=== block 1 ===
===== src/rtl/hvac_actuator_driver.sv =====
// HVAC actuator driver: sequences furnace, compressor and blower relays from
// thermostat requests with purge timing, minimum run time and compressor lockout.
module hvac_actuator_driver #(
    parameter int unsigned CNT_W    = 16,
    parameter int unsigned FAN_DLY  = 3,
    parameter int unsigned FAN_POST = 5,
    parameter int unsigned MIN_ON   = 8,
    parameter int unsigned MIN_OFF  = 20
) (
    input  logic       clk,
    input  logic       reset,
    input  logic       heat_req,
    input  logic       cool_req,
    input  logic       limit_fault,
    input  logic       fault_clear,
    output logic       furnace_on,
    output logic       compressor_on,
    output logic       fan_on,
    output logic       lockout,
    output logic       req_conflict,
    output logic       fault_latched,
    output logic [2:0] state_o
);

    localparam logic [2:0] S_IDLE       = 3'd0;
    localparam logic [2:0] S_HEAT_IGN   = 3'd1;
    localparam logic [2:0] S_HEAT_RUN   = 3'd2;
    localparam logic [2:0] S_HEAT_PURGE = 3'd3;
    localparam logic [2:0] S_COOL_PRE   = 3'd4;
    localparam logic [2:0] S_COOL_RUN   = 3'd5;
    localparam logic [2:0] S_COOL_PURGE = 3'd6;
    localparam logic [2:0] S_FAULT      = 3'd7;

    localparam logic [CNT_W-1:0] PRE_LAST  = CNT_W'(FAN_DLY - 1);
    localparam logic [CNT_W-1:0] POST_LAST = CNT_W'(FAN_POST - 1);
    localparam logic [CNT_W-1:0] RUN_LAST  = CNT_W'(MIN_ON - 1);
    localparam logic [CNT_W-1:0] LOCK_INIT = CNT_W'(MIN_OFF);

    logic [2:0]       state_q, state_d;
    logic [CNT_W-1:0] phase_q, phase_d;
    logic [CNT_W-1:0] lock_q, lock_d;
    logic             furnace_q, furnace_d;
    logic             compressor_q, compressor_d;
    logic             fan_q, fan_d;
    logic             conflict_q, conflict_d;
    logic             fault_q, fault_d;
    logic             heat_eff, cool_eff;

    // Simultaneous heat and cool requests cancel each other out.
    assign heat_eff = heat_req & ~cool_req;
    assign cool_eff = cool_req & ~heat_req;

    always_comb begin
        state_d = state_q;
        if (limit_fault && (state_q != S_FAULT)) begin
            state_d = S_FAULT;
        end else begin
            case (state_q)
                S_IDLE: begin
                    if (heat_eff)                        state_d = S_HEAT_IGN;
                    else if (cool_eff && (lock_q == '0)) state_d = S_COOL_PRE;
                end
                S_HEAT_IGN:   if (phase_q == PRE_LAST)  state_d = S_HEAT_RUN;
                S_HEAT_RUN:   if ((phase_q >= RUN_LAST) && !heat_eff) state_d = S_HEAT_PURGE;
                S_HEAT_PURGE: if (phase_q == POST_LAST) state_d = S_IDLE;
                S_COOL_PRE:   if (phase_q == PRE_LAST)  state_d = S_COOL_RUN;
                S_COOL_RUN:   if ((phase_q >= RUN_LAST) && !cool_eff) state_d = S_COOL_PURGE;
                S_COOL_PURGE: if (phase_q == POST_LAST) state_d = S_IDLE;
                S_FAULT:      if (fault_clear && !limit_fault) state_d = S_IDLE;
                default:      state_d = S_IDLE;
            endcase
        end
    end

    always_comb begin
        if (state_d != state_q)   phase_d = '0;
        else if (phase_q == '1)   phase_d = phase_q;
        else                      phase_d = phase_q + CNT_W'(1);

        // Any departure from COOL_RUN, including into FAULT, restarts the lockout.
        if ((state_q == S_COOL_RUN) && (state_d != S_COOL_RUN)) lock_d = LOCK_INIT;
        else if (lock_q != '0)                                   lock_d = lock_q - CNT_W'(1);
        else                                                     lock_d = lock_q;
    end

    // Drives are decoded from the next state so they change on the same edge.
    always_comb begin
        furnace_d    = (state_d == S_HEAT_IGN) || (state_d == S_HEAT_RUN);
        compressor_d = (state_d == S_COOL_RUN);
        fan_d        = (state_d != S_IDLE) && (state_d != S_HEAT_IGN);
        fault_d      = (state_d == S_FAULT);
        conflict_d   = heat_req & cool_req;
    end

    always_ff @(posedge clk or posedge reset) begin
        if (reset) begin
            state_q      <= S_IDLE;
            phase_q      <= '0;
            lock_q       <= LOCK_INIT;
            furnace_q    <= 1'b0;
            compressor_q <= 1'b0;
            fan_q        <= 1'b0;
            conflict_q   <= 1'b0;
            fault_q      <= 1'b0;
        end else begin
            state_q      <= state_d;
            phase_q      <= phase_d;
            lock_q       <= lock_d;
            furnace_q    <= furnace_d;
            compressor_q <= compressor_d;
            fan_q        <= fan_d;
            conflict_q   <= conflict_d;
            fault_q      <= fault_d;
        end
    end

    assign furnace_on    = furnace_q;
    assign compressor_on = compressor_q;
    assign fan_on        = fan_q;
    assign lockout       = (lock_q != '0);
    assign req_conflict  = conflict_q;
    assign fault_latched = fault_q;
    assign state_o       = state_q;

endmodule


===== config.mk =====
export PLATFORM = sky130hd
export DESIGN_NAME = hvac_actuator_driver
export DESIGN_NICKNAME = d
export VERILOG_FILES = /design/src/rtl/hvac_actuator_driver.sv
export SDC_FILE = /design/constraint.sdc
export NUM_CORES = 1
export LEC_CHECK = 0
export ABC_AREA = 1
export CAP_MARGIN = 5
export CORE_UTILIZATION = 34
export CTS_CLUSTER_DIAMETER = 30
export DETAILED_ROUTE_END_ITERATION = 8
export GPL_ROUTABILITY_DRIVEN = 0
export PLACE_DENSITY_LB_ADDON = 0.08
export SYNTH_ARGS = -nofsm -noshare
export SYNTH_HDL_FRONTEND = slang
export SYNTH_SLANG_ARGS = --single-unit

===== constraint.sdc =====
create_clock -name clk -period 2.3 [get_ports clk]
set_input_delay 0.575 -clock clk [delete_from_list [all_inputs] [get_ports clk]]
set_output_delay 0.575 -clock clk [all_outputs]
set_load 0.02 [all_outputs]

=== block 2 ===
### config.mk
export PLATFORM = sky130hd
export DESIGN_NAME = array_mult_sequencer
export DESIGN_NICKNAME = d
export VERILOG_FILES = /design/src/rtl/array_mult_sequencer_pkg.sv /design/src/rtl/array_mult_sequencer_core.sv /design/src/rtl/array_mult_sequencer.sv
export SDC_FILE = /design/constraint.sdc
export NUM_CORES = 1
export LEC_CHECK = 0
export CAP_MARGIN = 20
export CORE_MARGIN = 2
export CORE_UTILIZATION = 25
export DETAILED_ROUTE_END_ITERATION = 10
export GPL_ROUTABILITY_DRIVEN = 0
export MAX_ROUTING_LAYER = met4
export PLACE_DENSITY_LB_ADDON = 0.12
export SYNTH_ARGS = -nofsm -noshare
export SYNTH_HDL_FRONTEND = slang
export SYNTH_SLANG_ARGS = --single-unit
### constraint.sdc
create_clock -name clk -period 8.9 [get_ports clk]
set_input_delay 1.78 -clock clk [delete_from_list [all_inputs] [get_ports clk]]
set_output_delay 1.78 -clock clk [all_outputs]
set_load 0.02 [all_outputs]
### src/rtl/array_mult_sequencer_pkg.sv
// Shared constants and state encoding for the digit-serial multiply sequencer.
package array_mult_sequencer_pkg;

  localparam int DIGIT_W = 4;
  localparam int PP_W    = 8;

  typedef enum logic [1:0] {
    ST_IDLE = 2'd0,
    ST_RUN  = 2'd1,
    ST_DONE = 2'd2
  } state_t;

endpackage

### src/rtl/array_mult_sequencer_core.sv
// 4x4 -> 8 unsigned array multiplier: one shifted AND row per multiplier bit.
module ArrayMultiplier4Bit (
  input  logic [3:0] a,
  input  logic [3:0] b,
  output logic [7:0] p
);

  always_comb begin
    p = '0;
    for (int k = 0; k < 4; k++) begin
      if (b[k]) p = p + ({4'b0000, a} << k);
    end
  end

endmodule

### src/rtl/array_mult_sequencer.sv
// Multi-cycle WIDTH x WIDTH unsigned multiplier reusing one 4x4 array core,
// one digit pair per cycle, accumulating shifted partial products.
module array_mult_sequencer
  import array_mult_sequencer_pkg::*;
#(
  parameter int WIDTH = 8
) (
  input  logic               clk,
  input  logic               rst,
  input  logic               start,
  input  logic [WIDTH-1:0]   a,
  input  logic [WIDTH-1:0]   b,
  output logic               busy,
  output logic               done,
  output logic [2*WIDTH-1:0] product
);

  localparam int N     = WIDTH / DIGIT_W;
  localparam int PW    = 2 * WIDTH;
  localparam int CNT_W = (N > 1) ? $clog2(N) : 1;

  if ((WIDTH % DIGIT_W) != 0 || WIDTH < DIGIT_W) begin : g_bad_width
    $error("array_mult_sequencer: WIDTH must be a multiple of 4 and >= 4");
  end

  // State is kept as a named internal signal so checkers can bind to it.
  state_t             state, state_nxt;
  logic [WIDTH-1:0]   a_r, b_r;
  logic [PW-1:0]      acc, pp_sh;
  logic [CNT_W-1:0]   i_cnt, j_cnt;
  logic [DIGIT_W-1:0] a_dig, b_dig;
  logic [PP_W-1:0]    pp;
  logic               last;

  assign a_dig = a_r[DIGIT_W*int'(i_cnt) +: DIGIT_W];
  assign b_dig = b_r[DIGIT_W*int'(j_cnt) +: DIGIT_W];
  assign last  = (i_cnt == CNT_W'(N-1)) && (j_cnt == CNT_W'(N-1));
  assign pp_sh = PW'(pp) << (DIGIT_W * (int'(i_cnt) + int'(j_cnt)));

  ArrayMultiplier4Bit u_core (
    .a (a_dig),
    .b (b_dig),
    .p (pp)
  );

  always_ff @(posedge clk or posedge rst) begin
    if (rst) state <= ST_IDLE;
    else     state <= state_nxt;
  end

  always_comb begin
    state_nxt = state;
    case (state)
      ST_IDLE: if (start) state_nxt = ST_RUN;
      ST_RUN:  if (last)  state_nxt = ST_DONE;
      ST_DONE: state_nxt = ST_IDLE;
      default: state_nxt = ST_IDLE;
    endcase
  end

  always_comb begin
    busy = (state != ST_IDLE);
    done = (state == ST_DONE);
  end

  // j is the inner digit loop; i advances when j wraps.
  always_ff @(posedge clk or posedge rst) begin
    if (rst) begin
      a_r     <= '0;
      b_r     <= '0;
      acc     <= '0;
      i_cnt   <= '0;
      j_cnt   <= '0;
      product <= '0;
    end else begin
      case (state)
        ST_IDLE: begin
          if (start) begin
            a_r   <= a;
            b_r   <= b;
            acc   <= '0;
            i_cnt <= '0;
            j_cnt <= '0;
          end
        end
        ST_RUN: begin
          acc <= acc + pp_sh;
          if (last) begin
            product <= acc + pp_sh;
            i_cnt   <= '0;
            j_cnt   <= '0;
          end else if (j_cnt == CNT_W'(N-1)) begin
            j_cnt <= '0;
            i_cnt <= i_cnt + 1'b1;
          end else begin
            j_cnt <= j_cnt + 1'b1;
          end
        end
        default: ;
      endcase
    end
  end

endmodule

=== block 3 ===
--- config.mk ---
export PLATFORM = sky130hd
export DESIGN_NAME = serial_word_tx_flat
export DESIGN_NICKNAME = d
export VERILOG_FILES = /design/src/rtl/serial_word_tx_if.sv /design/src/rtl/serial_word_tx.sv /design/src/flat_wrapper.sv
export SDC_FILE = /design/constraint.sdc
export NUM_CORES = 1
export LEC_CHECK = 0
export ABC_CLOCK_PERIOD_IN_PS = 3600
export CORE_ASPECT_RATIO = 1.75
export CORE_MARGIN = 5
export CORE_UTILIZATION = 55
export CTS_CLUSTER_DIAMETER = 40
export DETAILED_ROUTE_END_ITERATION = 8
export PLACE_DENSITY = 0.83
export SYNTH_ARGS = -nofsm -noshare
export SYNTH_HDL_FRONTEND = slang
export SYNTH_SLANG_ARGS = --single-unit
--- constraint.sdc ---
create_clock -name clk -period 3.6 [get_ports clk]
set_input_delay 0.54 -clock clk [delete_from_list [all_inputs] [get_ports clk]]
set_output_delay 0.54 -clock clk [all_outputs]
set_load 0.01 [all_outputs]
--- src/rtl/serial_word_tx_if.sv ---
// serial_word_tx_if: word handshake plus serial line bundle.
// The master side offers words; the slave side shifts them out.
interface serial_word_tx_if #(
  parameter int L = 24
);
  logic         in_valid;
  logic [L-1:0] in_data;
  logic         in_ready;
  logic         sclk;
  logic         sdo;
  logic         fs;
  logic         busy;

  modport master (
    output in_valid,
    output in_data,
    input  in_ready,
    input  sclk,
    input  sdo,
    input  fs,
    input  busy
  );

  modport slave (
    input  in_valid,
    input  in_data,
    output in_ready,
    output sclk,
    output sdo,
    output fs,
    output busy
  );
endinterface

--- src/rtl/serial_word_tx.sv ---
// serial_word_tx: MSB-first word serializer with bit clock and frame sync.
// Define SERIAL_WORD_TX_PARITY_EN to append an even-parity bit per word.
module serial_word_tx #(
  parameter int L   = 24,
  parameter int DIV = 4
) (
  input  logic            clk,
  input  logic            rst,
  serial_word_tx_if.slave tx
);
  localparam int DW = (DIV > 1) ? $clog2(DIV) : 1;
  localparam int BW = $clog2(L + 1);

  localparam logic [DW-1:0] DLAST = DW'(DIV - 1);
  localparam logic [DW-1:0] DHALF = DW'(DIV / 2);
  localparam logic [BW-1:0] BLAST = BW'(L - 1);

  localparam logic [1:0] IDLE   = 2'd0;
  localparam logic [1:0] SHIFT  = 2'd1;
`ifdef SERIAL_WORD_TX_PARITY_EN
  localparam logic [1:0] PARITY = 2'd2;
`endif
  localparam logic [1:0] GAP    = 2'd3;

  logic [1:0]    state_q, state_d;
  logic [L-1:0]  sr_q, sr_d;
  logic [BW-1:0] bit_q, bit_d;
  logic [DW-1:0] div_q, div_d;
  logic          sclk_q, sclk_d;
  logic          sdo_q, sdo_d;
  logic          fs_q, fs_d;
  logic          busy_q, busy_d;
  logic          wrap;
  logic          accept;
`ifdef SERIAL_WORD_TX_PARITY_EN
  logic          par_q, par_d;
`endif

  assign wrap   = (div_q == DLAST);
  assign accept = (state_q == IDLE) && tx.in_valid;

  // Next-state: handshake capture, bit timing and word sequencing
  always_comb begin
    state_d = state_q;
    sr_d    = sr_q;
    bit_d   = bit_q;
    div_d   = div_q;
`ifdef SERIAL_WORD_TX_PARITY_EN
    par_d   = par_q;
`endif
    unique case (state_q)
      IDLE: begin
        if (accept) begin
          state_d = SHIFT;
          sr_d    = tx.in_data;
          bit_d   = '0;
          div_d   = '0;
`ifdef SERIAL_WORD_TX_PARITY_EN
          par_d   = ^tx.in_data;
`endif
        end
      end
      SHIFT: begin
        div_d = wrap ? '0 : div_q + 1'b1;
        if (wrap) begin
          sr_d  = {sr_q[L-2:0], 1'b0};
          bit_d = bit_q + 1'b1;
          if (bit_q == BLAST) begin
`ifdef SERIAL_WORD_TX_PARITY_EN
            state_d = PARITY;
`else
            state_d = GAP;
`endif
          end
        end
      end
`ifdef SERIAL_WORD_TX_PARITY_EN
      PARITY: begin
        div_d = wrap ? '0 : div_q + 1'b1;
        if (wrap) state_d = GAP;
      end
`endif
      GAP: begin
        div_d = wrap ? '0 : div_q + 1'b1;
        if (wrap) state_d = IDLE;
      end
      default: begin
        state_d = IDLE;
      end
    endcase
  end

  // Output decode from next state so the line pins stay registered
  always_comb begin
    sclk_d = 1'b0;
    sdo_d  = 1'b0;
    fs_d   = 1'b0;
    busy_d = (state_d != IDLE);
    unique case (1'b1)
      (state_d == SHIFT): begin
        sdo_d  = sr_d[L-1];
        sclk_d = (div_d >= DHALF);
        fs_d   = (bit_d == '0);
      end
`ifdef SERIAL_WORD_TX_PARITY_EN
      (state_d == PARITY): begin
        sdo_d  = par_d;
        sclk_d = (div_d >= DHALF);
      end
`endif
      default: begin
      end
    endcase
  end

  // State and datapath registers; reset aborts any word in flight
  always_ff @(posedge clk or posedge rst) begin
    if (rst) begin
      state_q <= IDLE;
      sr_q    <= '0;
      bit_q   <= '0;
      div_q   <= '0;
`ifdef SERIAL_WORD_TX_PARITY_EN
      par_q   <= 1'b0;
`endif
    end else begin
      state_q <= state_d;
      sr_q    <= sr_d;
      bit_q   <= bit_d;
      div_q   <= div_d;
`ifdef SERIAL_WORD_TX_PARITY_EN
      par_q   <= par_d;
`endif
    end
  end

  // Registered serial line outputs
  always_ff @(posedge clk or posedge rst) begin
    if (rst) begin
      sclk_q <= 1'b0;
      sdo_q  <= 1'b0;
      fs_q   <= 1'b0;
      busy_q <= 1'b0;
    end else begin
      sclk_q <= sclk_d;
      sdo_q  <= sdo_d;
      fs_q   <= fs_d;
      busy_q <= busy_d;
    end
  end

  assign tx.in_ready = (state_q == IDLE);
  assign tx.sclk     = sclk_q;
  assign tx.sdo      = sdo_q;
  assign tx.fs       = fs_q;
  assign tx.busy     = busy_q;

endmodule

--- src/flat_wrapper.sv ---
// flat-port wrapper written by rule: the top's interface ports become plain ports
module serial_word_tx_flat 
#(
  parameter int L   = 24,
  parameter int DIV = 4
)
  (clk, rst, tx_in_valid, tx_in_data, tx_in_ready, tx_sclk, tx_sdo, tx_fs, tx_busy);
  serial_word_tx_if #(.L(L)) tx_i ();
  input  logic clk;
  input  logic rst;
  input wire logic [$bits(tx_i.in_valid)-1:0] tx_in_valid;
  input wire logic [$bits(tx_i.in_data)-1:0] tx_in_data;
  output wire logic [$bits(tx_i.in_ready)-1:0] tx_in_ready;
  output wire logic [$bits(tx_i.sclk)-1:0] tx_sclk;
  output wire logic [$bits(tx_i.sdo)-1:0] tx_sdo;
  output wire logic [$bits(tx_i.fs)-1:0] tx_fs;
  output wire logic [$bits(tx_i.busy)-1:0] tx_busy;
  assign tx_i.in_valid = tx_in_valid;
  assign tx_i.in_data = tx_in_data;
  assign tx_in_ready = tx_i.in_ready;
  assign tx_sclk = tx_i.sclk;
  assign tx_sdo = tx_i.sdo;
  assign tx_fs = tx_i.fs;
  assign tx_busy = tx_i.busy;
  serial_word_tx #(.L(L), .DIV(DIV)) u_core (.clk(clk), .rst(rst), .tx(tx_i));
endmodule
Block 1, the metal 3 layer:
Scale bar: 20 um.
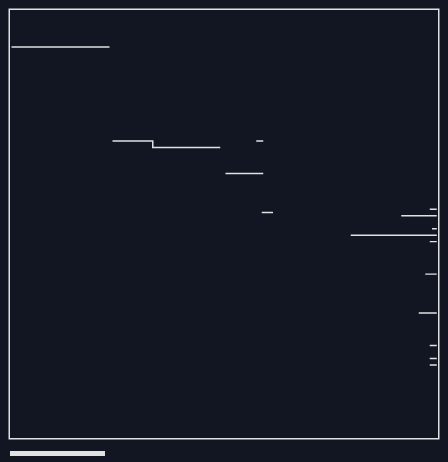
longest straight run: 20.2 um
nets with wire on the layer: 12
share of all routed wire: 1.9%
Global Route met3 Usage: 3.38%
total via count after detailed routing: 1882

Block 1, signal wires on met2:
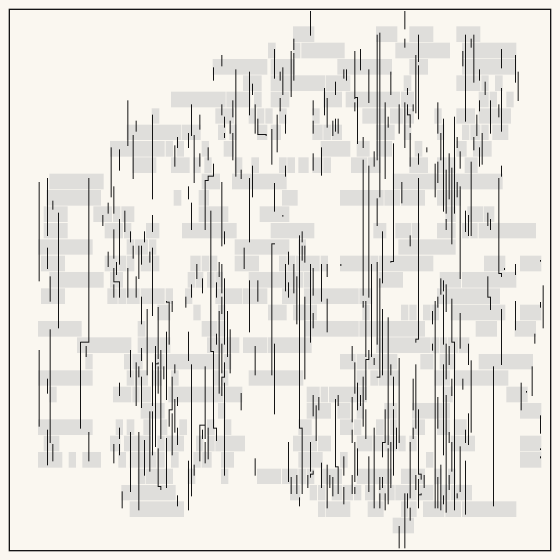
share of all routed wire: 45%
wire length on this layer: 2180 um
main direction: vertical
longest straight run: 34.3 um
nets with wire on the layer: 264

==> flow_summary_export.csv, block 1 <==
group,metric,value,unit
die,n_tap_cell,99,
die,top_level_ports,15,
layout,num-fill-cells,758,
worst_hold_path,min-delay-path-class,"reg2reg",
clock_network,cts.repair_timing.setup_buffer_count,0,
run_status,outcome,"complete, no violations",
clock_network,clock_tree_from_tritoncts,"built",
routing,route.detailed.wl_per_inst,10.9,um
routing,postRouteWirelength,4780,um
yosys,yosys_register_bits,40,
yosys,ys_top_cells_by_count,"sky130_fd_sc_hd__nand2_1, sky130_fd_sc_hd__nor2_1, sky130_fd_sc_hd__dfrtp_1, sky130_fd_sc_hd__inv_1, sky130_fd_sc_hd__nor2_4",
global_route,grtUsageMet2,20.9,%
worst_setup_path,worst-path-buf-inv,2,
yosys,yosys-stat-cells,303,
yosys,ys_warn_count,0,
timing,finalClockSkew,0.00792,ns
clock_network,clock_latency,0.29,ns
layout,area.share.sequential,32.2,%
clock_network,clock-sinks,40,
clock_network,cts_resized,1,
==> block 1: through the flow <==
stage	util, %	cells
2_1_floorplan	-	303
3_3_place_gp	41.0	429
3_5_place_dp	41.0	429
4_1_cts	42.5	437
5_1_grt	42.5	437
6_report	42.5	437
==> block 1: worst paths after layout <==
check                                       from                endpoint  depth (start not counted)
max                        lock_q[1]$_DFFE_PP0P_                 lockout                          6
min                        lock_q[2]$_DFFE_PP1P_   lock_q[2]$_DFFE_PP1P_                          2
max reg2reg                lock_q[1]$_DFFE_PP0P_  lock_q[13]$_DFFE_PP0P_                         14
min reg2reg                lock_q[2]$_DFFE_PP1P_   lock_q[2]$_DFFE_PP1P_                          2
max in group asynchronous                  reset   lock_q[2]$_DFFE_PP1P_                          3
min in group asynchronous                  reset   lock_q[7]$_DFFE_PP0P_                          3
==> block 1: logic make-up after synthesis <==
kind of cell | Yosys count | synth area share [%]
and+or+nand+nor | 173 | 39.6
buffers and inverters | 46 | 8.14
DFF | 40 | 38.4
AOI/OAI and AO/OA | 19 | 4.93
adders and majority gates | 4 | 1.91
xor gates and xnor gates | 21 | 7.04
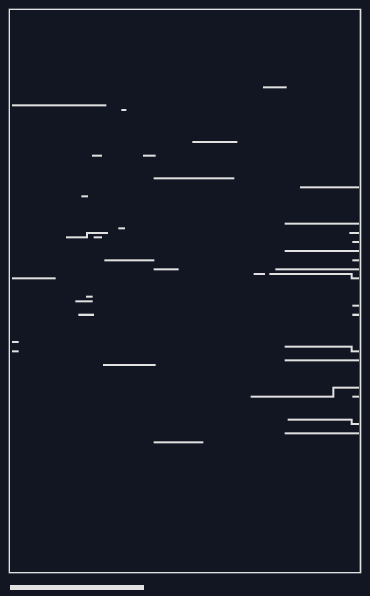
Block 3: the metal 3 layer
Scale bar: 20 um.
wire length on this layer: 209 um
nets with wire on the layer: 30
longest straight run: 13.8 um
total via count after detailed routing: 1377
Global Route met3 Usage: 5.72%

==> flow_summary_export.csv, block 3 <==
group,metric,value,unit
layout,largest_reg_flops,24,
timing,fin_ws,1.27,ns
timing,max_slew_violation_count,0,
yosys,simple_gate_share_of_the_synthesized_area,20.8,%
die,n_tap_cell,43,
yosys,yosys-stat-cells,171,
global_route,grt_remaining_overflow,0,
timing,fmax,429,MHz
layout,seqCellArea,926,um^2
layout,clock_tree_area_fraction,6.19,%
run_status,outcome,"complete, no violations",
clock_network,cts_resized,0,
placed_design,globalplace.congestion,0.786,
yosys,synthAoiAreaFrac,17.0,%
timing,max_slew_margin,33.9,%
yosys,yosys_register_bits,37,
layout,num-nonclk-inverters,2,
layout,final_layout_size_suffix_gt1_share,8.91,%
yosys,ys_warn_count,0,
die,fp.coreArea,3070,um^2
global_route,gr-usage-all-layers,19.3,%
layout,layout_top_cell_excl_fill_tap,"sky130_fd_sc_hd__nand2_1",
layout,clkbuf_count,5,
global_route,largest_net_degree_at_the_start_of_global_routing,28,
layout,post-route-util,70.4,%
yosys,top_logic_kind,"simple AND/OR/NAND/NOR gates",
job,drv_cap,0,
clock_network,clock_tree.htree_level_count,2,
clock_network,cts_max_path_buffers,2,
worst_setup_path,worst-path-buf-inv,0,
==> block 3: path summary, 6_finish.rpt <==
check	start	endpoint	slack, ns	cells past startpoint
worst max-delay path	u_core.div_q[0]$_DFF_PP0_	u_core.sr_q[0]$_DFFE_PP0P_	1.27	4
min in group asynchronous	rst	u_core.tx.sdo$_DFF_PP0_	0.78	2
worst max register to register	u_core.div_q[0]$_DFF_PP0_	u_core.sr_q[0]$_DFFE_PP0P_	1.27	4
worst min register to register	u_core.sr_q[11]$_DFFE_PP0P_	u_core.sr_q[11]$_DFFE_PP0P_	0.48	2
max in group asynchronous	rst	u_core.state_q[1]$_DFF_PP0_	2.09	3
worst min-delay path	u_core.sr_q[11]$_DFFE_PP0P_	u_core.sr_q[11]$_DFFE_PP0P_	0.48	2
==> block 3: routing by layer <==
metal | share of wire, % | track usage [%] | vias to the layer above | routed length [um]
li1 | - | - | 660 | -
met1 | 38 | 20.6 | 660 | 1480
met2 | 53 | 32.6 | 44 | 2060
met3 | 5.4 | 5.72 | 13 | 208
met5 | 0 | 0 | - | 0
met4 | 3.2 | 10.5 | 0 | 122
Block 2, I/O nets highlighted:
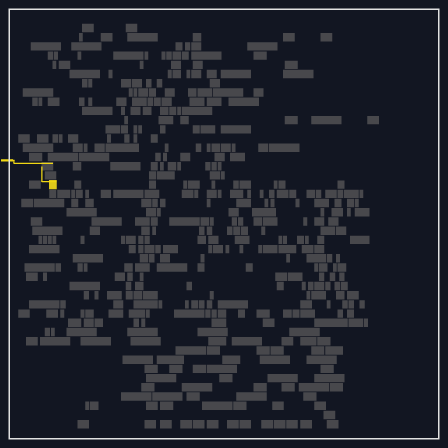
| port | colour | direction | end cells | buffers | wire |
|---|---|---|---|---|---|
| done | yellow | output | 1 | 1 | 21.6 um |

==> flow_summary_export.csv, block 2 <==
group,metric,value,unit
run_status,outcome,"complete, no violations",
yosys,yosys-mux-area-fraction,10.8,%
routing,dr_vias_cell,4.91,
worst_hold_path,min-delay-path-class,"reg2reg",
routing,vias,2981,
global_route,grtUsageMet2,19.3,%
clock_network,clock_latency,0.30,ns
layout,area_share_nonclk_buffers,8.96,%
yosys,flop_cell,"sky130_fd_sc_hd__dfrtp_1",
yosys,yosys-stat-cells,389,
clock_network,cts.repair_timing.setup_buffer_count,0,
yosys,synth.most_common_cell,"sky130_fd_sc_hd__dfrtp_1",
routing,route.detailed.wl_per_inst,15.9,um
routing,highest-signal-layer,"met4",
worst_setup_path,worst_path_dominant_cell_family,"AND-OR/OR-AND gates",
layout,finish.cell_count_without_fillers,607,
yosys,ys_top_cells_by_count,"sky130_fd_sc_hd__dfrtp_1, sky130_fd_sc_hd__nand2_1, sky130_fd_sc_hd__ha_1, sky130_fd_sc_hd__mux2_2, sky130_fd_sc_hd__o21ai_0",
die,fp.coreArea,14600,um^2
layout,non_clock_buffer_count,41,
layout,n_multi_input_combinational_cell,300,
placed_design,portBuffers,36,
layout,seq_cell_count,52,
yosys,sequential_share_of_the_synthesized_area,34.8,%
yosys,synth.top_cells.by_area,"sky130_fd_sc_hd__dfrtp_1, sky130_fd_sc_hd__ha_1, sky130_fd_sc_hd__mux2_2",
## block 2: worst min path at each step
stage / cells after the start / from / to / slack [ns]
floorplan: 2 / acc[12]$_DFFE_PP0P_ / acc[12]$_DFFE_PP0P_ / 0.46
global placement: 2 / product[9]$_DFFE_PP0P_ / product[9]$_DFFE_PP0P_ / 0.46
detailed placement: 2 / product[5]$_DFFE_PP0P_ / product[5]$_DFFE_PP0P_ / 0.47
CTS: 2 / product[14]$_DFFE_PP0P_ / product[14]$_DFFE_PP0P_ / 0.49
global route: 2 / product[14]$_DFFE_PP0P_ / product[14]$_DFFE_PP0P_ / 0.51
finish: 2 / product[14]$_DFFE_PP0P_ / product[14]$_DFFE_PP0P_ / 0.48
## block 2: state kept, by name, summed over array words and instances (netlist names)
name     flops
acc         16
i_cnt        1
b_r          8
product     16
j_cnt        1
a_r          8
state        2

==> notes/layouts.md <==
Pictures saved along the way, in no particular order.

Cell placement.
Plate I
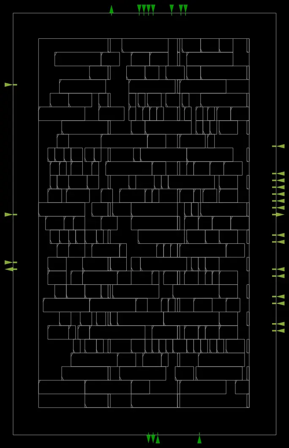
Plate II
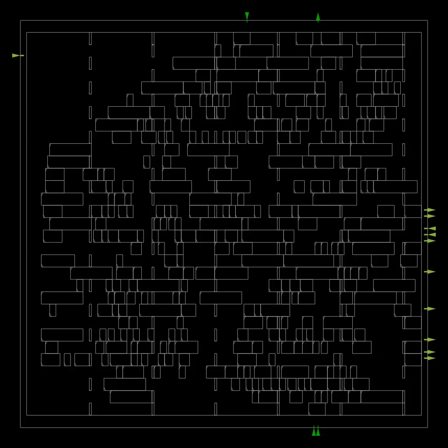
Plate III
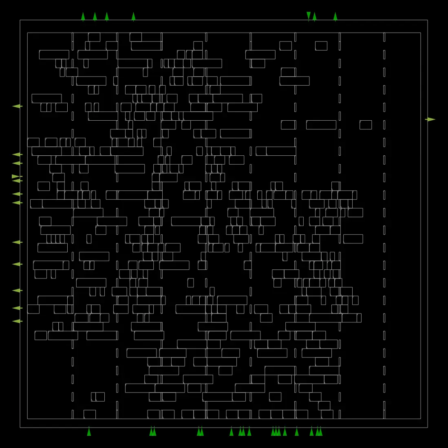
Of these, fewest cells: Plate I
Of these, most cells: Plate III
Plate III is block 2.
Plate I is block 3.
Plate II is block 1.


=== block 4 ===
===== config.mk =====
export PLATFORM = sky130hd
export DESIGN_NAME = mem_arbiter
export DESIGN_NICKNAME = d
export VERILOG_FILES = /design/src/rtl/mem_arbiter.sv
export SDC_FILE = /design/constraint.sdc
export NUM_CORES = 1
export LEC_CHECK = 0
export CAP_MARGIN = 20
export CORE_UTILIZATION = 44
export CTS_BUF_LIST = sky130_fd_sc_hd__clkbuf_8
export DETAILED_ROUTE_END_ITERATION = 6
export GPL_TIMING_DRIVEN = 0
export PLACE_DENSITY = 0.83
export SLEW_MARGIN = 20
export SYNTH_ARGS = -nofsm -noshare
export SYNTH_HDL_FRONTEND = slang
export SYNTH_SLANG_ARGS = --single-unit

===== constraint.sdc =====
create_clock -name CLK -period 2.27 [get_ports CLK]
set_clock_uncertainty 0.05 [all_clocks]
set_input_delay 0.454 -clock CLK [delete_from_list [all_inputs] [get_ports CLK]]
set_output_delay 0.454 -clock CLK [all_outputs]
set_load 0.05 [all_outputs]

===== src/rtl/mem_arbiter.sv =====
// Single-port RAM arbiter between instruction fetch and data memory.
// Each access is grant -> RAM access -> one-cycle hit; data wins unless fetch is starved.
module mem_arbiter #(
    parameter int ADDR_W     = 32,
    parameter int DATA_W     = 32,
    parameter int STARVE_MAX = 4,
    parameter int TIMEOUT    = 255
) (
    input  logic              CLK,
    input  logic              nRST,
    input  logic              iREN,
    input  logic [ADDR_W-1:0] iaddr,
    output logic              ihit,
    output logic [DATA_W-1:0] iload,
    input  logic              dREN,
    input  logic              dWEN,
    input  logic [ADDR_W-1:0] daddr,
    input  logic [DATA_W-1:0] dstore,
    output logic              dhit,
    output logic [DATA_W-1:0] dload,
    output logic              ramREN,
    output logic              ramWEN,
    output logic [ADDR_W-1:0] ramaddr,
    output logic [DATA_W-1:0] ramstore,
    input  logic [DATA_W-1:0] ramload,
    input  logic              ram_ready,
    output logic              ram_err,
    output logic              busy
);

    localparam logic [1:0] IDLE = 2'd0;
    localparam logic [1:0] IACC = 2'd1;
    localparam logic [1:0] DACC = 2'd2;
    localparam logic [1:0] DONE = 2'd3;

    localparam logic [3:0] STARVE_LIM = 4'(STARVE_MAX);
    localparam logic [9:0] TMO_LAST   = 10'(TIMEOUT - 1);

    logic [1:0]        state_q,      state_d;
    logic [3:0]        starve_cnt_q, starve_cnt_d;
    logic [9:0]        tmo_cnt_q,    tmo_cnt_d;
    logic              ihit_q,       ihit_d;
    logic              dhit_q,       dhit_d;
    logic [DATA_W-1:0] iload_q,      iload_d;
    logic [DATA_W-1:0] dload_q,      dload_d;
    logic              ram_ren_q,    ram_ren_d;
    logic              ram_wen_q,    ram_wen_d;
    logic [ADDR_W-1:0] ramaddr_q,    ramaddr_d;
    logic [DATA_W-1:0] ramstore_q,   ramstore_d;
    logic              ram_err_q,    ram_err_d;
    logic              busy_q,       busy_d;

    logic d_req;
    logic fetch_starved;

    assign d_req         = dREN | dWEN;
    assign fetch_starved = iREN && (starve_cnt_q == STARVE_LIM);

    always_comb begin
        state_d      = state_q;
        starve_cnt_d = starve_cnt_q;
        tmo_cnt_d    = tmo_cnt_q;
        ihit_d       = 1'b0;
        dhit_d       = 1'b0;
        iload_d      = iload_q;
        dload_d      = dload_q;
        ram_ren_d    = ram_ren_q;
        ram_wen_d    = ram_wen_q;
        ramaddr_d    = ramaddr_q;
        ramstore_d   = ramstore_q;
        ram_err_d    = ram_err_q;
        busy_d       = busy_q;

        // Fetch waiting is the only thing that keeps the starvation count alive.
        if (!iREN) begin
            starve_cnt_d = '0;
        end

        case (state_q)
            IDLE: begin
                if (d_req && !fetch_starved) begin
                    state_d    = DACC;
                    ram_wen_d  = dWEN;
                    ram_ren_d  = ~dWEN;
                    ramaddr_d  = daddr;
                    ramstore_d = dstore;
                    busy_d     = 1'b1;
                    tmo_cnt_d  = '0;
                    if (iREN && starve_cnt_q != STARVE_LIM) begin
                        starve_cnt_d = starve_cnt_q + 4'd1;
                    end
                end else if (iREN) begin
                    state_d      = IACC;
                    ram_ren_d    = 1'b1;
                    ram_wen_d    = 1'b0;
                    ramaddr_d    = iaddr;
                    ramstore_d   = dstore;
                    busy_d       = 1'b1;
                    tmo_cnt_d    = '0;
                    starve_cnt_d = '0;
                end
            end

            IACC, DACC: begin
                if (ram_ready) begin
                    if (state_q == IACC) begin
                        iload_d = ramload;
                    end else if (!ram_wen_q) begin
                        dload_d = ramload;
                    end
                    ram_ren_d = 1'b0;
                    ram_wen_d = 1'b0;
                    tmo_cnt_d = '0;
                    state_d   = DONE;
                    ihit_d    = (state_q == IACC);
                    dhit_d    = (state_q == DACC);
                end else if (tmo_cnt_q == TMO_LAST) begin
                    // Abandon the access; the still-held request is re-arbitrated from IDLE.
                    ram_err_d = 1'b1;
                    ram_ren_d = 1'b0;
                    ram_wen_d = 1'b0;
                    tmo_cnt_d = '0;
                    state_d   = IDLE;
                    busy_d    = 1'b0;
                end else begin
                    tmo_cnt_d = tmo_cnt_q + 10'd1;
                end
            end

            DONE: begin
                state_d = IDLE;
                busy_d  = 1'b0;
            end

            default: begin
                state_d   = IDLE;
                busy_d    = 1'b0;
                ram_ren_d = 1'b0;
                ram_wen_d = 1'b0;
            end
        endcase
    end

    always_ff @(posedge CLK or negedge nRST) begin
        if (!nRST) begin
            state_q      <= IDLE;
            starve_cnt_q <= '0;
            tmo_cnt_q    <= '0;
            ihit_q       <= 1'b0;
            dhit_q       <= 1'b0;
            iload_q      <= '0;
            dload_q      <= '0;
            ram_ren_q    <= 1'b0;
            ram_wen_q    <= 1'b0;
            ramaddr_q    <= '0;
            ramstore_q   <= '0;
            ram_err_q    <= 1'b0;
            busy_q       <= 1'b0;
        end else begin
            state_q      <= state_d;
            starve_cnt_q <= starve_cnt_d;
            tmo_cnt_q    <= tmo_cnt_d;
            ihit_q       <= ihit_d;
            dhit_q       <= dhit_d;
            iload_q      <= iload_d;
            dload_q      <= dload_d;
            ram_ren_q    <= ram_ren_d;
            ram_wen_q    <= ram_wen_d;
            ramaddr_q    <= ramaddr_d;
            ramstore_q   <= ramstore_d;
            ram_err_q    <= ram_err_d;
            busy_q       <= busy_d;
        end
    end

    assign ihit     = ihit_q;
    assign dhit     = dhit_q;
    assign iload    = iload_q;
    assign dload    = dload_q;
    assign ramREN   = ram_ren_q;
    assign ramWEN   = ram_wen_q;
    assign ramaddr  = ramaddr_q;
    assign ramstore = ramstore_q;
    assign ram_err  = ram_err_q;
    assign busy     = busy_q;

endmodule


=== block 5 ===
===== src/rtl/bcd_seq_adder_pkg.sv =====
// Shared definitions for the digit-serial BCD adder: digit width, largest legal digit, FSM states.
package bcd_pkg;
    localparam int         DIGIT_W = 4;
    localparam logic [3:0] BCD_MAX = 4'd9;

    typedef enum logic [1:0] {IDLE, RUN, DONE} state_t;
endpackage


===== src/rtl/bcd_seq_adder_if.sv =====
// Request/result handshake bundle between the arithmetic front end and the BCD sequential adder.
interface bcd_seq_adder_if #(parameter int NDIG = 4);
    logic                in_valid;
    logic                in_ready;
    logic [4*NDIG-1:0]   a;
    logic [4*NDIG-1:0]   b;
    logic                cin;
    logic                op;
    logic                out_valid;
    logic                out_ready;
    logic [4*NDIG-1:0]   sum;
    logic                cout;
    logic                err;

    modport master (
        output in_valid, a, b, cin, op, out_ready,
        input  in_ready, out_valid, sum, cout, err
    );

    modport slave (
        input  in_valid, a, b, cin, op, out_ready,
        output in_ready, out_valid, sum, cout, err
    );
endinterface


===== src/rtl/bcd_seq_adder_digit_add.sv =====
// Combinational one-digit BCD adder: binary add, then +6 correction when the raw sum leaves 0..9.
module bcd_digit_add
    import bcd_pkg::*;
(
    input  logic [DIGIT_W-1:0] a,
    input  logic [DIGIT_W-1:0] b,
    input  logic               ci,
    output logic [DIGIT_W-1:0] s,
    output logic               co
);
    logic [DIGIT_W:0] raw;

    always_comb begin
        raw = {1'b0, a} + {1'b0, b} + {{DIGIT_W{1'b0}}, ci};
        co  = raw[DIGIT_W] || (raw[DIGIT_W-1:0] > BCD_MAX);
        s   = raw[DIGIT_W-1:0] + (co ? DIGIT_W'(6) : DIGIT_W'(0));
    end
endmodule


===== src/rtl/bcd_seq_adder.sv =====
// Digit-serial BCD add/subtract controller: one shared digit adder walks the operands LSD first.
module bcd_seq_adder
    import bcd_pkg::*;
#(
    parameter int NDIG = 4
) (
    input  logic             clk,
    input  logic             rst_n,
    bcd_seq_adder_if.slave   bus
);
    localparam int W     = DIGIT_W * NDIG;
    localparam int IDX_W = (NDIG > 1) ? $clog2(NDIG) : 1;

    state_t             state, state_nxt;
    logic [IDX_W-1:0]   idx;
    logic               carry;
    logic [W-1:0]       a_r, b_r, sum_r, sum_nxt;
    logic               op_r, err_r;
    logic [DIGIT_W-1:0] a_d, b_d, b_eff, s_d;
    logic               co_d, last, accept;

    function automatic logic has_bad_digit(input logic [W-1:0] v);
        has_bad_digit = 1'b0;
        for (int k = 0; k < NDIG; k++)
            if (v[k*DIGIT_W +: DIGIT_W] > BCD_MAX) has_bad_digit = 1'b1;
    endfunction

    assign accept = (state == IDLE) && bus.in_valid;
    assign last   = (idx == IDX_W'(NDIG - 1));

    always_comb begin
        a_d     = '0;
        b_d     = '0;
        sum_nxt = sum_r;
        for (int k = 0; k < NDIG; k++) begin
            if (idx == IDX_W'(k)) begin
                a_d = a_r[k*DIGIT_W +: DIGIT_W];
                b_d = b_r[k*DIGIT_W +: DIGIT_W];
                sum_nxt[k*DIGIT_W +: DIGIT_W] = s_d;
            end
        end
        // Nine's complement of b plus a seeded carry of 1 gives ten's-complement subtraction.
        b_eff = op_r ? (BCD_MAX - b_d) : b_d;
    end

    bcd_digit_add u_digit (
        .a  (a_d),
        .b  (b_eff),
        .ci (carry),
        .s  (s_d),
        .co (co_d)
    );

    always_comb begin
        state_nxt = state;
        case (state)
            IDLE:    if (bus.in_valid)  state_nxt = RUN;
            RUN:     if (last)          state_nxt = DONE;
            DONE:    if (bus.out_ready) state_nxt = IDLE;
            default: state_nxt = IDLE;
        endcase
    end

    always_ff @(posedge clk or negedge rst_n) begin
        if (!rst_n) begin
            state <= IDLE;
            idx   <= '0;
            carry <= 1'b0;
            sum_r <= '0;
            err_r <= 1'b0;
        end else begin
            state <= state_nxt;
            if (accept) begin
                idx   <= '0;
                carry <= bus.op ? 1'b1 : bus.cin;
                sum_r <= '0;
                err_r <= has_bad_digit(bus.a) | has_bad_digit(bus.b);
            end else if (state == RUN) begin
                sum_r <= sum_nxt;
                carry <= co_d;
                if (!last) idx <= idx + IDX_W'(1);
            end
        end
    end

    // Operand registers hold data only; they are always reloaded before use.
    always_ff @(posedge clk) begin
        if (accept) begin
            a_r  <= bus.a;
            b_r  <= bus.b;
            op_r <= bus.op;
        end
    end

    assign bus.in_ready  = (state == IDLE);
    assign bus.out_valid = (state == DONE);
    assign bus.sum       = sum_r;
    assign bus.cout      = carry;
    assign bus.err       = err_r;
endmodule


===== src/flat_wrapper.sv =====
// flat-port wrapper written by rule: the top's interface ports become plain ports
module bcd_seq_adder_flat import bcd_pkg::*;
#(
    parameter int NDIG = 4
)
  (clk, rst_n, bus_in_valid, bus_a, bus_b, bus_cin, bus_op, bus_out_ready, bus_in_ready, bus_out_valid, bus_sum, bus_cout, bus_err);
  bcd_seq_adder_if #(.NDIG(NDIG)) bus_i ();
  input  logic clk;
  input  logic rst_n;
  input wire logic [$bits(bus_i.in_valid)-1:0] bus_in_valid;
  input wire logic [$bits(bus_i.a)-1:0] bus_a;
  input wire logic [$bits(bus_i.b)-1:0] bus_b;
  input wire logic [$bits(bus_i.cin)-1:0] bus_cin;
  input wire logic [$bits(bus_i.op)-1:0] bus_op;
  input wire logic [$bits(bus_i.out_ready)-1:0] bus_out_ready;
  output wire logic [$bits(bus_i.in_ready)-1:0] bus_in_ready;
  output wire logic [$bits(bus_i.out_valid)-1:0] bus_out_valid;
  output wire logic [$bits(bus_i.sum)-1:0] bus_sum;
  output wire logic [$bits(bus_i.cout)-1:0] bus_cout;
  output wire logic [$bits(bus_i.err)-1:0] bus_err;
  assign bus_i.in_valid = bus_in_valid;
  assign bus_i.a = bus_a;
  assign bus_i.b = bus_b;
  assign bus_i.cin = bus_cin;
  assign bus_i.op = bus_op;
  assign bus_i.out_ready = bus_out_ready;
  assign bus_in_ready = bus_i.in_ready;
  assign bus_out_valid = bus_i.out_valid;
  assign bus_sum = bus_i.sum;
  assign bus_cout = bus_i.cout;
  assign bus_err = bus_i.err;
  bcd_seq_adder #(.NDIG(NDIG)) u_core (.clk(clk), .rst_n(rst_n), .bus(bus_i));
endmodule

===== config.mk =====
export PLATFORM = sky130hd
export DESIGN_NAME = bcd_seq_adder_flat
export DESIGN_NICKNAME = d
export VERILOG_FILES = /design/src/rtl/bcd_seq_adder_pkg.sv /design/src/rtl/bcd_seq_adder_if.sv /design/src/rtl/bcd_seq_adder_digit_add.sv /design/src/rtl/bcd_seq_adder.sv /design/src/flat_wrapper.sv
export SDC_FILE = /design/constraint.sdc
export NUM_CORES = 1
export LEC_CHECK = 0
export ABC_AREA = 0
export CELL_PAD_IN_SITES_DETAIL_PLACEMENT = 1
export CELL_PAD_IN_SITES_GLOBAL_PLACEMENT = 1
export CORE_ASPECT_RATIO = 1.4
export CORE_MARGIN = 1.5
export CORE_UTILIZATION = 36
export DETAILED_ROUTE_END_ITERATION = 7
export PLACE_DENSITY = 0.85
export SLEW_MARGIN = 20
export SYNTH_ARGS = -nofsm -noshare
export SYNTH_HDL_FRONTEND = slang
export SYNTH_SLANG_ARGS = --single-unit

===== constraint.sdc =====
create_clock -name clk -period 4.1 [get_ports clk]
set_clock_uncertainty 0.2 [all_clocks]
set_input_delay 1.025 -clock clk [delete_from_list [all_inputs] [get_ports clk]]
set_output_delay 1.025 -clock clk [all_outputs]
set_load 0.005 [all_outputs]

=== block 6 ===
### src/rtl/v6_pulse_gen_if.sv
// Pulse generator signal bundle: trigger/amplitude/baseline in, sample stream and status out.
// Combinational bundle only; no storage, so it adds no latency.
// No backpressure: the sample stream runs at one sample per clock.
interface v6_pulse_gen_if #(
  parameter int SIZE_OUT = 14
);
  logic                trig;
  logic [SIZE_OUT-1:0] amplitude;
  logic [SIZE_OUT-1:0] baseline;
  logic [SIZE_OUT-1:0] output_data;
  logic                busy;
  logic [7:0]          pileup_cnt;

  // Stimulus side: drives pulse requests and levels, observes the stream.
  modport master (
    output trig,
    output amplitude,
    output baseline,
    input  output_data,
    input  busy,
    input  pileup_cnt
  );

  // Generator side.
  modport slave (
    input  trig,
    input  amplitude,
    input  baseline,
    output output_data,
    output busy,
    output pileup_cnt
  );
endinterface

### src/rtl/v6_pulse_gen.sv
// Synthetic detector pulse generator: linear rise of 2^RISE_SHIFT steps, exponential decay, pile-up.
// Latency: trig sampled at edge N gives the first rise increment on output_data at edge N+2.
// No backpressure: triggers arriving during RISE are dropped and counted in pileup_cnt.
// Optional macro V6_PULSE_GEN_NOISE_LFSR_EN adds small LFSR noise to the output sum.
module v6_pulse_gen #(
  parameter int SIZE_OUT    = 14,
  parameter int RISE_SHIFT  = 2,
  parameter int DECAY_SHIFT = 4,
  parameter int NOISE_BITS  = 3
) (
  input  logic          clk,
  input  logic          reset,
  v6_pulse_gen_if.slave pg
);

  // Two guard bits let stacked pulses climb above the output range before clamping.
  localparam int ACC_W = SIZE_OUT + 2;
  // Output sum needs room for baseline + acc plus a sign bit for negative noise.
  localparam int SUM_W = SIZE_OUT + 4;
  localparam int CNT_W = RISE_SHIFT + 1;

  localparam logic [CNT_W-1:0]        RISE_LAST = CNT_W'((1 << RISE_SHIFT) - 1);
  localparam logic [ACC_W-1:0]        ACC_MAX   = '1;
  localparam logic signed [SUM_W-1:0] OUT_MAX   = SUM_W'((1 << SIZE_OUT) - 1);

  // Noise amplitude must fit inside the 16-bit LFSR and leave a usable range.
  if (NOISE_BITS < 1 || NOISE_BITS > 15) begin : g_bad_noise_bits
    $error("NOISE_BITS must be in 1..15");
  end

  typedef enum logic [1:0] {
    IDLE  = 2'd0,
    RISE  = 2'd1,
    DECAY = 2'd2
  } state_t;

  state_t state;
  state_t state_nxt;

  logic [ACC_W-1:0]        acc;
  logic [ACC_W-1:0]        decay_amt;
  logic [ACC_W:0]          rise_sum;
  logic [ACC_W-1:0]        acc_rise;
  logic [SIZE_OUT-1:0]     step;
  logic [CNT_W-1:0]        rise_cnt;
  logic [7:0]              pileup_cnt;
  logic                    trig_accept;
  logic                    trig_reject;
  logic                    rise_done;
  logic                    decay_done;
  logic signed [SUM_W-1:0] noise;
  logic signed [SUM_W-1:0] out_sum;
  logic [SIZE_OUT-1:0]     out_clamped;

  // ---------------------------------------------------------------------------
  // Datapath helpers
  // ---------------------------------------------------------------------------
  assign decay_amt  = acc >> DECAY_SHIFT;
  assign decay_done = (decay_amt == '0);
  assign rise_done  = (rise_cnt == RISE_LAST);

  // One extra bit on the adder exposes the carry used for saturation.
  assign rise_sum = {1'b0, acc} + {{(ACC_W + 1 - SIZE_OUT){1'b0}}, step};
  assign acc_rise = rise_sum[ACC_W] ? ACC_MAX : rise_sum[ACC_W-1:0];

  // A trigger starts a new rise from IDLE or on top of a decaying tail;
  // during RISE it is dropped (including the last rise cycle).
  assign trig_accept = pg.trig && ((state == IDLE) || (state == DECAY));
  assign trig_reject = pg.trig && (state == RISE);

  // ---------------------------------------------------------------------------
  // FSM
  // ---------------------------------------------------------------------------

  // State register.
  always_ff @(posedge clk) begin
    if (reset) begin
      state <= IDLE;
    end else begin
      state <= state_nxt;
    end
  end

  // Next-state: a fixed-length rise, then decay until the per-cycle decrement vanishes.
  always_comb begin
    state_nxt = state;
    case (state)
      IDLE: begin
        if (trig_accept) begin
          state_nxt = RISE;
        end
      end
      RISE: begin
        if (rise_done) begin
          state_nxt = DECAY;
        end
      end
      DECAY: begin
        if (trig_accept) begin
          state_nxt = RISE;
        end else if (decay_done) begin
          state_nxt = IDLE;
        end
      end
      default: state_nxt = IDLE;
    endcase
  end

  // Outputs decoded from state.
  always_comb begin
    pg.busy = 1'b0;
    if (state != IDLE) begin
      pg.busy = 1'b1;
    end
  end

  // ---------------------------------------------------------------------------
  // Pulse shape accumulator
  // ---------------------------------------------------------------------------

  // Accumulator, rise step and rise counter; acc is kept on pile-up so pulses stack.
  always_ff @(posedge clk) begin
    if (reset) begin
      acc      <= '0;
      step     <= '0;
      rise_cnt <= '0;
    end else begin
      case (state)
        IDLE: begin
          acc <= '0;
          if (trig_accept) begin
            step     <= pg.amplitude >> RISE_SHIFT;
            rise_cnt <= '0;
          end
        end
        RISE: begin
          acc      <= acc_rise;
          rise_cnt <= rise_cnt + CNT_W'(1);
        end
        DECAY: begin
          if (trig_accept) begin
            step     <= pg.amplitude >> RISE_SHIFT;
            rise_cnt <= '0;
          end else if (decay_done) begin
            acc <= '0;
          end else begin
            acc <= acc - decay_amt;
          end
        end
        default: begin
          acc <= '0;
        end
      endcase
    end
  end

  // Saturating count of triggers that arrived while a rise was in progress.
  always_ff @(posedge clk) begin
    if (reset) begin
      pileup_cnt <= '0;
    end else if (trig_reject && (pileup_cnt != 8'hFF)) begin
      pileup_cnt <= pileup_cnt + 8'd1;
    end
  end

  assign pg.pileup_cnt = pileup_cnt;

  // ---------------------------------------------------------------------------
  // Noise source
  // ---------------------------------------------------------------------------
`ifdef V6_PULSE_GEN_NOISE_LFSR_EN
  logic [15:0] lfsr;
  logic        lfsr_fb;

  // Maximal-length taps 16,14,13,11 give a 65535-cycle repeat period.
  assign lfsr_fb = lfsr[15] ^ lfsr[13] ^ lfsr[12] ^ lfsr[10];

  // Free-running LFSR, one shift per clock.
  always_ff @(posedge clk) begin
    if (reset) begin
      lfsr <= 16'hACE1;
    end else begin
      lfsr <= {lfsr[14:0], lfsr_fb};
    end
  end

  // Centre the low LFSR bits around zero: range -2^(NOISE_BITS-1) .. 2^(NOISE_BITS-1)-1.
  assign noise = $signed({{(SUM_W - NOISE_BITS){1'b0}}, lfsr[NOISE_BITS-1:0]})
               - $signed(SUM_W'(1 << (NOISE_BITS - 1)));
`else
  assign noise = '0;
`endif

  // ---------------------------------------------------------------------------
  // Output stage
  // ---------------------------------------------------------------------------

  // Baseline plus pulse plus noise, clamped into the unsigned output range.
  always_comb begin
    out_sum = $signed({{(SUM_W - SIZE_OUT){1'b0}}, pg.baseline})
            + $signed({{(SUM_W - ACC_W){1'b0}}, acc})
            + noise;
    out_clamped = out_sum[SIZE_OUT-1:0];
    if (out_sum < 0) begin
      out_clamped = '0;
    end else if (out_sum > OUT_MAX) begin
      out_clamped = OUT_MAX[SIZE_OUT-1:0];
    end
  end

  // Registered sample stream, one cycle behind acc.
  always_ff @(posedge clk) begin
    if (reset) begin
      pg.output_data <= '0;
    end else begin
      pg.output_data <= out_clamped;
    end
  end

endmodule

### src/flat_wrapper.sv
// flat-port wrapper written by rule: the top's interface ports become plain ports
module v6_pulse_gen_flat 
#(
  parameter int SIZE_OUT    = 14,
  parameter int RISE_SHIFT  = 2,
  parameter int DECAY_SHIFT = 4,
  parameter int NOISE_BITS  = 3
)
  (clk, reset, pg_trig, pg_amplitude, pg_baseline, pg_output_data, pg_busy, pg_pileup_cnt);
  v6_pulse_gen_if #(.SIZE_OUT(SIZE_OUT)) pg_i ();
  input  logic clk;
  input  logic reset;
  input wire logic [$bits(pg_i.trig)-1:0] pg_trig;
  input wire logic [$bits(pg_i.amplitude)-1:0] pg_amplitude;
  input wire logic [$bits(pg_i.baseline)-1:0] pg_baseline;
  output wire logic [$bits(pg_i.output_data)-1:0] pg_output_data;
  output wire logic [$bits(pg_i.busy)-1:0] pg_busy;
  output wire logic [$bits(pg_i.pileup_cnt)-1:0] pg_pileup_cnt;
  assign pg_i.trig = pg_trig;
  assign pg_i.amplitude = pg_amplitude;
  assign pg_i.baseline = pg_baseline;
  assign pg_output_data = pg_i.output_data;
  assign pg_busy = pg_i.busy;
  assign pg_pileup_cnt = pg_i.pileup_cnt;
  v6_pulse_gen #(.SIZE_OUT(SIZE_OUT), .RISE_SHIFT(RISE_SHIFT), .DECAY_SHIFT(DECAY_SHIFT), .NOISE_BITS(NOISE_BITS)) u_core (.clk(clk), .reset(reset), .pg(pg_i));
endmodule
### config.mk
export PLATFORM = sky130hd
export DESIGN_NAME = v6_pulse_gen_flat
export DESIGN_NICKNAME = d
export VERILOG_FILES = /design/src/rtl/v6_pulse_gen_if.sv /design/src/rtl/v6_pulse_gen.sv /design/src/flat_wrapper.sv
export SDC_FILE = /design/constraint.sdc
export NUM_CORES = 1
export LEC_CHECK = 0
export CORE_MARGIN = 2
export CORE_UTILIZATION = 30
export CTS_BUF_LIST = sky130_fd_sc_hd__clkbuf_2
export CTS_CLUSTER_SIZE = 25
export DETAILED_ROUTE_END_ITERATION = 6
export GPL_ROUTABILITY_DRIVEN = 1
export PLACE_DENSITY = 0.49
export RECOVER_POWER = 100
export SYNTH_ARGS = -nofsm -noshare
export SYNTH_HDL_FRONTEND = slang
export SYNTH_SLANG_ARGS = --single-unit
### constraint.sdc
create_clock -name clk -period 3.2 [get_ports clk]
set_clock_uncertainty 0.05 [all_clocks]
set_input_delay 0.64 -clock clk [delete_from_list [all_inputs] [get_ports clk]]
set_output_delay 0.64 -clock clk [all_outputs]
set_load 0.05 [all_outputs]
=== block 7 ===
### src/rtl/four_bit_serial_subtractor.sv
// Bit-serial subtractor D = A - B - Bin, LSB first, one borrow flop, START/DONE handshake.
// Optional signed-overflow output OVF is enabled by defining SIGNED_OVF_EN.
module four_bit_serial_subtractor #(
  parameter int unsigned WIDTH = 4
) (
  input  logic             CLK,
  input  logic             RST,
  input  logic             START,
  input  logic [WIDTH-1:0] A,
  input  logic [WIDTH-1:0] B,
  input  logic             Bin,
  output logic             BUSY,
  output logic             DONE,
  output logic [WIDTH-1:0] D,
  output logic             Bout
`ifdef SIGNED_OVF_EN
  ,
  output logic             OVF
`endif
);

  localparam int unsigned CNT_W = $clog2(WIDTH + 1);

  typedef enum logic [1:0] {
    IDLE    = 2'd0,
    SHIFT   = 2'd1,
    DONE_ST = 2'd2
  } state_e;

  state_e             state_q, state_d;
  logic [CNT_W-1:0]   cnt_q, cnt_d;
  logic [WIDTH-1:0]   a_q, a_d;
  logic [WIDTH-1:0]   b_q, b_d;
  logic [WIDTH-1:0]   res_q, res_d;
  logic [WIDTH-1:0]   d_q, d_d;
  logic               br_q, br_d;
  logic               bout_q, bout_d;
  logic               busy_q, busy_d;
  logic               done_q, done_d;
`ifdef SIGNED_OVF_EN
  logic               a_msb_q, a_msb_d;
  logic               b_msb_q, b_msb_d;
  logic               ovf_q, ovf_d;
`endif

  logic               diff_bit;
  logic               borrow_nxt;
  logic [WIDTH-1:0]   res_shift;

  // State and datapath registers
  always_ff @(posedge CLK) begin
    if (RST) begin
      state_q <= IDLE;
      cnt_q   <= '0;
      a_q     <= '0;
      b_q     <= '0;
      res_q   <= '0;
      d_q     <= '0;
      br_q    <= 1'b0;
      bout_q  <= 1'b0;
      busy_q  <= 1'b0;
      done_q  <= 1'b0;
`ifdef SIGNED_OVF_EN
      a_msb_q <= 1'b0;
      b_msb_q <= 1'b0;
      ovf_q   <= 1'b0;
`endif
    end else begin
      state_q <= state_d;
      cnt_q   <= cnt_d;
      a_q     <= a_d;
      b_q     <= b_d;
      res_q   <= res_d;
      d_q     <= d_d;
      br_q    <= br_d;
      bout_q  <= bout_d;
      busy_q  <= busy_d;
      done_q  <= done_d;
`ifdef SIGNED_OVF_EN
      a_msb_q <= a_msb_d;
      b_msb_q <= b_msb_d;
      ovf_q   <= ovf_d;
`endif
    end
  end

  // Next-state and serial full-subtractor cell
  always_comb begin
    state_d    = state_q;
    cnt_d      = cnt_q;
    a_d        = a_q;
    b_d        = b_q;
    res_d      = res_q;
    d_d        = d_q;
    br_d       = br_q;
    bout_d     = bout_q;
    busy_d     = busy_q;
    done_d     = 1'b0;
`ifdef SIGNED_OVF_EN
    a_msb_d    = a_msb_q;
    b_msb_d    = b_msb_q;
    ovf_d      = ovf_q;
`endif
    diff_bit   = a_q[0] ^ b_q[0] ^ br_q;
    borrow_nxt = (~a_q[0] & b_q[0]) | (~(a_q[0] ^ b_q[0]) & br_q);
    res_shift  = {diff_bit, res_q[WIDTH-1:1]};

    unique case (state_q)
      // DONE_ST accepts a new request so back-to-back operations take WIDTH+1 cycles
      IDLE, DONE_ST: begin
        state_d = IDLE;
        busy_d  = 1'b0;
        if (START) begin
          state_d = SHIFT;
          a_d     = A;
          b_d     = B;
          br_d    = Bin;
          cnt_d   = '0;
          busy_d  = 1'b1;
`ifdef SIGNED_OVF_EN
          a_msb_d = A[WIDTH-1];
          b_msb_d = B[WIDTH-1];
`endif
        end
      end
      SHIFT: begin
        a_d   = a_q >> 1;
        b_d   = b_q >> 1;
        br_d  = borrow_nxt;
        res_d = res_shift;
        cnt_d = cnt_q + CNT_W'(1);
        if (cnt_q == CNT_W'(WIDTH - 1)) begin
          state_d = DONE_ST;
          d_d     = res_shift;
          bout_d  = borrow_nxt;
          busy_d  = 1'b0;
          done_d  = 1'b1;
`ifdef SIGNED_OVF_EN
          ovf_d   = (a_msb_q ^ b_msb_q) & (a_msb_q ^ diff_bit);
`endif
        end
      end
      default: begin
        state_d = IDLE;
        busy_d  = 1'b0;
      end
    endcase
  end

  assign BUSY = busy_q;
  assign DONE = done_q;
  assign D    = d_q;
  assign Bout = bout_q;
`ifdef SIGNED_OVF_EN
  assign OVF  = ovf_q;
`endif

endmodule

### config.mk
export PLATFORM = sky130hd
export DESIGN_NAME = four_bit_serial_subtractor
export DESIGN_NICKNAME = d
export VERILOG_FILES = /design/src/rtl/four_bit_serial_subtractor.sv
export SDC_FILE = /design/constraint.sdc
export NUM_CORES = 1
export LEC_CHECK = 0
export ABC_CLOCK_PERIOD_IN_PS = 4010
export CAP_MARGIN = 20
export CORE_UTILIZATION = 40
export DETAILED_ROUTE_END_ITERATION = 8
export PLACE_DENSITY = 0.64
export SYNTH_ARGS = -nofsm -noshare
export SYNTH_HDL_FRONTEND = slang
export SYNTH_SLANG_ARGS = --single-unit
### constraint.sdc
create_clock -name CLK -period 4.01 [get_ports CLK]
set_input_delay 0.6015 -clock CLK [delete_from_list [all_inputs] [get_ports CLK]]
set_output_delay 0.6015 -clock CLK [all_outputs]
set_load 0.05 [all_outputs]
Block 4, the metal 3 layer:
Scale bar: 20 um.
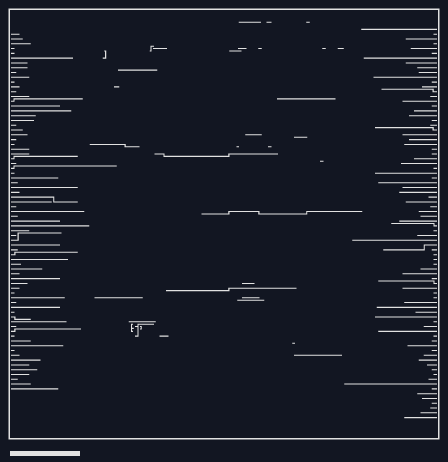
share of all routed wire: 8.4%
wire length on this layer: 1370 um

Block 4, cell placement:
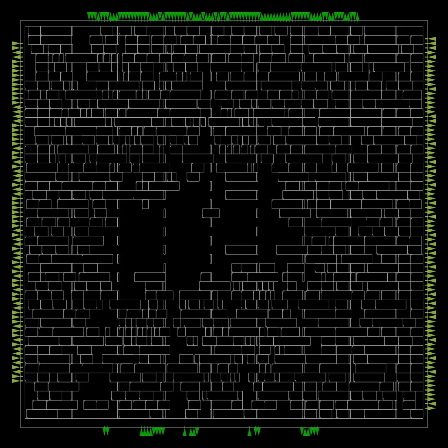
number of standard cells in the final layout excluding fillers: 941
flip-flops: 150
utilization after layout: 69.5%
core region area: 13900 um^2
number of fill cells: 973

==> flow_summary_export.csv, block 4 <==
group,metric,value,unit
clock_network,cts-buffers-inserted,17,
layout,n_antenna_cell,0,
yosys,synth.top_cells.by_area,"sky130_fd_sc_hd__dfrtp_1, sky130_fd_sc_hd__mux2_2, sky130_fd_sc_hd__mux2i_1",
die,die_area,14700,um^2
yosys,synthesis.area_per_instance,13.6,um^2
yosys,post_synth_edffs,0,
yosys,synth.most_common_cell,"sky130_fd_sc_hd__dfrtp_1",
yosys,synth_area,6280,um^2
yosys,yosys-stat-cells,462,
worst_setup_path,critical_path.endpoint_type,"primary output",
routing,postRouteWirelength,16300,um
routing,dr_vias_cell,5.01,
run_status,outcome,"complete, no violations",
clock_network,cts.repair_timing.setup_buffer_count,0,
worst_hold_path,min-delay-path-class,"in2reg",
yosys,synth.largest_area_cell,"sky130_fd_sc_hd__dfrtp_1",
worst_setup_path,setup.worst_path.start,"iload[2]$_DFFE_PN0P_",
global_route,largest_net_degree_at_the_start_of_global_routing,84,
global_route,grt_first_pass_wirelength,25300,um
block 4: layer usage:
layer  GRT usage, %  vias up  part of all wire, %
met4           8.26        0                  1.6
met2           39.7      212                   52
met3           7.85       19                  8.4
met5              0        -                    0
li1               -     2181                    -
met1           25.6     2304                   38
block 4: logic make-up after synthesis:
kind of cell             share of synthesized area, %
AND/OR/NAND/NOR                                  6.72
AND-OR/OR-AND                                    4.86
adder cells (fa/ha/maj)                          1.59
multiplexers                                     23.3
buffers and inverters                            2.59
flip-flops                                       59.8
XOR/XNOR                                         1.12
block 4: through the flow:
| step | area [um^2] |
|---|---|
| after floorplan | 6280 |
| after global placement | 9170 |
| after detailed placement | 9200 |
| after CTS | 9620 |
| after global routing | 9650 |
| final | 9650 |
block 4: cell type report:
class                   instances  area (um^2)
flip-flops and latches        150         3750
inverters                       7         26.3
repair buffers                268         2710
multi-input cells             281         2380
clock inverters                12          153
plain buffers                  24          144
fillers                       973         4230
well taps                     180          225
clock buffers                  19          262
block 4: timing repair:
action                                 in CTS  in global routing
resized                                     1                  8
hold buffers                                1                  0
endpoints found under the hold margin      67                  0
setup endpoints to repair                  28                 40
Block 5, I/O nets highlighted:
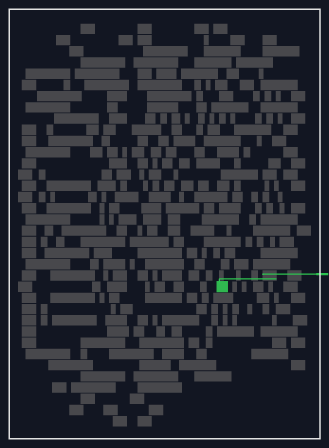
| port | colour | direction | end cells | buffers | wire |
|---|---|---|---|---|---|
| bus_cin | green | input | 1 | 1 | 28.2 um |
PortBufs: 57
number of I/O pins: 58

==> flow_summary_export.csv, block 5 <==
group,metric,value,unit
placed_design,place_ws,-0.220,ns
timing,fin_ws,-0.122,ns
layout,postLayoutCellArea,3690,um^2
worst_hold_path,min-delay-path-class,"reg2reg",
layout,non_clock_buffer_count,82,
run_status,outcome,"complete, but fails checks",
timing,setup_viol,4,
clock_network,cts_root_buf,"sky130_fd_sc_hd__clkbuf_8",
yosys,top_logic_kind,"AND-OR/OR-AND gates",
layout,combinational_share_of_cell_area,31.2,%
run_status,failed_checks,"setup timing",
yosys,synth.most_common_cell,"sky130_fd_sc_hd__edfxtp_1",
clock_network,path_clk_slew,0.10,ns
yosys,synth.top_cells.by_area,"sky130_fd_sc_hd__edfxtp_1, sky130_fd_sc_hd__dfrtp_1, sky130_fd_sc_hd__a21oi_1",
job,drv_cap,0,
die,fp_util,37.5,%
layout,area.share.sequential,41.9,%
layout,layout.nets,349,
yosys,flop_cell,"sky130_fd_sc_hd__edfxtp_1",
worst_setup_path,cp_max_fo,4,
global_route,gr-usage-all-layers,18.9,%
clock_network,cts_resized,12,
die,n_tap_cell,95,
die,fp.coreArea,6980,um^2
routing,post-route-drc-count,0,
die,floorplan.die.height,104,um
global_route,grtUsageMet2,35.8,%
timing,fmax,237,MHz
layout,seq_cell_count,55,
global_route,gr-usage-met1,20.2,%
## block 5: state kept, by name, indices dropped and copies added (netlist names)
name / cells
u_core.idx: 2
u_core.b_r: 16
u_core.bus.cout: 1
u_core.bus.err: 1
u_core.state: 2
u_core.bus.sum: 16
u_core.a_r: 16
u_core.op_r: 1
## block 5: worst paths after layout
| kind | from | end | slack (ns) | cells past startpoint |
|---|---|---|---|---|
| max in group asynchronous | rst_n | u_core.idx[0]$_DFFE_PN0P_ | 1.98 | 1 |
| min in group asynchronous | rst_n | u_core.bus.sum[14]$_DFFE_PN0P_ | 1.05 | 1 |
| max reg2reg | u_core.idx[0]$_DFFE_PN0P_ | u_core.bus.sum[7]$_DFFE_PN0P_ | -0.12 | 16 |
| min reg2reg | u_core.bus.sum[13]$_DFFE_PN0P_ | u_core.bus.sum[13]$_DFFE_PN0P_ | 0.32 | 2 |
| max | u_core.idx[0]$_DFFE_PN0P_ | u_core.bus.sum[7]$_DFFE_PN0P_ | -0.12 | 16 |
| min | u_core.bus.sum[13]$_DFFE_PN0P_ | u_core.bus.sum[13]$_DFFE_PN0P_ | 0.32 | 2 |
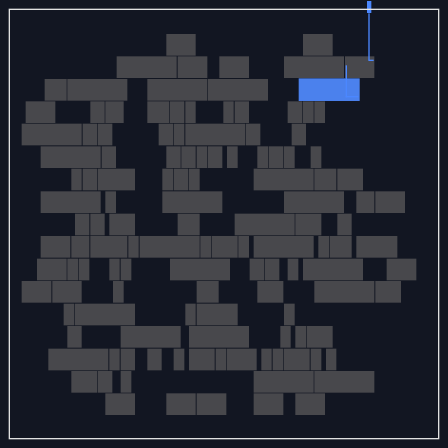
Block 7: I/O nets highlighted
| port | colour | direction | end cells | buffers | wire |
|---|---|---|---|---|---|
| DONE | blue | output | 1 | 1 | 11.2 um |

==> flow_summary_export.csv, block 7 <==
group,metric,value,unit
layout,seq_cell_count,24,
global_route,antenna_found_initial,0,
layout,clkbuf_count,4,
routing,dr_vias_cell,5.01,
clock_network,clock_tree.htree_level_count,1,
worst_hold_path,timing.hold.worst.start,"res_q[1]$_SDFFE_PP0P_",
routing,initial_drt_markers,11,
worst_setup_path,worstSetupEndpoint,"D[3]",
yosys,yosys-mux-area-fraction,0,%
run_status,outcome,"complete, no violations",
global_route,gr-usage-met1,20.9,%
yosys,synth.most_common_cell,"sky130_fd_sc_hd__nand2_1",
layout,leading_cell_kind,"sequential cells",
timing,grt_setup_unrepaired,"no",
worst_setup_path,worst_setup_path_start_kind,"register",
layout,area.share.sequential,40.6,%
worst_setup_path,path_cells,"clkdlybuf4s50_1",
global_route,first_global_vias,704,
yosys,floorplan.nets,129,
worst_setup_path,cp_max_fo,2,
layout,final_layout_size_suffix_gt1_share,5.47,%
clock_network,cts.repair_timing.setup_buffer_count,0,
worst_setup_path,ff2ff_path_depth,3,
global_route,grt_first_pass_wirelength,3020,um
## block 7: stage by stage
step | cell area, um^2 | utilization, % | hold slack (ns) | std cells | worst slack (ns)
global placement | 1150 | 50.4 | 0.444 | 152 | 2.09
detailed placement | 1150 | 50.4 | 0.449 | 152 | 2.05
CTS | 1180 | 52.0 | 0.469 | 156 | 1.93
finish | 1180 | 52.0 | 0.467 | 156 | 1.95
floorplan | 992 | - | 0.437 | 114 | 2.72
global route | 1180 | 52.0 | 0.502 | 156 | 1.88
## block 7: flip-flops by register name (all words and copies together), names as in the netlist
| signal | cells |
|---|---|
| D | 4 |
| a_q | 4 |
| b_q | 4 |
| cnt_q | 3 |
| res_q | 3 |
| state_q | 2 |
| BUSY | 1 |
| Bout | 1 |
| DONE | 1 |
| br_q | 1 |
Block 6, I/O nets highlighted:
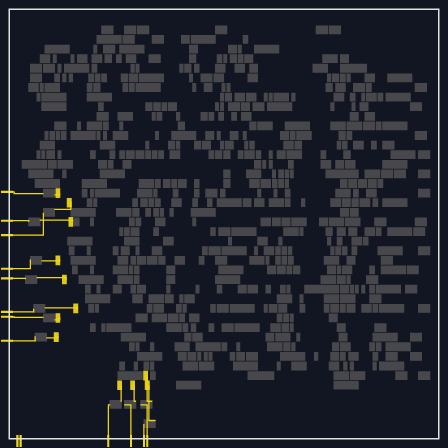
| port | colour | direction | end cells | buffers | wire |
|---|---|---|---|---|---|
| pg_amplitude | yellow | input | 12 | 12 | 177 um |
PortBufs: 51
number of I/O pins: 54

==> flow_summary_export.csv, block 6 <==
group,metric,value,unit
run_status,outcome,"complete, no violations",
global_route,gr-usage-all-layers,15.2,%
layout,post-route-util,37.1,%
yosys,synthesis.area_per_instance,8.01,um^2
layout,lay_top_cells,"sky130_fd_sc_hd__a21oi_1, sky130_fd_sc_hd__dfxtp_1, sky130_fd_sc_hd__nand2_1",
worst_setup_path,worstSetupEndpoint,"pg_busy",
yosys,post_synth_edffs,0,
job,drv_cap,0,
routing,route.detailed.wl_per_inst,14.3,um
global_route,grt_first_pass_wirelength,18000,um
layout,finish.cell_count_without_fillers,750,
layout,layout_top_cell_excl_fill_tap,"sky130_fd_sc_hd__a21oi_1",
layout,area_grow_syn2layout,20.2,%
routing,first_pass_iters,4,
clock_network,number_of_buffers_added_to_fix_hold_violations_after_cts,0,
worst_setup_path,critical_path.max_stage_delay,0.88,ns
yosys,ys_top_cells_by_count,"sky130_fd_sc_hd__a21oi_1, sky130_fd_sc_hd__dfxtp_1, sky130_fd_sc_hd__nand2_1, sky130_fd_sc_hd__ha_1, sky130_fd_sc_hd__nor2_1",
routing,routed_wl_met3,410,um
routing,remaining_antenna_violation_count,0,
layout,layout.nets,652,
placed_design,place_ws,-0.372,ns
worst_setup_path,crit-reg2reg-launch,"u_core.acc[0]$_SDFFE_PP0N_",
job,warning_count,31,
worst_setup_path,worst_path_max_delay_cell,"sky130_fd_sc_hd__dlygate4sd3_1",
timing,setup_viol,0,
yosys,flop_cell,"sky130_fd_sc_hd__dfxtp_1",
worst_setup_path,ff2ff_path_depth,10,
timing,fin_ws,0.181,ns
yosys,floorplan.nets,594,
global_route,antenna_found_initial,0,
block 6: timing repair:
item	4_1_cts	5_1_grt
endpoints found under the setup margin	0	2
gates resized	0	3
buffers inserted	0	0
block 6: flip-flops by register name, summed over array words and instances, names as in the netlist:
signal / flops
u_core.acc: 16
u_core.pg.output_data: 14
u_core.pg.pileup_cnt: 8
u_core.rise_cnt: 3
u_core.state: 2
u_core.step: 12
block 6: critical path: cells and delay by family, from the launching register on:
family                     cells  cell delay [ns]
adders and majority gates      1             0.26
DFF                            1             0.45
buffers and inverters          3             1.08
block 6: final cells by class:
cell class	count	share of cell area [%]
Multi-Input combinational cell	411	57.1
Sequential cell	55	22.3
Timing Repair Buffer	68	12.9
Tap cell	176	4.45
Inverter	32	2.42
Clock buffer	5	0.505
Clock inverter	3	0.404
block 6: kinds of logic after synthesis:
family                     synth area share [%]
muxes                                     0.971
buffers and inverters                      4.67
DFF                                        26.7
and+or+nand+nor                            16.9
AOI/OAI and AO/OA                          28.6
adders and majority gates                  15.1
xor gates and xnor gates                   7.01

## Gallery

Signal wires on met2.
(a)
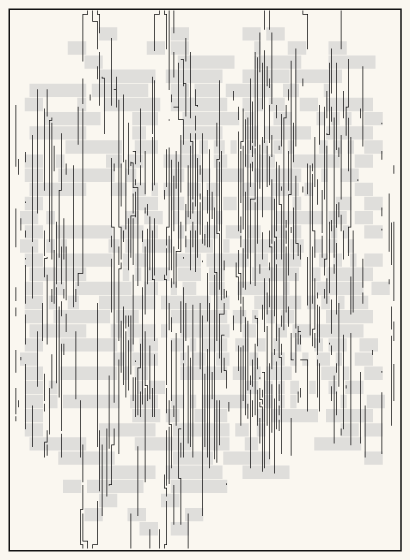
(b)
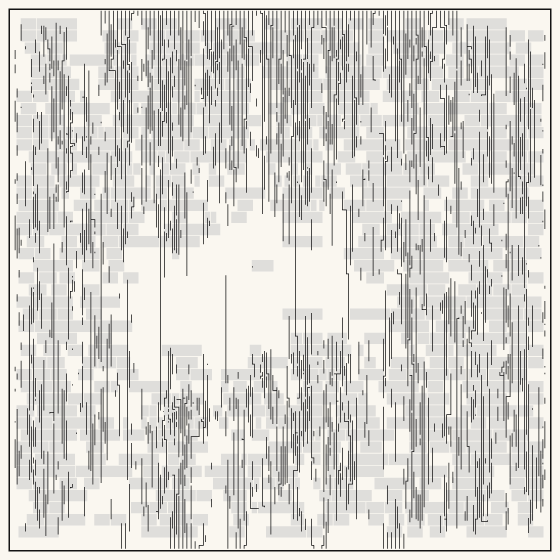
(c)
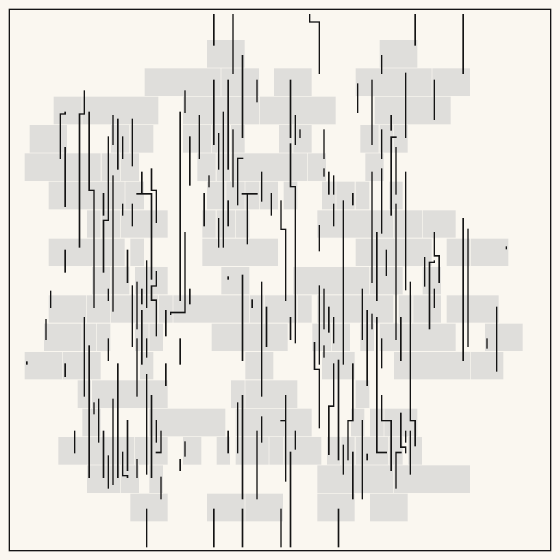
(d)
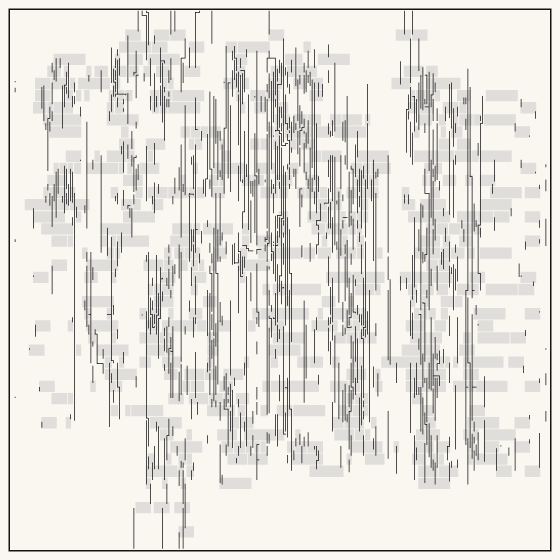
For block 7, see (c).
For block 5, see (a).
For block 4, see (b).
For block 6, see (d).


=== block 8 ===
<file path="src/rtl/perf_event_monitor.sv">
// rtl/perf_event_monitor.sv - event/cycle performance counters with RUN/FROZEN gating
//
// Purpose: counts per-cycle event strobes on NUM_EVENTS channels plus a
// free-running cycle counter while in RUN, freezes on halt, and exposes the
// totals through a registered read port. All counters saturate at max and set
// a sticky overflow flag.
//
// Ports:
//   clk       rising-edge clock
//   rst       synchronous active-high reset
//   start     IDLE -> RUN
//   halt      RUN -> FROZEN
//   clear     zero counters and flags, return to IDLE (any state)
//   event_in  per-cycle event strobes, bit i feeds counter i
//   rd_sel    0..NUM_EVENTS-1 event counters, NUM_EVENTS cycle counter
//   rd_data   registered read data (0 for out-of-range select)
//   ovf       sticky saturation flags, bit NUM_EVENTS = cycle counter
//   state     00 IDLE, 01 RUN, 10 FROZEN
//   done      one-cycle pulse on the first cycle in FROZEN
module perf_event_monitor #(
  parameter int NUM_EVENTS = 4,
  parameter int CNT_WIDTH  = 16,
  parameter int SEL_W      = $clog2(NUM_EVENTS + 1)
) (
  input  logic                  clk,
  input  logic                  rst,
  input  logic                  start,
  input  logic                  halt,
  input  logic                  clear,
  input  logic [NUM_EVENTS-1:0] event_in,
  input  logic [SEL_W-1:0]      rd_sel,
  output logic [CNT_WIDTH-1:0]  rd_data,
  output logic [NUM_EVENTS:0]   ovf,
  output logic [1:0]            state,
  output logic                  done
);

  localparam logic [1:0] S_IDLE   = 2'b00;
  localparam logic [1:0] S_RUN    = 2'b01;
  localparam logic [1:0] S_FROZEN = 2'b10;

  // Counter NUM_EVENTS is the cycle counter.
  localparam int NC = NUM_EVENTS + 1;

  logic [1:0]           state_q, state_d;
  logic [CNT_WIDTH-1:0] cnt_q [NC];
  logic [CNT_WIDTH-1:0] cnt_d [NC];
  logic [NUM_EVENTS:0]  ovf_q, ovf_d;
  logic                 done_q, done_d;
  logic [CNT_WIDTH-1:0] rd_data_q, rd_data_d;
  logic [NUM_EVENTS:0]  inc;

  // The cycle counter's "event" is always asserted.
  assign inc = {1'b1, event_in};

  always_comb begin
    state_d   = state_q;
    cnt_d     = cnt_q;
    ovf_d     = ovf_q;
    done_d    = 1'b0;
    rd_data_d = '0;

    // Read captures the pre-increment value of this edge.
    if (rd_sel <= SEL_W'(NUM_EVENTS)) begin
      rd_data_d = cnt_q[rd_sel];
    end

    if (clear) begin
      // Events of a clear cycle are discarded.
      state_d = S_IDLE;
      ovf_d   = '0;
      for (int i = 0; i < NC; i++) begin
        cnt_d[i] = '0;
      end
    end else begin
      case (state_q)
        S_IDLE: begin
          if (start) begin
            state_d = S_RUN;
          end
        end
        S_RUN: begin
          // The halt cycle itself is still counted.
          for (int i = 0; i < NC; i++) begin
            if (inc[i]) begin
              if (cnt_q[i] == {CNT_WIDTH{1'b1}}) begin
                ovf_d[i] = 1'b1;
              end else begin
                cnt_d[i] = cnt_q[i] + CNT_WIDTH'(1);
              end
            end
          end
          if (halt) begin
            state_d = S_FROZEN;
            done_d  = 1'b1;
          end
        end
        S_FROZEN: begin
          state_d = S_FROZEN;
        end
        default: begin
          state_d = S_IDLE;
        end
      endcase
    end
  end

  always_ff @(posedge clk) begin
    if (rst) begin
      state_q   <= S_IDLE;
      ovf_q     <= '0;
      done_q    <= 1'b0;
      rd_data_q <= '0;
      for (int i = 0; i < NC; i++) begin
        cnt_q[i] <= '0;
      end
    end else begin
      state_q   <= state_d;
      ovf_q     <= ovf_d;
      done_q    <= done_d;
      rd_data_q <= rd_data_d;
      for (int i = 0; i < NC; i++) begin
        cnt_q[i] <= cnt_d[i];
      end
    end
  end

  assign rd_data = rd_data_q;
  assign ovf     = ovf_q;
  assign state   = state_q;
  assign done    = done_q;

endmodule

</file>
<file path="config.mk">
export PLATFORM = sky130hd
export DESIGN_NAME = perf_event_monitor
export DESIGN_NICKNAME = d
export VERILOG_FILES = /design/src/rtl/perf_event_monitor.sv
export SDC_FILE = /design/constraint.sdc
export NUM_CORES = 1
export LEC_CHECK = 0
export CAP_MARGIN = 25
export CORE_MARGIN = 1
export CORE_UTILIZATION = 59
export CTS_CLUSTER_DIAMETER = 100
export DETAILED_ROUTE_END_ITERATION = 10
export PLACE_DENSITY = 0.77
export RECOVER_POWER = 25
export SYNTH_ARGS = -nofsm -noshare
export SYNTH_HDL_FRONTEND = slang
export SYNTH_SLANG_ARGS = --single-unit
</file>
<file path="constraint.sdc">
create_clock -name clk -period 2.3 [get_ports clk]
set_input_delay 0.345 -clock clk [delete_from_list [all_inputs] [get_ports clk]]
set_output_delay 0.345 -clock clk [all_outputs]
set_load 0.01 [all_outputs]
</file>
=== block 9 ===
==> src/rtl/stopwatch_pkg.sv <==
// Shared types and default rates for the stopwatch controller and its datapath.
package stopwatch_pkg;

   typedef enum logic [1:0] {
      IDLE  = 2'd0,
      RUN   = 2'd1,
      PAUSE = 2'd2,
      SPLIT = 2'd3
   } sw_state_t;

   typedef logic [15:0] bcd4_t;

   localparam int unsigned DEF_IN_CLK_HZ = 50_000_000;
   localparam int unsigned DEF_TICK_HZ   = 100;

endpackage

==> src/rtl/stopwatch_ctrl_tick_prescaler.sv <==
// Divides the system clock down to the datapath tick period. The counter only
// advances while enabled, so a paused stopwatch keeps its partial period.
// tick flags the cycle in which the counter sits at DIV-1 and is enabled,
// i.e. the cycle whose closing edge wraps the counter; the parent registers it.
module tick_prescaler #(
   parameter int unsigned DIV = 10
) (
   input  logic clk,
   input  logic rst_n,
   input  logic en,
   input  logic clr,
   output logic tick
);

   localparam int unsigned CW = $clog2(DIV);
   localparam logic [CW-1:0] LAST = CW'(DIV - 1);

   logic [CW-1:0] r_cnt;

   assign tick = en && (r_cnt == LAST);

   // Period counter: clear wins, otherwise count 0..DIV-1 while enabled.
   always_ff @(posedge clk or negedge rst_n) begin
      if (!rst_n) begin
         r_cnt <= '0;
      end else if (clr) begin
         r_cnt <= '0;
      end else if (en) begin
         r_cnt <= (r_cnt == LAST) ? '0 : r_cnt + 1'b1;
      end
   end

endmodule

==> src/rtl/stopwatch_ctrl.sv <==
// Stopwatch sequencing controller: turns debounced key pulses into the
// datapath tick enable and clear strobe, runs the run/pause/split FSM and
// owns the frozen-display hold register. All outputs are registered.
// Key handshake: each *_pulse is a one-cycle event sampled on the rising
// edge; there is no back-pressure, and an event that is not valid in the
// current state (or loses priority clr > start > lap) is dropped.
module stopwatch_ctrl
   import stopwatch_pkg::*;
#(
   parameter int unsigned IN_CLK_HZ = DEF_IN_CLK_HZ,
   parameter int unsigned TICK_HZ   = DEF_TICK_HZ
) (
   input  logic        clk,
   input  logic        rst_n,
   input  logic        start_pulse,
   input  logic        lap_pulse,
   input  logic        clr_pulse,
   input  logic [15:0] cnt_digits,
   input  logic        cnt_max,
   output logic        tick,
   output logic        cnt_clear,
   output logic [15:0] disp,
   output logic [1:0]  state,
   output logic        lap_active
);

   localparam int unsigned DIV = IN_CLK_HZ / TICK_HZ;

   sw_state_t r_state;
   sw_state_t w_next;
   logic      w_en;
   logic      w_wrap;
   logic      w_sat;
   logic      w_clr;
   logic      w_latch;
   logic      r_tick;
   logic      r_clear;
   logic      r_lap;
   bcd4_t     r_hold;
   bcd4_t     r_disp;

   // Counting happens in RUN and SPLIT only.
   assign w_en = (r_state == RUN) || (r_state == SPLIT);

   // A period boundary reached while the datapath is already at its terminal
   // value stops the watch instead of letting the digits wrap.
   assign w_sat = w_wrap && cnt_max;

   tick_prescaler #(
      .DIV (DIV)
   ) u_prescaler (
      .clk   (clk),
      .rst_n (rst_n),
      .en    (w_en),
      .clr   (w_clr),
      .tick  (w_wrap)
   );

   // State register.
   always_ff @(posedge clk or negedge rst_n) begin
      if (!rst_n) begin
         r_state <= IDLE;
      end else begin
         r_state <= w_next;
      end
   end

   // Next-state, clear and latch decode; one event per cycle, clr > start > lap.
   always_comb begin
      w_next  = r_state;
      w_clr   = 1'b0;
      w_latch = 1'b0;
      case (r_state)
         IDLE: begin
            if (clr_pulse) begin
               w_clr = 1'b1;
            end else if (start_pulse) begin
               w_next = RUN;
            end
         end
         RUN: begin
            if (w_sat || start_pulse) begin
               w_next = PAUSE;
            end else if (lap_pulse) begin
               w_next  = SPLIT;
               w_latch = 1'b1;
            end
         end
         SPLIT: begin
            if (w_sat || start_pulse) begin
               w_next = PAUSE;
            end else if (lap_pulse) begin
               w_next = RUN;
            end
         end
         PAUSE: begin
            if (clr_pulse) begin
               w_next = IDLE;
               w_clr  = 1'b1;
            end else if (start_pulse) begin
               w_next = RUN;
            end
         end
         default: begin
            w_next = IDLE;
         end
      endcase
   end

   // Registered outputs: tick, clear strobe, hold register and display mux.
   always_ff @(posedge clk or negedge rst_n) begin
      if (!rst_n) begin
         r_tick  <= 1'b0;
         r_clear <= 1'b0;
         r_lap   <= 1'b0;
         r_hold  <= '0;
         r_disp  <= '0;
      end else begin
         r_tick  <= w_wrap && !cnt_max;
         r_clear <= w_clr;
         r_lap   <= (w_next == SPLIT);
         if (w_latch) begin
            r_hold <= cnt_digits;
         end
         if (w_next == SPLIT) begin
            r_disp <= w_latch ? cnt_digits : r_hold;
         end else begin
            r_disp <= cnt_digits;
         end
      end
   end

   assign tick       = r_tick;
   assign cnt_clear  = r_clear;
   assign disp       = r_disp;
   assign state      = r_state;
   assign lap_active = r_lap;

endmodule

==> config.mk <==
export PLATFORM = sky130hd
export DESIGN_NAME = stopwatch_ctrl
export DESIGN_NICKNAME = d
export VERILOG_FILES = /design/src/rtl/stopwatch_pkg.sv /design/src/rtl/stopwatch_ctrl_tick_prescaler.sv /design/src/rtl/stopwatch_ctrl.sv
export SDC_FILE = /design/constraint.sdc
export NUM_CORES = 1
export LEC_CHECK = 0
export ABC_AREA = 1
export CAP_MARGIN = 20
export CORE_MARGIN = 5
export CORE_UTILIZATION = 54
export DETAILED_ROUTE_END_ITERATION = 8
export GPL_TIMING_DRIVEN = 1
export PLACE_DENSITY_LB_ADDON = 0.25
export SLEW_MARGIN = 20
export SYNTH_ARGS = -nofsm -noshare
export SYNTH_HDL_FRONTEND = slang
export SYNTH_HIERARCHICAL = 1
export SYNTH_SLANG_ARGS = --single-unit
export TNS_END_PERCENT = 30
==> constraint.sdc <==
create_clock -name clk -period 2.24 [get_ports clk]
set_clock_uncertainty 0.1 [all_clocks]
set_input_delay 0.448 -clock clk [delete_from_list [all_inputs] [get_ports clk]]
set_output_delay 0.448 -clock clk [all_outputs]
set_load 0.01 [all_outputs]

## Gallery

Cell classes on the final placement.
Fill, decap, tap and diode cells in grey.
shot_01.png
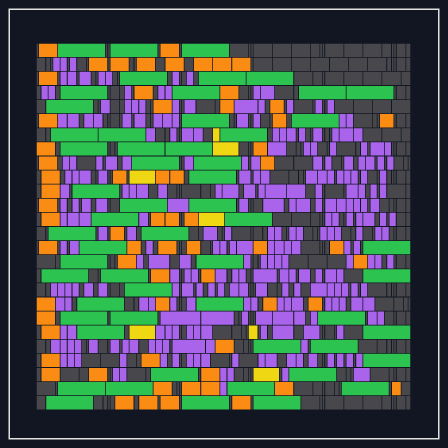
shot_02.png
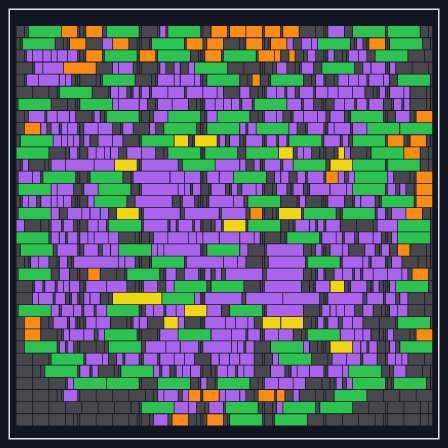
The one with the most sequential cells is shot_02.png.
The one with the most cells is shot_02.png.
| picture | from |
|---|---|
| shot_02.png | block 8 |
| shot_01.png | block 9 |

Block 8, I/O nets highlighted:
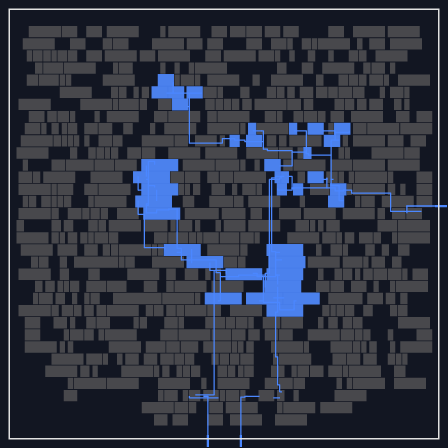
| port | colour | direction | end cells | buffers | wire |
|---|---|---|---|---|---|
| rd_sel | blue | input | 37 | 6 | 434 um |
PortBufs: 35
number of I/O pins: 36

Block 8, the metal 3 layer:
Scale bar: 20 um.
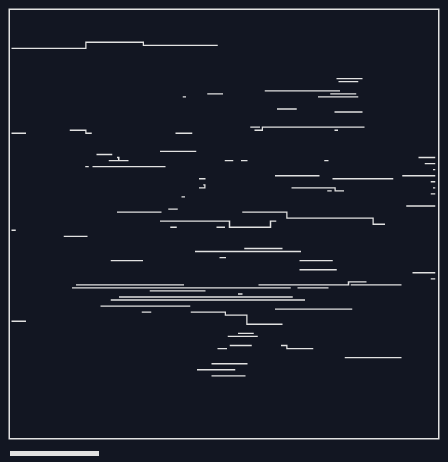
main direction: horizontal
longest straight run: 48.8 um
nets with wire on the layer: 56
wire length on this layer: 714 um

==> flow_summary_export.csv, block 8 <==
group,metric,value,unit
layout,area_grow_syn2layout,12.5,%
global_route,grtUsageMet2,47.6,%
power_and_ir_drop,totalPowerFinal,3120,uW
layout,layout_top_cell_excl_fill_tap,"sky130_fd_sc_hd__dfxtp_1",
power_and_ir_drop,power.combinational.fraction,4.5,%
power_and_ir_drop,max-vdd-ir-drop,0.308,mV
timing,max_slew_violation_count,0,
yosys,floorplan.nets,574,
timing,finalClockSkew,0.00862,ns
job,drv_cap,0,
timing,worst_slew_pin_slew,1.07,ns
worst_setup_path,critical_path.endpoint_type,"register",
worst_setup_path,worst_setup_path_start_kind,"register",
yosys,synthesis.area_per_instance,9.39,um^2
global_route,globalRouteMet3Util,6.00,%
global_route,grt_remaining_overflow,0,
routing,vias,4346,
power_and_ir_drop,internal_power_of_the_cells,2380,uW
timing,fmax,493,MHz
timing,final_period_minus_worst_setup_slack,2.03,ns
run_status,outcome,"complete, no violations",
yosys,post_synth_inst_count,555,
timing,fin_ws,0.272,ns
worst_setup_path,setup.worst_path.start,"cnt_q[16]$_SDFFE_PP0P_",
yosys,flop_cell,"sky130_fd_sc_hd__dfxtp_1",
yosys,synth_area,5210,um^2
worst_setup_path,reg2reg_to,"cnt_q[22]$_SDFFE_PP0P_",
placed_design,globalplace.congestion,0.880,
global_route,first_global_vias,4044,
die,rows,33,
yosys,ys_warn_count,0,
layout,finish.cell_count_without_fillers,697,
power_and_ir_drop,seqPwrFrac,57.9,%
clock_network,cts-buffers-inserted,9,
clock_network,cts_resized,0,
## block 8: cell families (layout without fill, tap and decap cells)
family                   Yosys count  in the layout  synth area share, %
AND/OR/NAND/NOR                  257            257                 27.9
flip-flops                       104            104                 40.0
AND-OR/OR-AND                     76             76                 9.77
XOR/XNOR                          49             49                 8.24
multiplexers                      31             31                 9.80
buffers and inverters             31             68                 2.64
adder cells (fa/ha/maj)            7              7                 1.68
## block 8: registers in the layout, summed over array words and instances (netlist names)
signal / count
cnt_q: 80
rd_data: 16
ovf: 5
state: 2
done: 1
## block 8: critical path, delay by kind of cell, from the launching register on
kind / cells / cell delay, ns
simple gates: 4 / 1.02
flops: 1 / 0.41
fa+ha+maj: 1 / 0.28
xor+xnor: 1 / 0.16
## block 8: final cells by class
cell class	count	area, um^2	share of cell area (%)
sequential	104	2080	35.5
multi-input combinational	420	2990	51.0
inverter	7	26.3	0.448
clock inverter	6	76.3	1.30
clock buffer	10	128	2.18
tap	105	131	2.24
timing repair buffer	45	425	7.26
Block 9, signal wires on met2:
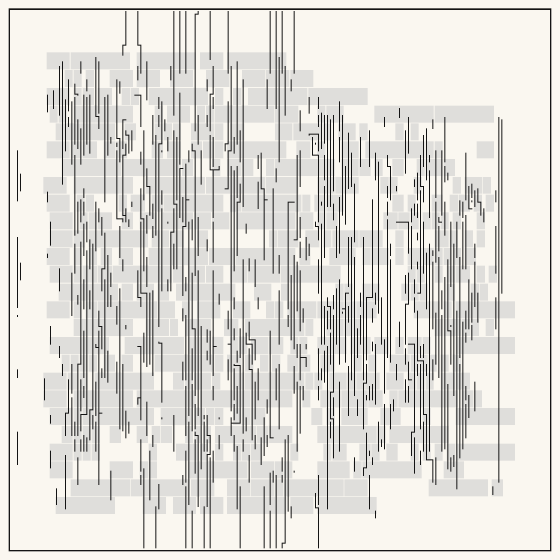
share of all routed wire: 53%
main direction: vertical
met2 track demand over resource in global routing: 37.7%
wire length reported by the detailed router: 6370 um

Block 9, I/O nets highlighted:
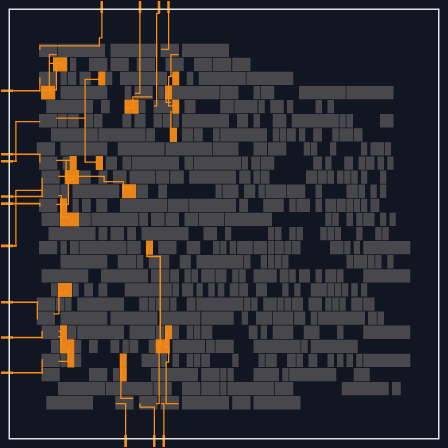
| port | colour | direction | end cells | buffers | wire |
|---|---|---|---|---|---|
| cnt_digits | orange | input | 32 | 16 | 361 um |

==> flow_summary_export.csv, block 9 <==
group,metric,value,unit
global_route,gr-usage-all-layers,21.2,%
worst_hold_path,min-delay-path-class,"in2async",
yosys,floorplan.nets,371,
run_status,outcome,"complete, no violations",
layout,largest_reg_flops,19,
routing,post-route-drc-count,0,
worst_setup_path,cp.required,2.34,ns
clock_network,cts_resized,0,
routing,route.detailed.wl_per_inst,13.2,um
clock_network,cts-buffers-inserted,5,
placed_design,place.detailed.hpwl,4840,um
power_and_ir_drop,totalPowerFinal,2500,uW
worst_setup_path,ff2ff_path_depth,12,
power_and_ir_drop,p_per_area,711,nW/um^2
die,fp_util,55.7,%
job,warning_count,26,
layout,clkbuf_count,6,
job,drv_cap,0,
layout,layout.nets,434,
routing,remaining_antenna_violation_count,0,
layout,registers.top_by_ff_count,"u_prescaler/r_cnt",
die,floorplan.die.height,82.6,um
layout,post-route-util,69.0,%
layout,n_multi_input_combinational_cell,256,
die,top_level_ports,43,
placed_design,globalplace.congestion,0.843,
yosys,ys_warn_count,6,
yosys,synthAoiAreaFrac,5.68,%
worst_setup_path,worstPathArrival,2.14,ns
die,rows,26,
clock_network,number_of_buffers_added_to_fix_hold_violations_after_cts,0,
layout,leading_cell_kind,"sequential cells",
timing,final_period_minus_worst_setup_slack,2.04,ns
die,die_w,82.6,um
-- block 9: critical path, cell delays in order (launching register included) --
cell and delay (ns):
sky130_fd_sc_hd__dfrtp_1 0.39, sky130_fd_sc_hd__ha_1 0.22, sky130_fd_sc_hd__nand2_1 0.12, sky130_fd_sc_hd__nor2_2 0.07, sky130_fd_sc_hd__nand4_2 0.10, sky130_fd_sc_hd__inv_1 0.06
sky130_fd_sc_hd__nand2_1 0.15, sky130_fd_sc_hd__nand3_4 0.11, sky130_fd_sc_hd__buf_4 0.20, sky130_fd_sc_hd__o21ai_0 0.20, sky130_fd_sc_hd__nand2_2 0.07, sky130_fd_sc_hd__nand3_1 0.09
sky130_fd_sc_hd__nand2_1 0.06
-- block 9: where the power goes --
group / total [uW] / switching, uW / internal, uW / leakage (uW)
Clock: 519 / 305 / 214 / 0.0000410
Sequential: 1270 / 73.8 / 1200 / 0.000717
Combinational: 716 / 398 / 318 / 0.000909
-- block 9: routing by layer --
layer,track usage [%],part of all wire (%),vias to the layer above
li1,-,-,1223
met1,25.7,42,1128
met2,37.7,53,44
met3,5.10,3.8,8
met4,5.88,1.3,0
met5,0,0,-

=== block 10 ===
Block 10, cell classes on the final placement:
Fill, decap, tap and diode cells in grey.
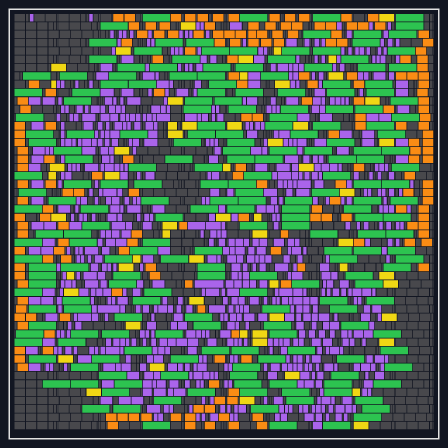

$ cat config.mk
export PLATFORM = sky130hd
export DESIGN_NAME = counter_scan_master
export DESIGN_NICKNAME = d
export VERILOG_FILES = /design/src/rtl/counter_scan_master.sv
export SDC_FILE = /design/constraint.sdc
export NUM_CORES = 1
export LEC_CHECK = 0
export CORE_UTILIZATION = 54
export CTS_BUF_LIST = sky130_fd_sc_hd__clkbuf_4 sky130_fd_sc_hd__clkbuf_8
export DETAILED_ROUTE_END_ITERATION = 8
export PLACE_DENSITY = 0.82
export SYNTH_ARGS = -nofsm -noshare
export SYNTH_HDL_FRONTEND = slang
export SYNTH_SLANG_ARGS = --single-unit
$ cat constraint.sdc
create_clock -name clk -period 10.6 [get_ports clk]
set_clock_uncertainty 0.2 [all_clocks]
set_input_delay 3.18 -clock clk [delete_from_list [all_inputs] [get_ports clk]]
set_output_delay 3.18 -clock clk [all_outputs]
set_load 0.01 [all_outputs]
$ cat src/rtl/counter_scan_master.sv
// counter_scan_master: steps an output level, gates the pulse counter once per
// step over its register bus, reads back count/time and streams one record per step.
module counter_scan_master #(
    parameter int unsigned DATA_WIDTH     = 8,
    parameter int unsigned SETTLE_CYCLES  = 50000,
    parameter int unsigned TIMEOUT_CYCLES = 300000000
) (
    input  logic                  clk,
    input  logic                  reset,
    input  logic                  run_start,
    input  logic                  abort,
    input  logic [7:0]            cfg_steps,
    input  logic [7:0]            cfg_gate_sec,
    input  logic [15:0]           cfg_level_start,
    input  logic [15:0]           cfg_level_inc,
    output logic [7:0]            ctr_addr,
    output logic [DATA_WIDTH-1:0] ctr_data_in,
    output logic                  ctr_we,
    input  logic [DATA_WIDTH-1:0] ctr_data_out,
    output logic                  ctr_start,
    input  logic                  ctr_stop,
    output logic [15:0]           scan_level,
    output logic                  res_valid,
    input  logic                  res_ready,
    output logic [7:0]            res_step,
    output logic [15:0]           res_level,
    output logic [31:0]           res_count,
    output logic [31:0]           res_time,
    output logic                  busy,
    output logic                  done,
    output logic                  error
);

    localparam int unsigned CNT_W     = 32;
    localparam logic [7:0]  GATE_ADDR = 8'h27;

    typedef enum logic [3:0] {
        S_IDLE,
        S_SET_LEVEL,
        S_SETTLE,
        S_WR_GATE,
        S_WR_HOLD,
        S_START,
        S_WAIT_STOP_HI,
        S_WAIT_STOP_LO,
        S_RD_ADDR,
        S_RD_HOLD,
        S_RD_SAMPLE,
        S_PUSH,
        S_NEXT
    } state_t;

    state_t r_state;
    state_t w_state_nxt;

    logic [CNT_W-1:0] r_cnt;
    logic [2:0]       r_byte;
    logic [2:0]       w_byte_nxt;
    logic [7:0]       r_steps;
    logic [7:0]       r_gate;
    logic [15:0]      r_inc;
    logic [7:0]       r_step;
    logic [15:0]      r_level;
    logic [63:0]      r_rec;

    logic             w_timeout;
    logic             w_done_nxt;
    logic             w_accept;
    logic [7:0]       w_addr_nxt;
    logic [7:0]       w_data_nxt;
    logic             w_we_nxt;
    logic             w_start_nxt;
    logic             w_busy_nxt;
    logic             w_valid_nxt;

    // Readback address for byte b: count at 0x28..0x31, time at 0x32..0x35 (hex gap is intentional)
    function automatic logic [7:0] rd_addr(input logic [2:0] b);
        logic [7:0] a;
        case (b)
            3'd0:    a = 8'h28;
            3'd1:    a = 8'h29;
            3'd2:    a = 8'h30;
            3'd3:    a = 8'h31;
            3'd4:    a = 8'h32;
            3'd5:    a = 8'h33;
            3'd6:    a = 8'h34;
            default: a = 8'h35;
        endcase
        return a;
    endfunction

    assign w_accept  = (r_state == S_IDLE) && run_start;
    assign res_count = r_rec[31:0];
    assign res_time  = r_rec[63:32];

    // State register
    always_ff @(posedge clk or posedge reset) begin
        if (reset) begin
            r_state <= S_IDLE;
        end else begin
            r_state <= w_state_nxt;
        end
    end

    // Next-state, byte index, timeout and done decisions; abort overrides everything
    always_comb begin
        w_state_nxt = r_state;
        w_byte_nxt  = r_byte;
        w_timeout   = 1'b0;
        w_done_nxt  = 1'b0;
        case (r_state)
            S_IDLE: begin
                if (run_start) begin
                    if (cfg_steps == 8'd0) begin
                        w_done_nxt = 1'b1;
                    end else begin
                        w_state_nxt = S_SET_LEVEL;
                    end
                end
            end
            S_SET_LEVEL: w_state_nxt = S_SETTLE;
            S_SETTLE: begin
                if (r_cnt == CNT_W'(SETTLE_CYCLES - 1)) w_state_nxt = S_WR_GATE;
            end
            S_WR_GATE: w_state_nxt = S_WR_HOLD;
            S_WR_HOLD: begin
                if (r_cnt == CNT_W'(1)) w_state_nxt = S_START;
            end
            S_START: w_state_nxt = S_WAIT_STOP_HI;
            S_WAIT_STOP_HI: begin
                if (ctr_stop) begin
                    w_state_nxt = S_WAIT_STOP_LO;
                end else if (r_cnt == CNT_W'(TIMEOUT_CYCLES - 1)) begin
                    w_timeout   = 1'b1;
                    w_state_nxt = S_IDLE;
                end
            end
            S_WAIT_STOP_LO: begin
                if (!ctr_stop) begin
                    w_state_nxt = S_RD_ADDR;
                    w_byte_nxt  = 3'd0;
                end else if (r_cnt == CNT_W'(TIMEOUT_CYCLES - 1)) begin
                    w_timeout   = 1'b1;
                    w_state_nxt = S_IDLE;
                end
            end
            S_RD_ADDR: w_state_nxt = S_RD_HOLD;
            S_RD_HOLD: w_state_nxt = S_RD_SAMPLE;
            S_RD_SAMPLE: begin
                if (r_byte == 3'd7) begin
                    w_state_nxt = S_PUSH;
                end else begin
                    w_state_nxt = S_RD_ADDR;
                    w_byte_nxt  = r_byte + 3'd1;
                end
            end
            S_PUSH: begin
                if (res_valid && res_ready) w_state_nxt = S_NEXT;
            end
            S_NEXT: begin
                if (r_step == r_steps - 8'd1) begin
                    w_state_nxt = S_IDLE;
                    w_done_nxt  = 1'b1;
                end else begin
                    w_state_nxt = S_SET_LEVEL;
                end
            end
            default: w_state_nxt = S_IDLE;
        endcase
        if (abort && (r_state != S_IDLE)) begin
            w_state_nxt = S_IDLE;
            w_timeout   = 1'b0;
            w_done_nxt  = 1'b0;
        end
    end

    // Bus/stream values for the state being entered, so the registered outputs line up with it
    always_comb begin
        w_addr_nxt  = 8'h00;
        w_data_nxt  = 8'h00;
        w_we_nxt    = 1'b0;
        w_start_nxt = 1'b0;
        w_busy_nxt  = (w_state_nxt != S_IDLE);
        w_valid_nxt = (w_state_nxt == S_PUSH);
        case (w_state_nxt)
            S_WR_GATE: begin
                w_addr_nxt = GATE_ADDR;
                w_data_nxt = r_gate;
                w_we_nxt   = 1'b1;
            end
            S_WR_HOLD: begin
                w_addr_nxt = GATE_ADDR;
                w_data_nxt = r_gate;
            end
            S_START:                          w_start_nxt = 1'b1;
            S_RD_ADDR, S_RD_HOLD, S_RD_SAMPLE: w_addr_nxt = rd_addr(w_byte_nxt);
            default: ;
        endcase
    end

    // Registered outputs and sticky error
    always_ff @(posedge clk or posedge reset) begin
        if (reset) begin
            ctr_addr    <= 8'h00;
            ctr_data_in <= '0;
            ctr_we      <= 1'b0;
            ctr_start   <= 1'b0;
            busy        <= 1'b0;
            res_valid   <= 1'b0;
            done        <= 1'b0;
            error       <= 1'b0;
        end else begin
            ctr_addr    <= w_addr_nxt;
            ctr_data_in <= DATA_WIDTH'(w_data_nxt);
            ctr_we      <= w_we_nxt;
            ctr_start   <= w_start_nxt;
            busy        <= w_busy_nxt;
            res_valid   <= w_valid_nxt;
            done        <= w_done_nxt;
            if (w_accept) begin
                error <= 1'b0;
            end else if (w_timeout) begin
                error <= 1'b1;
            end
        end
    end

    // Shared settle / hold / stop-wait counter
    always_ff @(posedge clk or posedge reset) begin
        if (reset) begin
            r_cnt <= '0;
        end else begin
            case (r_state)
                S_SET_LEVEL, S_WR_GATE, S_START:   r_cnt <= '0;
                S_WAIT_STOP_HI:                    r_cnt <= ctr_stop ? '0 : r_cnt + CNT_W'(1);
                S_SETTLE, S_WR_HOLD, S_WAIT_STOP_LO: r_cnt <= r_cnt + CNT_W'(1);
                default: ;
            endcase
        end
    end

    // Scan config, step/level bookkeeping and record capture
    always_ff @(posedge clk or posedge reset) begin
        if (reset) begin
            r_steps    <= 8'h00;
            r_gate     <= 8'h00;
            r_inc      <= 16'h0000;
            r_step     <= 8'h00;
            r_level    <= 16'h0000;
            r_byte     <= 3'd0;
            r_rec      <= 64'h0;
            scan_level <= 16'h0000;
            res_step   <= 8'h00;
            res_level  <= 16'h0000;
        end else begin
            r_byte <= w_byte_nxt;
            if (w_accept) begin
                r_steps <= cfg_steps;
                r_gate  <= cfg_gate_sec;
                r_inc   <= cfg_level_inc;
                r_step  <= 8'h00;
                r_level <= cfg_level_start;
            end
            if ((r_state == S_NEXT) && (w_state_nxt == S_SET_LEVEL)) begin
                r_step  <= r_step + 8'd1;
                r_level <= r_level + r_inc;
            end
            if (r_state == S_SET_LEVEL) begin
                scan_level <= r_level;
            end
            if (r_state == S_RD_SAMPLE) begin
                r_rec[6'({r_byte, 3'b000}) +: 8] <= 8'(ctr_data_out);
            end
            if ((r_state == S_RD_SAMPLE) && (w_state_nxt == S_PUSH)) begin
                res_step  <= r_step;
                res_level <= r_level;
            end
        end
    end

endmodule
=== block 11 ===
## config.mk

```make
export PLATFORM = sky130hd
export DESIGN_NAME = mem_arbiter
export DESIGN_NICKNAME = d
export VERILOG_FILES = /design/src/rtl/mem_arbiter.sv
export SDC_FILE = /design/constraint.sdc
export NUM_CORES = 1
export LEC_CHECK = 0
export CAP_MARGIN = 20
export CORE_AREA = 2 2 117 119
export CTS_CLUSTER_DIAMETER = 200
export DETAILED_ROUTE_END_ITERATION = 7
export DIE_AREA = 0 0 119 121
export DONT_BUFFER_PORTS = 1
export PLACE_DENSITY = 0.4
export SETUP_SLACK_MARGIN = 0.5
export SLEW_MARGIN = 10
export SYNTH_ARGS = -nofsm -noshare
export SYNTH_HDL_FRONTEND = slang
export SYNTH_SLANG_ARGS = --single-unit
```

## constraint.sdc

```tcl
create_clock -name clk_i -period 1.55 [get_ports clk_i]
set_clock_uncertainty 0.2 [all_clocks]
set_input_delay 0.31 -clock clk_i [delete_from_list [all_inputs] [get_ports clk_i]]
set_output_delay 0.31 -clock clk_i [all_outputs]
set_load 0.02 [all_outputs]
```

## src/rtl/mem_arbiter.sv

```systemverilog
// Two-requester arbiter for one single-port RAM: weighted CPU/debug sharing,
// an exclusive debug lock, and one-cycle read-response routing.
module mem_arbiter #(
  parameter int DATA_W     = 32,
  parameter int ADDR_W     = 32,
  parameter int CPU_WEIGHT = 4
) (
  input  logic              clk_i,
  input  logic              rst_i,
  input  logic              cpu_req_i,
  input  logic              cpu_we_i,
  input  logic [ADDR_W-1:0] cpu_addr_i,
  input  logic [DATA_W-1:0] cpu_wdata_i,
  output logic              cpu_gnt_o,
  output logic              cpu_rvalid_o,
  output logic [DATA_W-1:0] cpu_rdata_o,
  input  logic              dbg_req_i,
  input  logic              dbg_we_i,
  input  logic [ADDR_W-1:0] dbg_addr_i,
  input  logic [DATA_W-1:0] dbg_wdata_i,
  input  logic              dbg_lock_i,
  output logic              dbg_gnt_o,
  output logic              dbg_rvalid_o,
  output logic [DATA_W-1:0] dbg_rdata_o,
  output logic              mem_en_o,
  output logic              mem_we_o,
  output logic [ADDR_W-1:0] mem_addr_o,
  output logic [DATA_W-1:0] mem_wdata_o,
  input  logic [DATA_W-1:0] mem_rdata_i,
  output logic              cpu_stall_o,
  output logic              locked_o
);

  typedef enum logic {
    ARB    = 1'b0,
    LOCKED = 1'b1
  } state_e;

  localparam logic [3:0] WEIGHT = 4'(CPU_WEIGHT);

  state_e     state_q, state_d;
  logic [3:0] cnt_q, cnt_d;
  logic       cpu_rd_q, cpu_rd_d;
  logic       dbg_rd_q, dbg_rd_d;
  logic       lock_hold;
  logic       cpu_gnt, dbg_gnt;

  // Lock is only held while debug keeps dbg_lock_i high; the cycle it drops
  // already arbitrates normally so the CPU can win immediately.
  assign lock_hold = (state_q == LOCKED) && dbg_lock_i;

  always_comb begin
    // NOTE: every variable gets a default first so no path leaves it unassigned (no latch).
    cpu_gnt = 1'b0;
    dbg_gnt = 1'b0;
    if (!rst_i) begin
      if (lock_hold) begin
        dbg_gnt = dbg_req_i;
      end else if (cpu_req_i && dbg_req_i) begin
        if (cnt_q < WEIGHT) cpu_gnt = 1'b1;
        else                dbg_gnt = 1'b1;
      end else begin
        cpu_gnt = cpu_req_i;
        dbg_gnt = dbg_req_i;
      end
    end
  end

  always_comb begin
    state_d  = (lock_hold || (dbg_gnt && dbg_lock_i)) ? LOCKED : ARB;
    cnt_d    = cnt_q;
    if (dbg_gnt || !dbg_req_i) begin
      cnt_d = 4'd0;
    end else if (cpu_gnt && (cnt_q < WEIGHT)) begin
      cnt_d = cnt_q + 4'd1;
    end
    cpu_rd_d = cpu_gnt && !cpu_we_i;
    dbg_rd_d = dbg_gnt && !dbg_we_i;
  end

  // An in-flight read is dropped by reset because its pending flag is cleared.
  always_ff @(posedge clk_i or posedge rst_i) begin
    if (rst_i) begin
      state_q  <= ARB;
      cnt_q    <= 4'd0;
      cpu_rd_q <= 1'b0;
      dbg_rd_q <= 1'b0;
    end else begin
      // NOTE: sequential state uses non-blocking assignments so all flops update together.
      state_q  <= state_d;
      cnt_q    <= cnt_d;
      cpu_rd_q <= cpu_rd_d;
      dbg_rd_q <= dbg_rd_d;
    end
  end

  assign cpu_gnt_o    = cpu_gnt;
  assign dbg_gnt_o    = dbg_gnt;
  assign mem_en_o     = cpu_gnt | dbg_gnt;
  assign mem_we_o     = cpu_gnt ? cpu_we_i    : (dbg_gnt ? dbg_we_i    : 1'b0);
  assign mem_addr_o   = cpu_gnt ? cpu_addr_i  : (dbg_gnt ? dbg_addr_i  : '0);
  assign mem_wdata_o  = cpu_gnt ? cpu_wdata_i : (dbg_gnt ? dbg_wdata_i : '0);

  assign cpu_rvalid_o = cpu_rd_q;
  assign dbg_rvalid_o = dbg_rd_q;
  assign cpu_rdata_o  = cpu_rd_q ? mem_rdata_i : '0;
  assign dbg_rdata_o  = dbg_rd_q ? mem_rdata_i : '0;

  assign cpu_stall_o  = !rst_i && ((cpu_req_i && !cpu_gnt) || lock_hold);
  assign locked_o     = lock_hold;

endmodule

```

Block 11, the metal 3 layer:
Scale bar: 20 um.
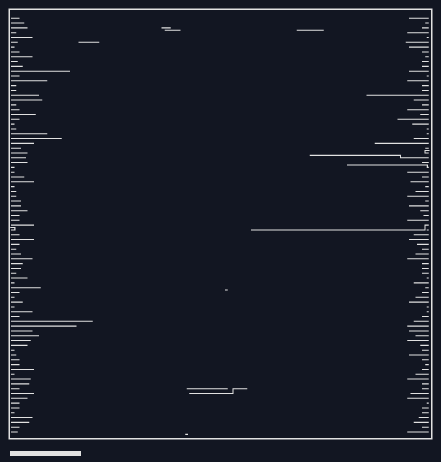
wire length on this layer: 776 um
share of all routed wire: 7.5%
Global Route met3 Usage: 2.07%
wire length reported by the detailed router: 10300 um
total via count after detailed routing: 2314

Block 11, I/O nets highlighted:
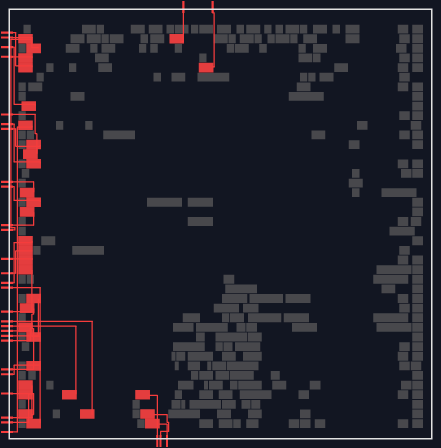
| port | colour | direction | end cells | buffers | wire |
|---|---|---|---|---|---|
| cpu_addr_i | red | input | 32 | 0 | 648 um |

==> flow_summary_export.csv, block 11 <==
group,metric,value,unit
run_status,outcome,"complete, but fails checks",
run_status,failed_checks,"hold timing, setup timing",
power_and_ir_drop,power.combinational.fraction,56.4,%
timing,fin_ws,-0.610,ns
placed_design,place_ws,-0.380,ns
timing,fmax,463,MHz
timing,final_hold_viol_count,8,
global_route,gr-usage-met1,12.7,%
power_and_ir_drop,totalPowerFinal,1490,uW
timing,finalHoldWorstSlack,-0.315,ns
layout,layout.nets,442,
yosys,synth_top_area_share,40.9,%
yosys,yosysChipArea,2020,um^2
clock_network,cts.repair_timing.setup_buffer_count,9,
yosys,yosys_register_bits,7,
placed_design,place.detailed.hpwl,6890,um
timing,worst_slew_pin_slew,0.342,ns
yosys,simple_gate_share_of_the_synthesized_area,45.8,%
job,warning_count,31,
layout,n_antenna_cell,0,
timing,setup_viol,109,
clock_network,cts_max_path_buffers,2,
timing,grt_setup_unrepaired,"yes",
power_and_ir_drop,swShare,39.6,%
die,die_area,14400,um^2
worst_setup_path,reg2reg_slack,0,ns
yosys,floorplan.nets,434,
worst_setup_path,path_class,"reg2out",
## block 11: path summary, 6_finish.rpt
kind                                      start                      to  cells after the start
setup / recovery           cnt_q[3]$_DFFE_PP0P_           mem_addr_o[5]                      5
hold / removal                            rst_i    cnt_q[0]$_DFFE_PP0P_                      1
setup reg to reg           cnt_q[3]$_DFFE_PP0P_  cpu_rvalid_o$_DFF_PP0_                      5
hold reg to reg            cnt_q[1]$_DFFE_PP0P_    cnt_q[1]$_DFFE_PP0P_                      2
max in group asynchronous                 rst_i  cpu_rvalid_o$_DFF_PP0_                      1
min in group clk_i                     cpu_we_i  cpu_rvalid_o$_DFF_PP0_                      1
## block 11: flip-flops by register name, summed over array words and instances, names as in the netlist
name          count
cnt_q             4
state_q           1
dbg_rvalid_o      1
cpu_rvalid_o      1
## block 11: layout make-up
| cell class | instances | area [um^2] | area share (%) |
|---|---|---|---|
| Sequential cell | 7 | 178 | 5.70 |
| Timing Repair Buffer | 38 | 653 | 21.0 |
| Inverter | 1 | 16.3 | 0.522 |
| Clock buffer | 4 | 78.8 | 2.53 |
| Tap cell | 176 | 220 | 7.07 |
| Multi-Input combinational cell | 223 | 1970 | 63.2 |
Block 10, signal wires on met2:
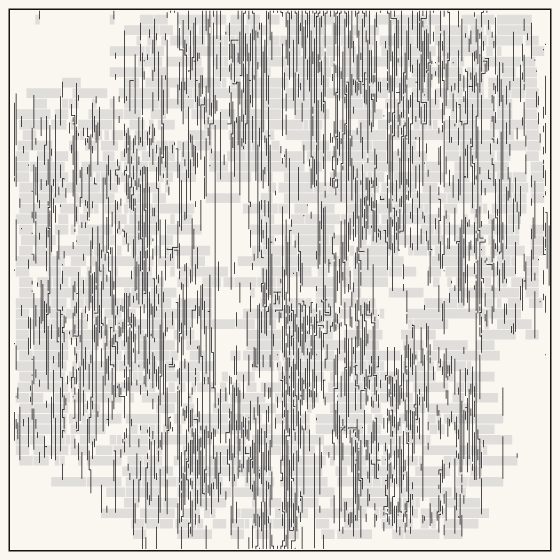
share of all routed wire: 48%
longest straight run: 67.3 um
main direction: vertical
nets with wire on the layer: 1119

Notes on 'cell classes on the final placement' of block 10 above:
| class | colour | cells | share of their area |
|---|---|---|---|
| flip-flops | green | 219 | 43% |
| other buffers and delay cells | orange | 192 | 15% |
| clock drivers and dummy loads | yellow | 58 | 5.5% |
| all other logic | purple | 756 | 36% |

==> flow_summary_export.csv, block 10 <==
group,metric,value,unit
run_status,outcome,"complete, no violations",
yosys,ys_warn_count,0,
timing,fin_crit_sh,56.7,%
routing,drt-met1-wl,10400,um
placed_design,place_ws,4.10,ns
die,top_level_ports,188,
yosys,yosys-stat-cells,1016,
routing,postRouteWirelength,24500,um
routing,route.detailed.wl_per_inst,16.8,um
layout,layout.nets,1294,
placed_design,globalplace.congestion,0.866,
layout,seqCellArea,5480,um^2
placed_design,dpl_cell_area,12300,um^2
timing,max_slew_violation_count,0,
job,drv_cap,0,
layout,n_antenna_cell,0,
worst_setup_path,reg2reg_slack,6.90,ns
yosys,post_synth_inst_count,1016,
layout,num-nonclk-inverters,26,
routing,first_pass_iters,4,
power_and_ir_drop,p_per_area,224,nW/um^2
worst_hold_path,min-delay-path-class,"reg2reg",
routing,wl_met2,11900,um
global_route,grt_first_pass_wirelength,40900,um
layout,combinational_share_of_cell_area,34.8,%
worst_setup_path,worstPathArrival,6.23,ns
routing,remaining_antenna_violation_count,0,
yosys,post_synth_edffs,0,
placed_design,place.detailed.hpwl,16600,um
worst_setup_path,crit-reg2reg-launch,"r_state[0]$_DFF_PP0_",
==> block 10: cells by family after synthesis <==
group	synth area share [%]
XOR/XNOR	4.10
other	0.0365
multiplexers	7.36
buffers and inverters	2.72
flip-flops	53.4
AND/OR/NAND/NOR	20.1
adder cells (fa/ha/maj)	3.24
AND-OR/OR-AND	9.07
==> block 10: Yosys cell counts, drive strengths merged, types with 6 or more instances <==
cell type  number  share of area, %
a211oi          7              0.56
a21oi          28               1.4
a31oi          11              0.67
and2           16              0.98
and3           11              0.67
and4            6              0.51
buf             6              0.45
clkbuf         36               1.3
dfrtp         219                53
ha             25               3.0
inv            26              0.95
mux2           60               6.6
mux2i           8              0.78
nand2         206               7.5
nand2b         10              0.68
nand3          37               1.8
nand4          16              0.98
nor2           74               2.7
nor2b           6              0.37
nor3           13              0.74
o21ai          62               3.0
or3             9              0.60
xnor2          19               1.6
xor2           29               2.5
==> block 10: power breakdown <==
part           switching [uW]  internal (uW)
Combinational             559            467
Sequential                149            997
Clock                     335            405
Total                    1040           1870
==> block 10: worst max-delay path: cells and delay by family <==
kind,cells,cell delay (ns)
and+or+nand+nor,3,1.32
AOI/OAI and AO/OA,5,0.88
buffers and inverters,2,0.83


==> gallery <==
The metal 3 layer.
picture 1
Scale bar: 50 um.
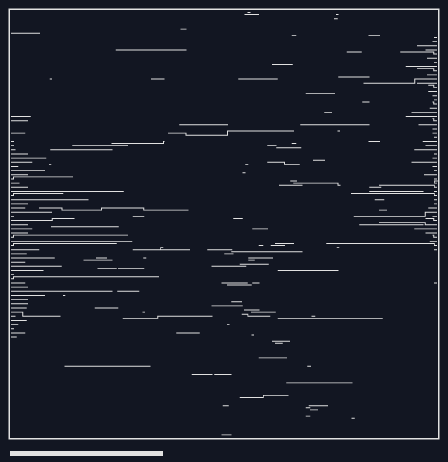
picture 2
Scale bar: 20 um.
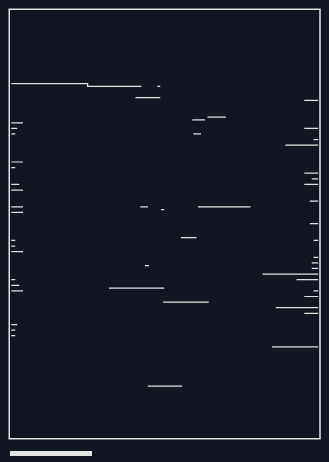
picture 3
Scale bar: 20 um.
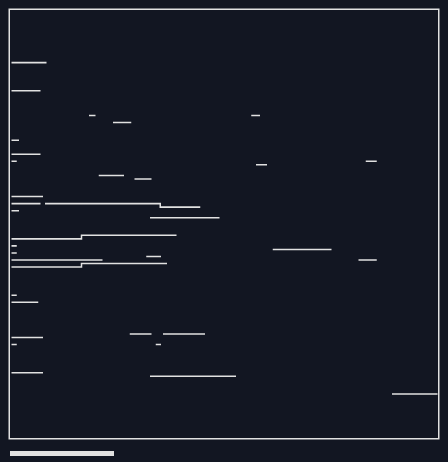
picture 4
Scale bar: 20 um.
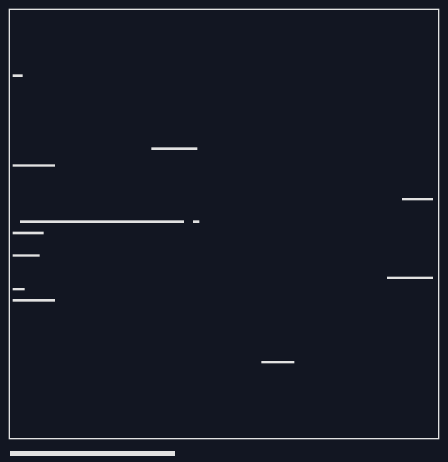
picture 5
Scale bar: 20 um.
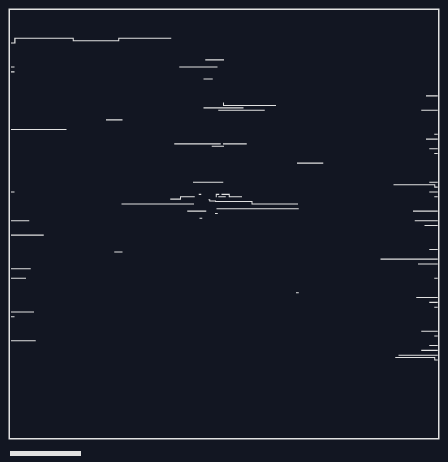
picture 6
Scale bar: 50 um.
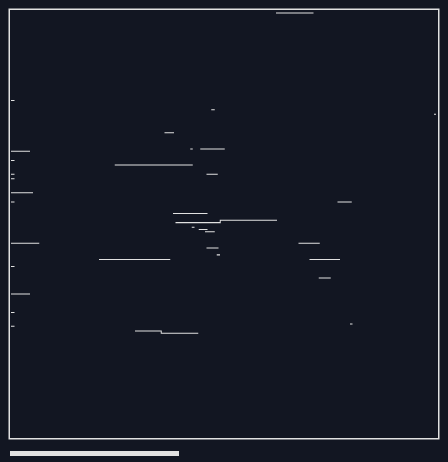
Block 2 is picture 6.
Block 6 is picture 5.
Block 10 is picture 1.
Block 7 is picture 4.
Block 9 is picture 3.
Block 5 is picture 2.
Of these, smallest die: picture 4
Of these, largest die: picture 1

Key to picture 5:
nets with wire on the layer: 52
wire length on this layer: 411 um
main direction: horizontal
share of all routed wire: 3.8%


==> layout pictures side by side <==
I/O nets highlighted.
image #1
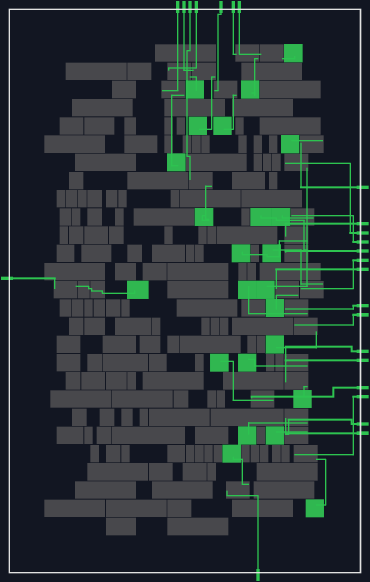
image #2
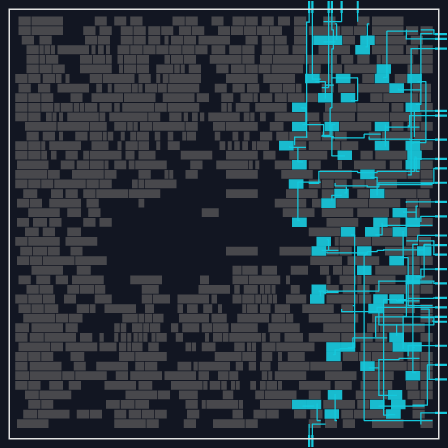
image #3
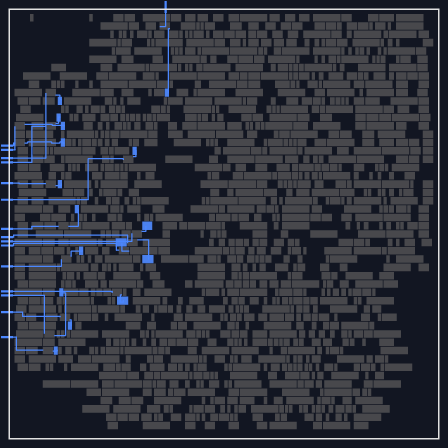
image #4
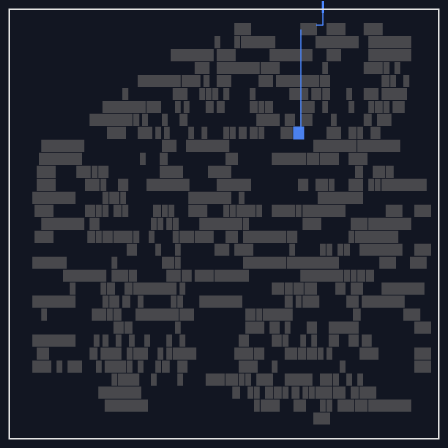
- image #1 = block 3
- image #3 = block 10
- image #2 = block 4
- image #4 = block 1
The one with the most cells is image #3.
The one with the fewest cells is image #1.

Key to image #3:
| port | colour | direction | end cells | buffers | wire |
|---|---|---|---|---|---|
| cfg_level_start | blue | input | 16 | 16 | 501 um |

Power is estimated from default activity; no workload was simulated.
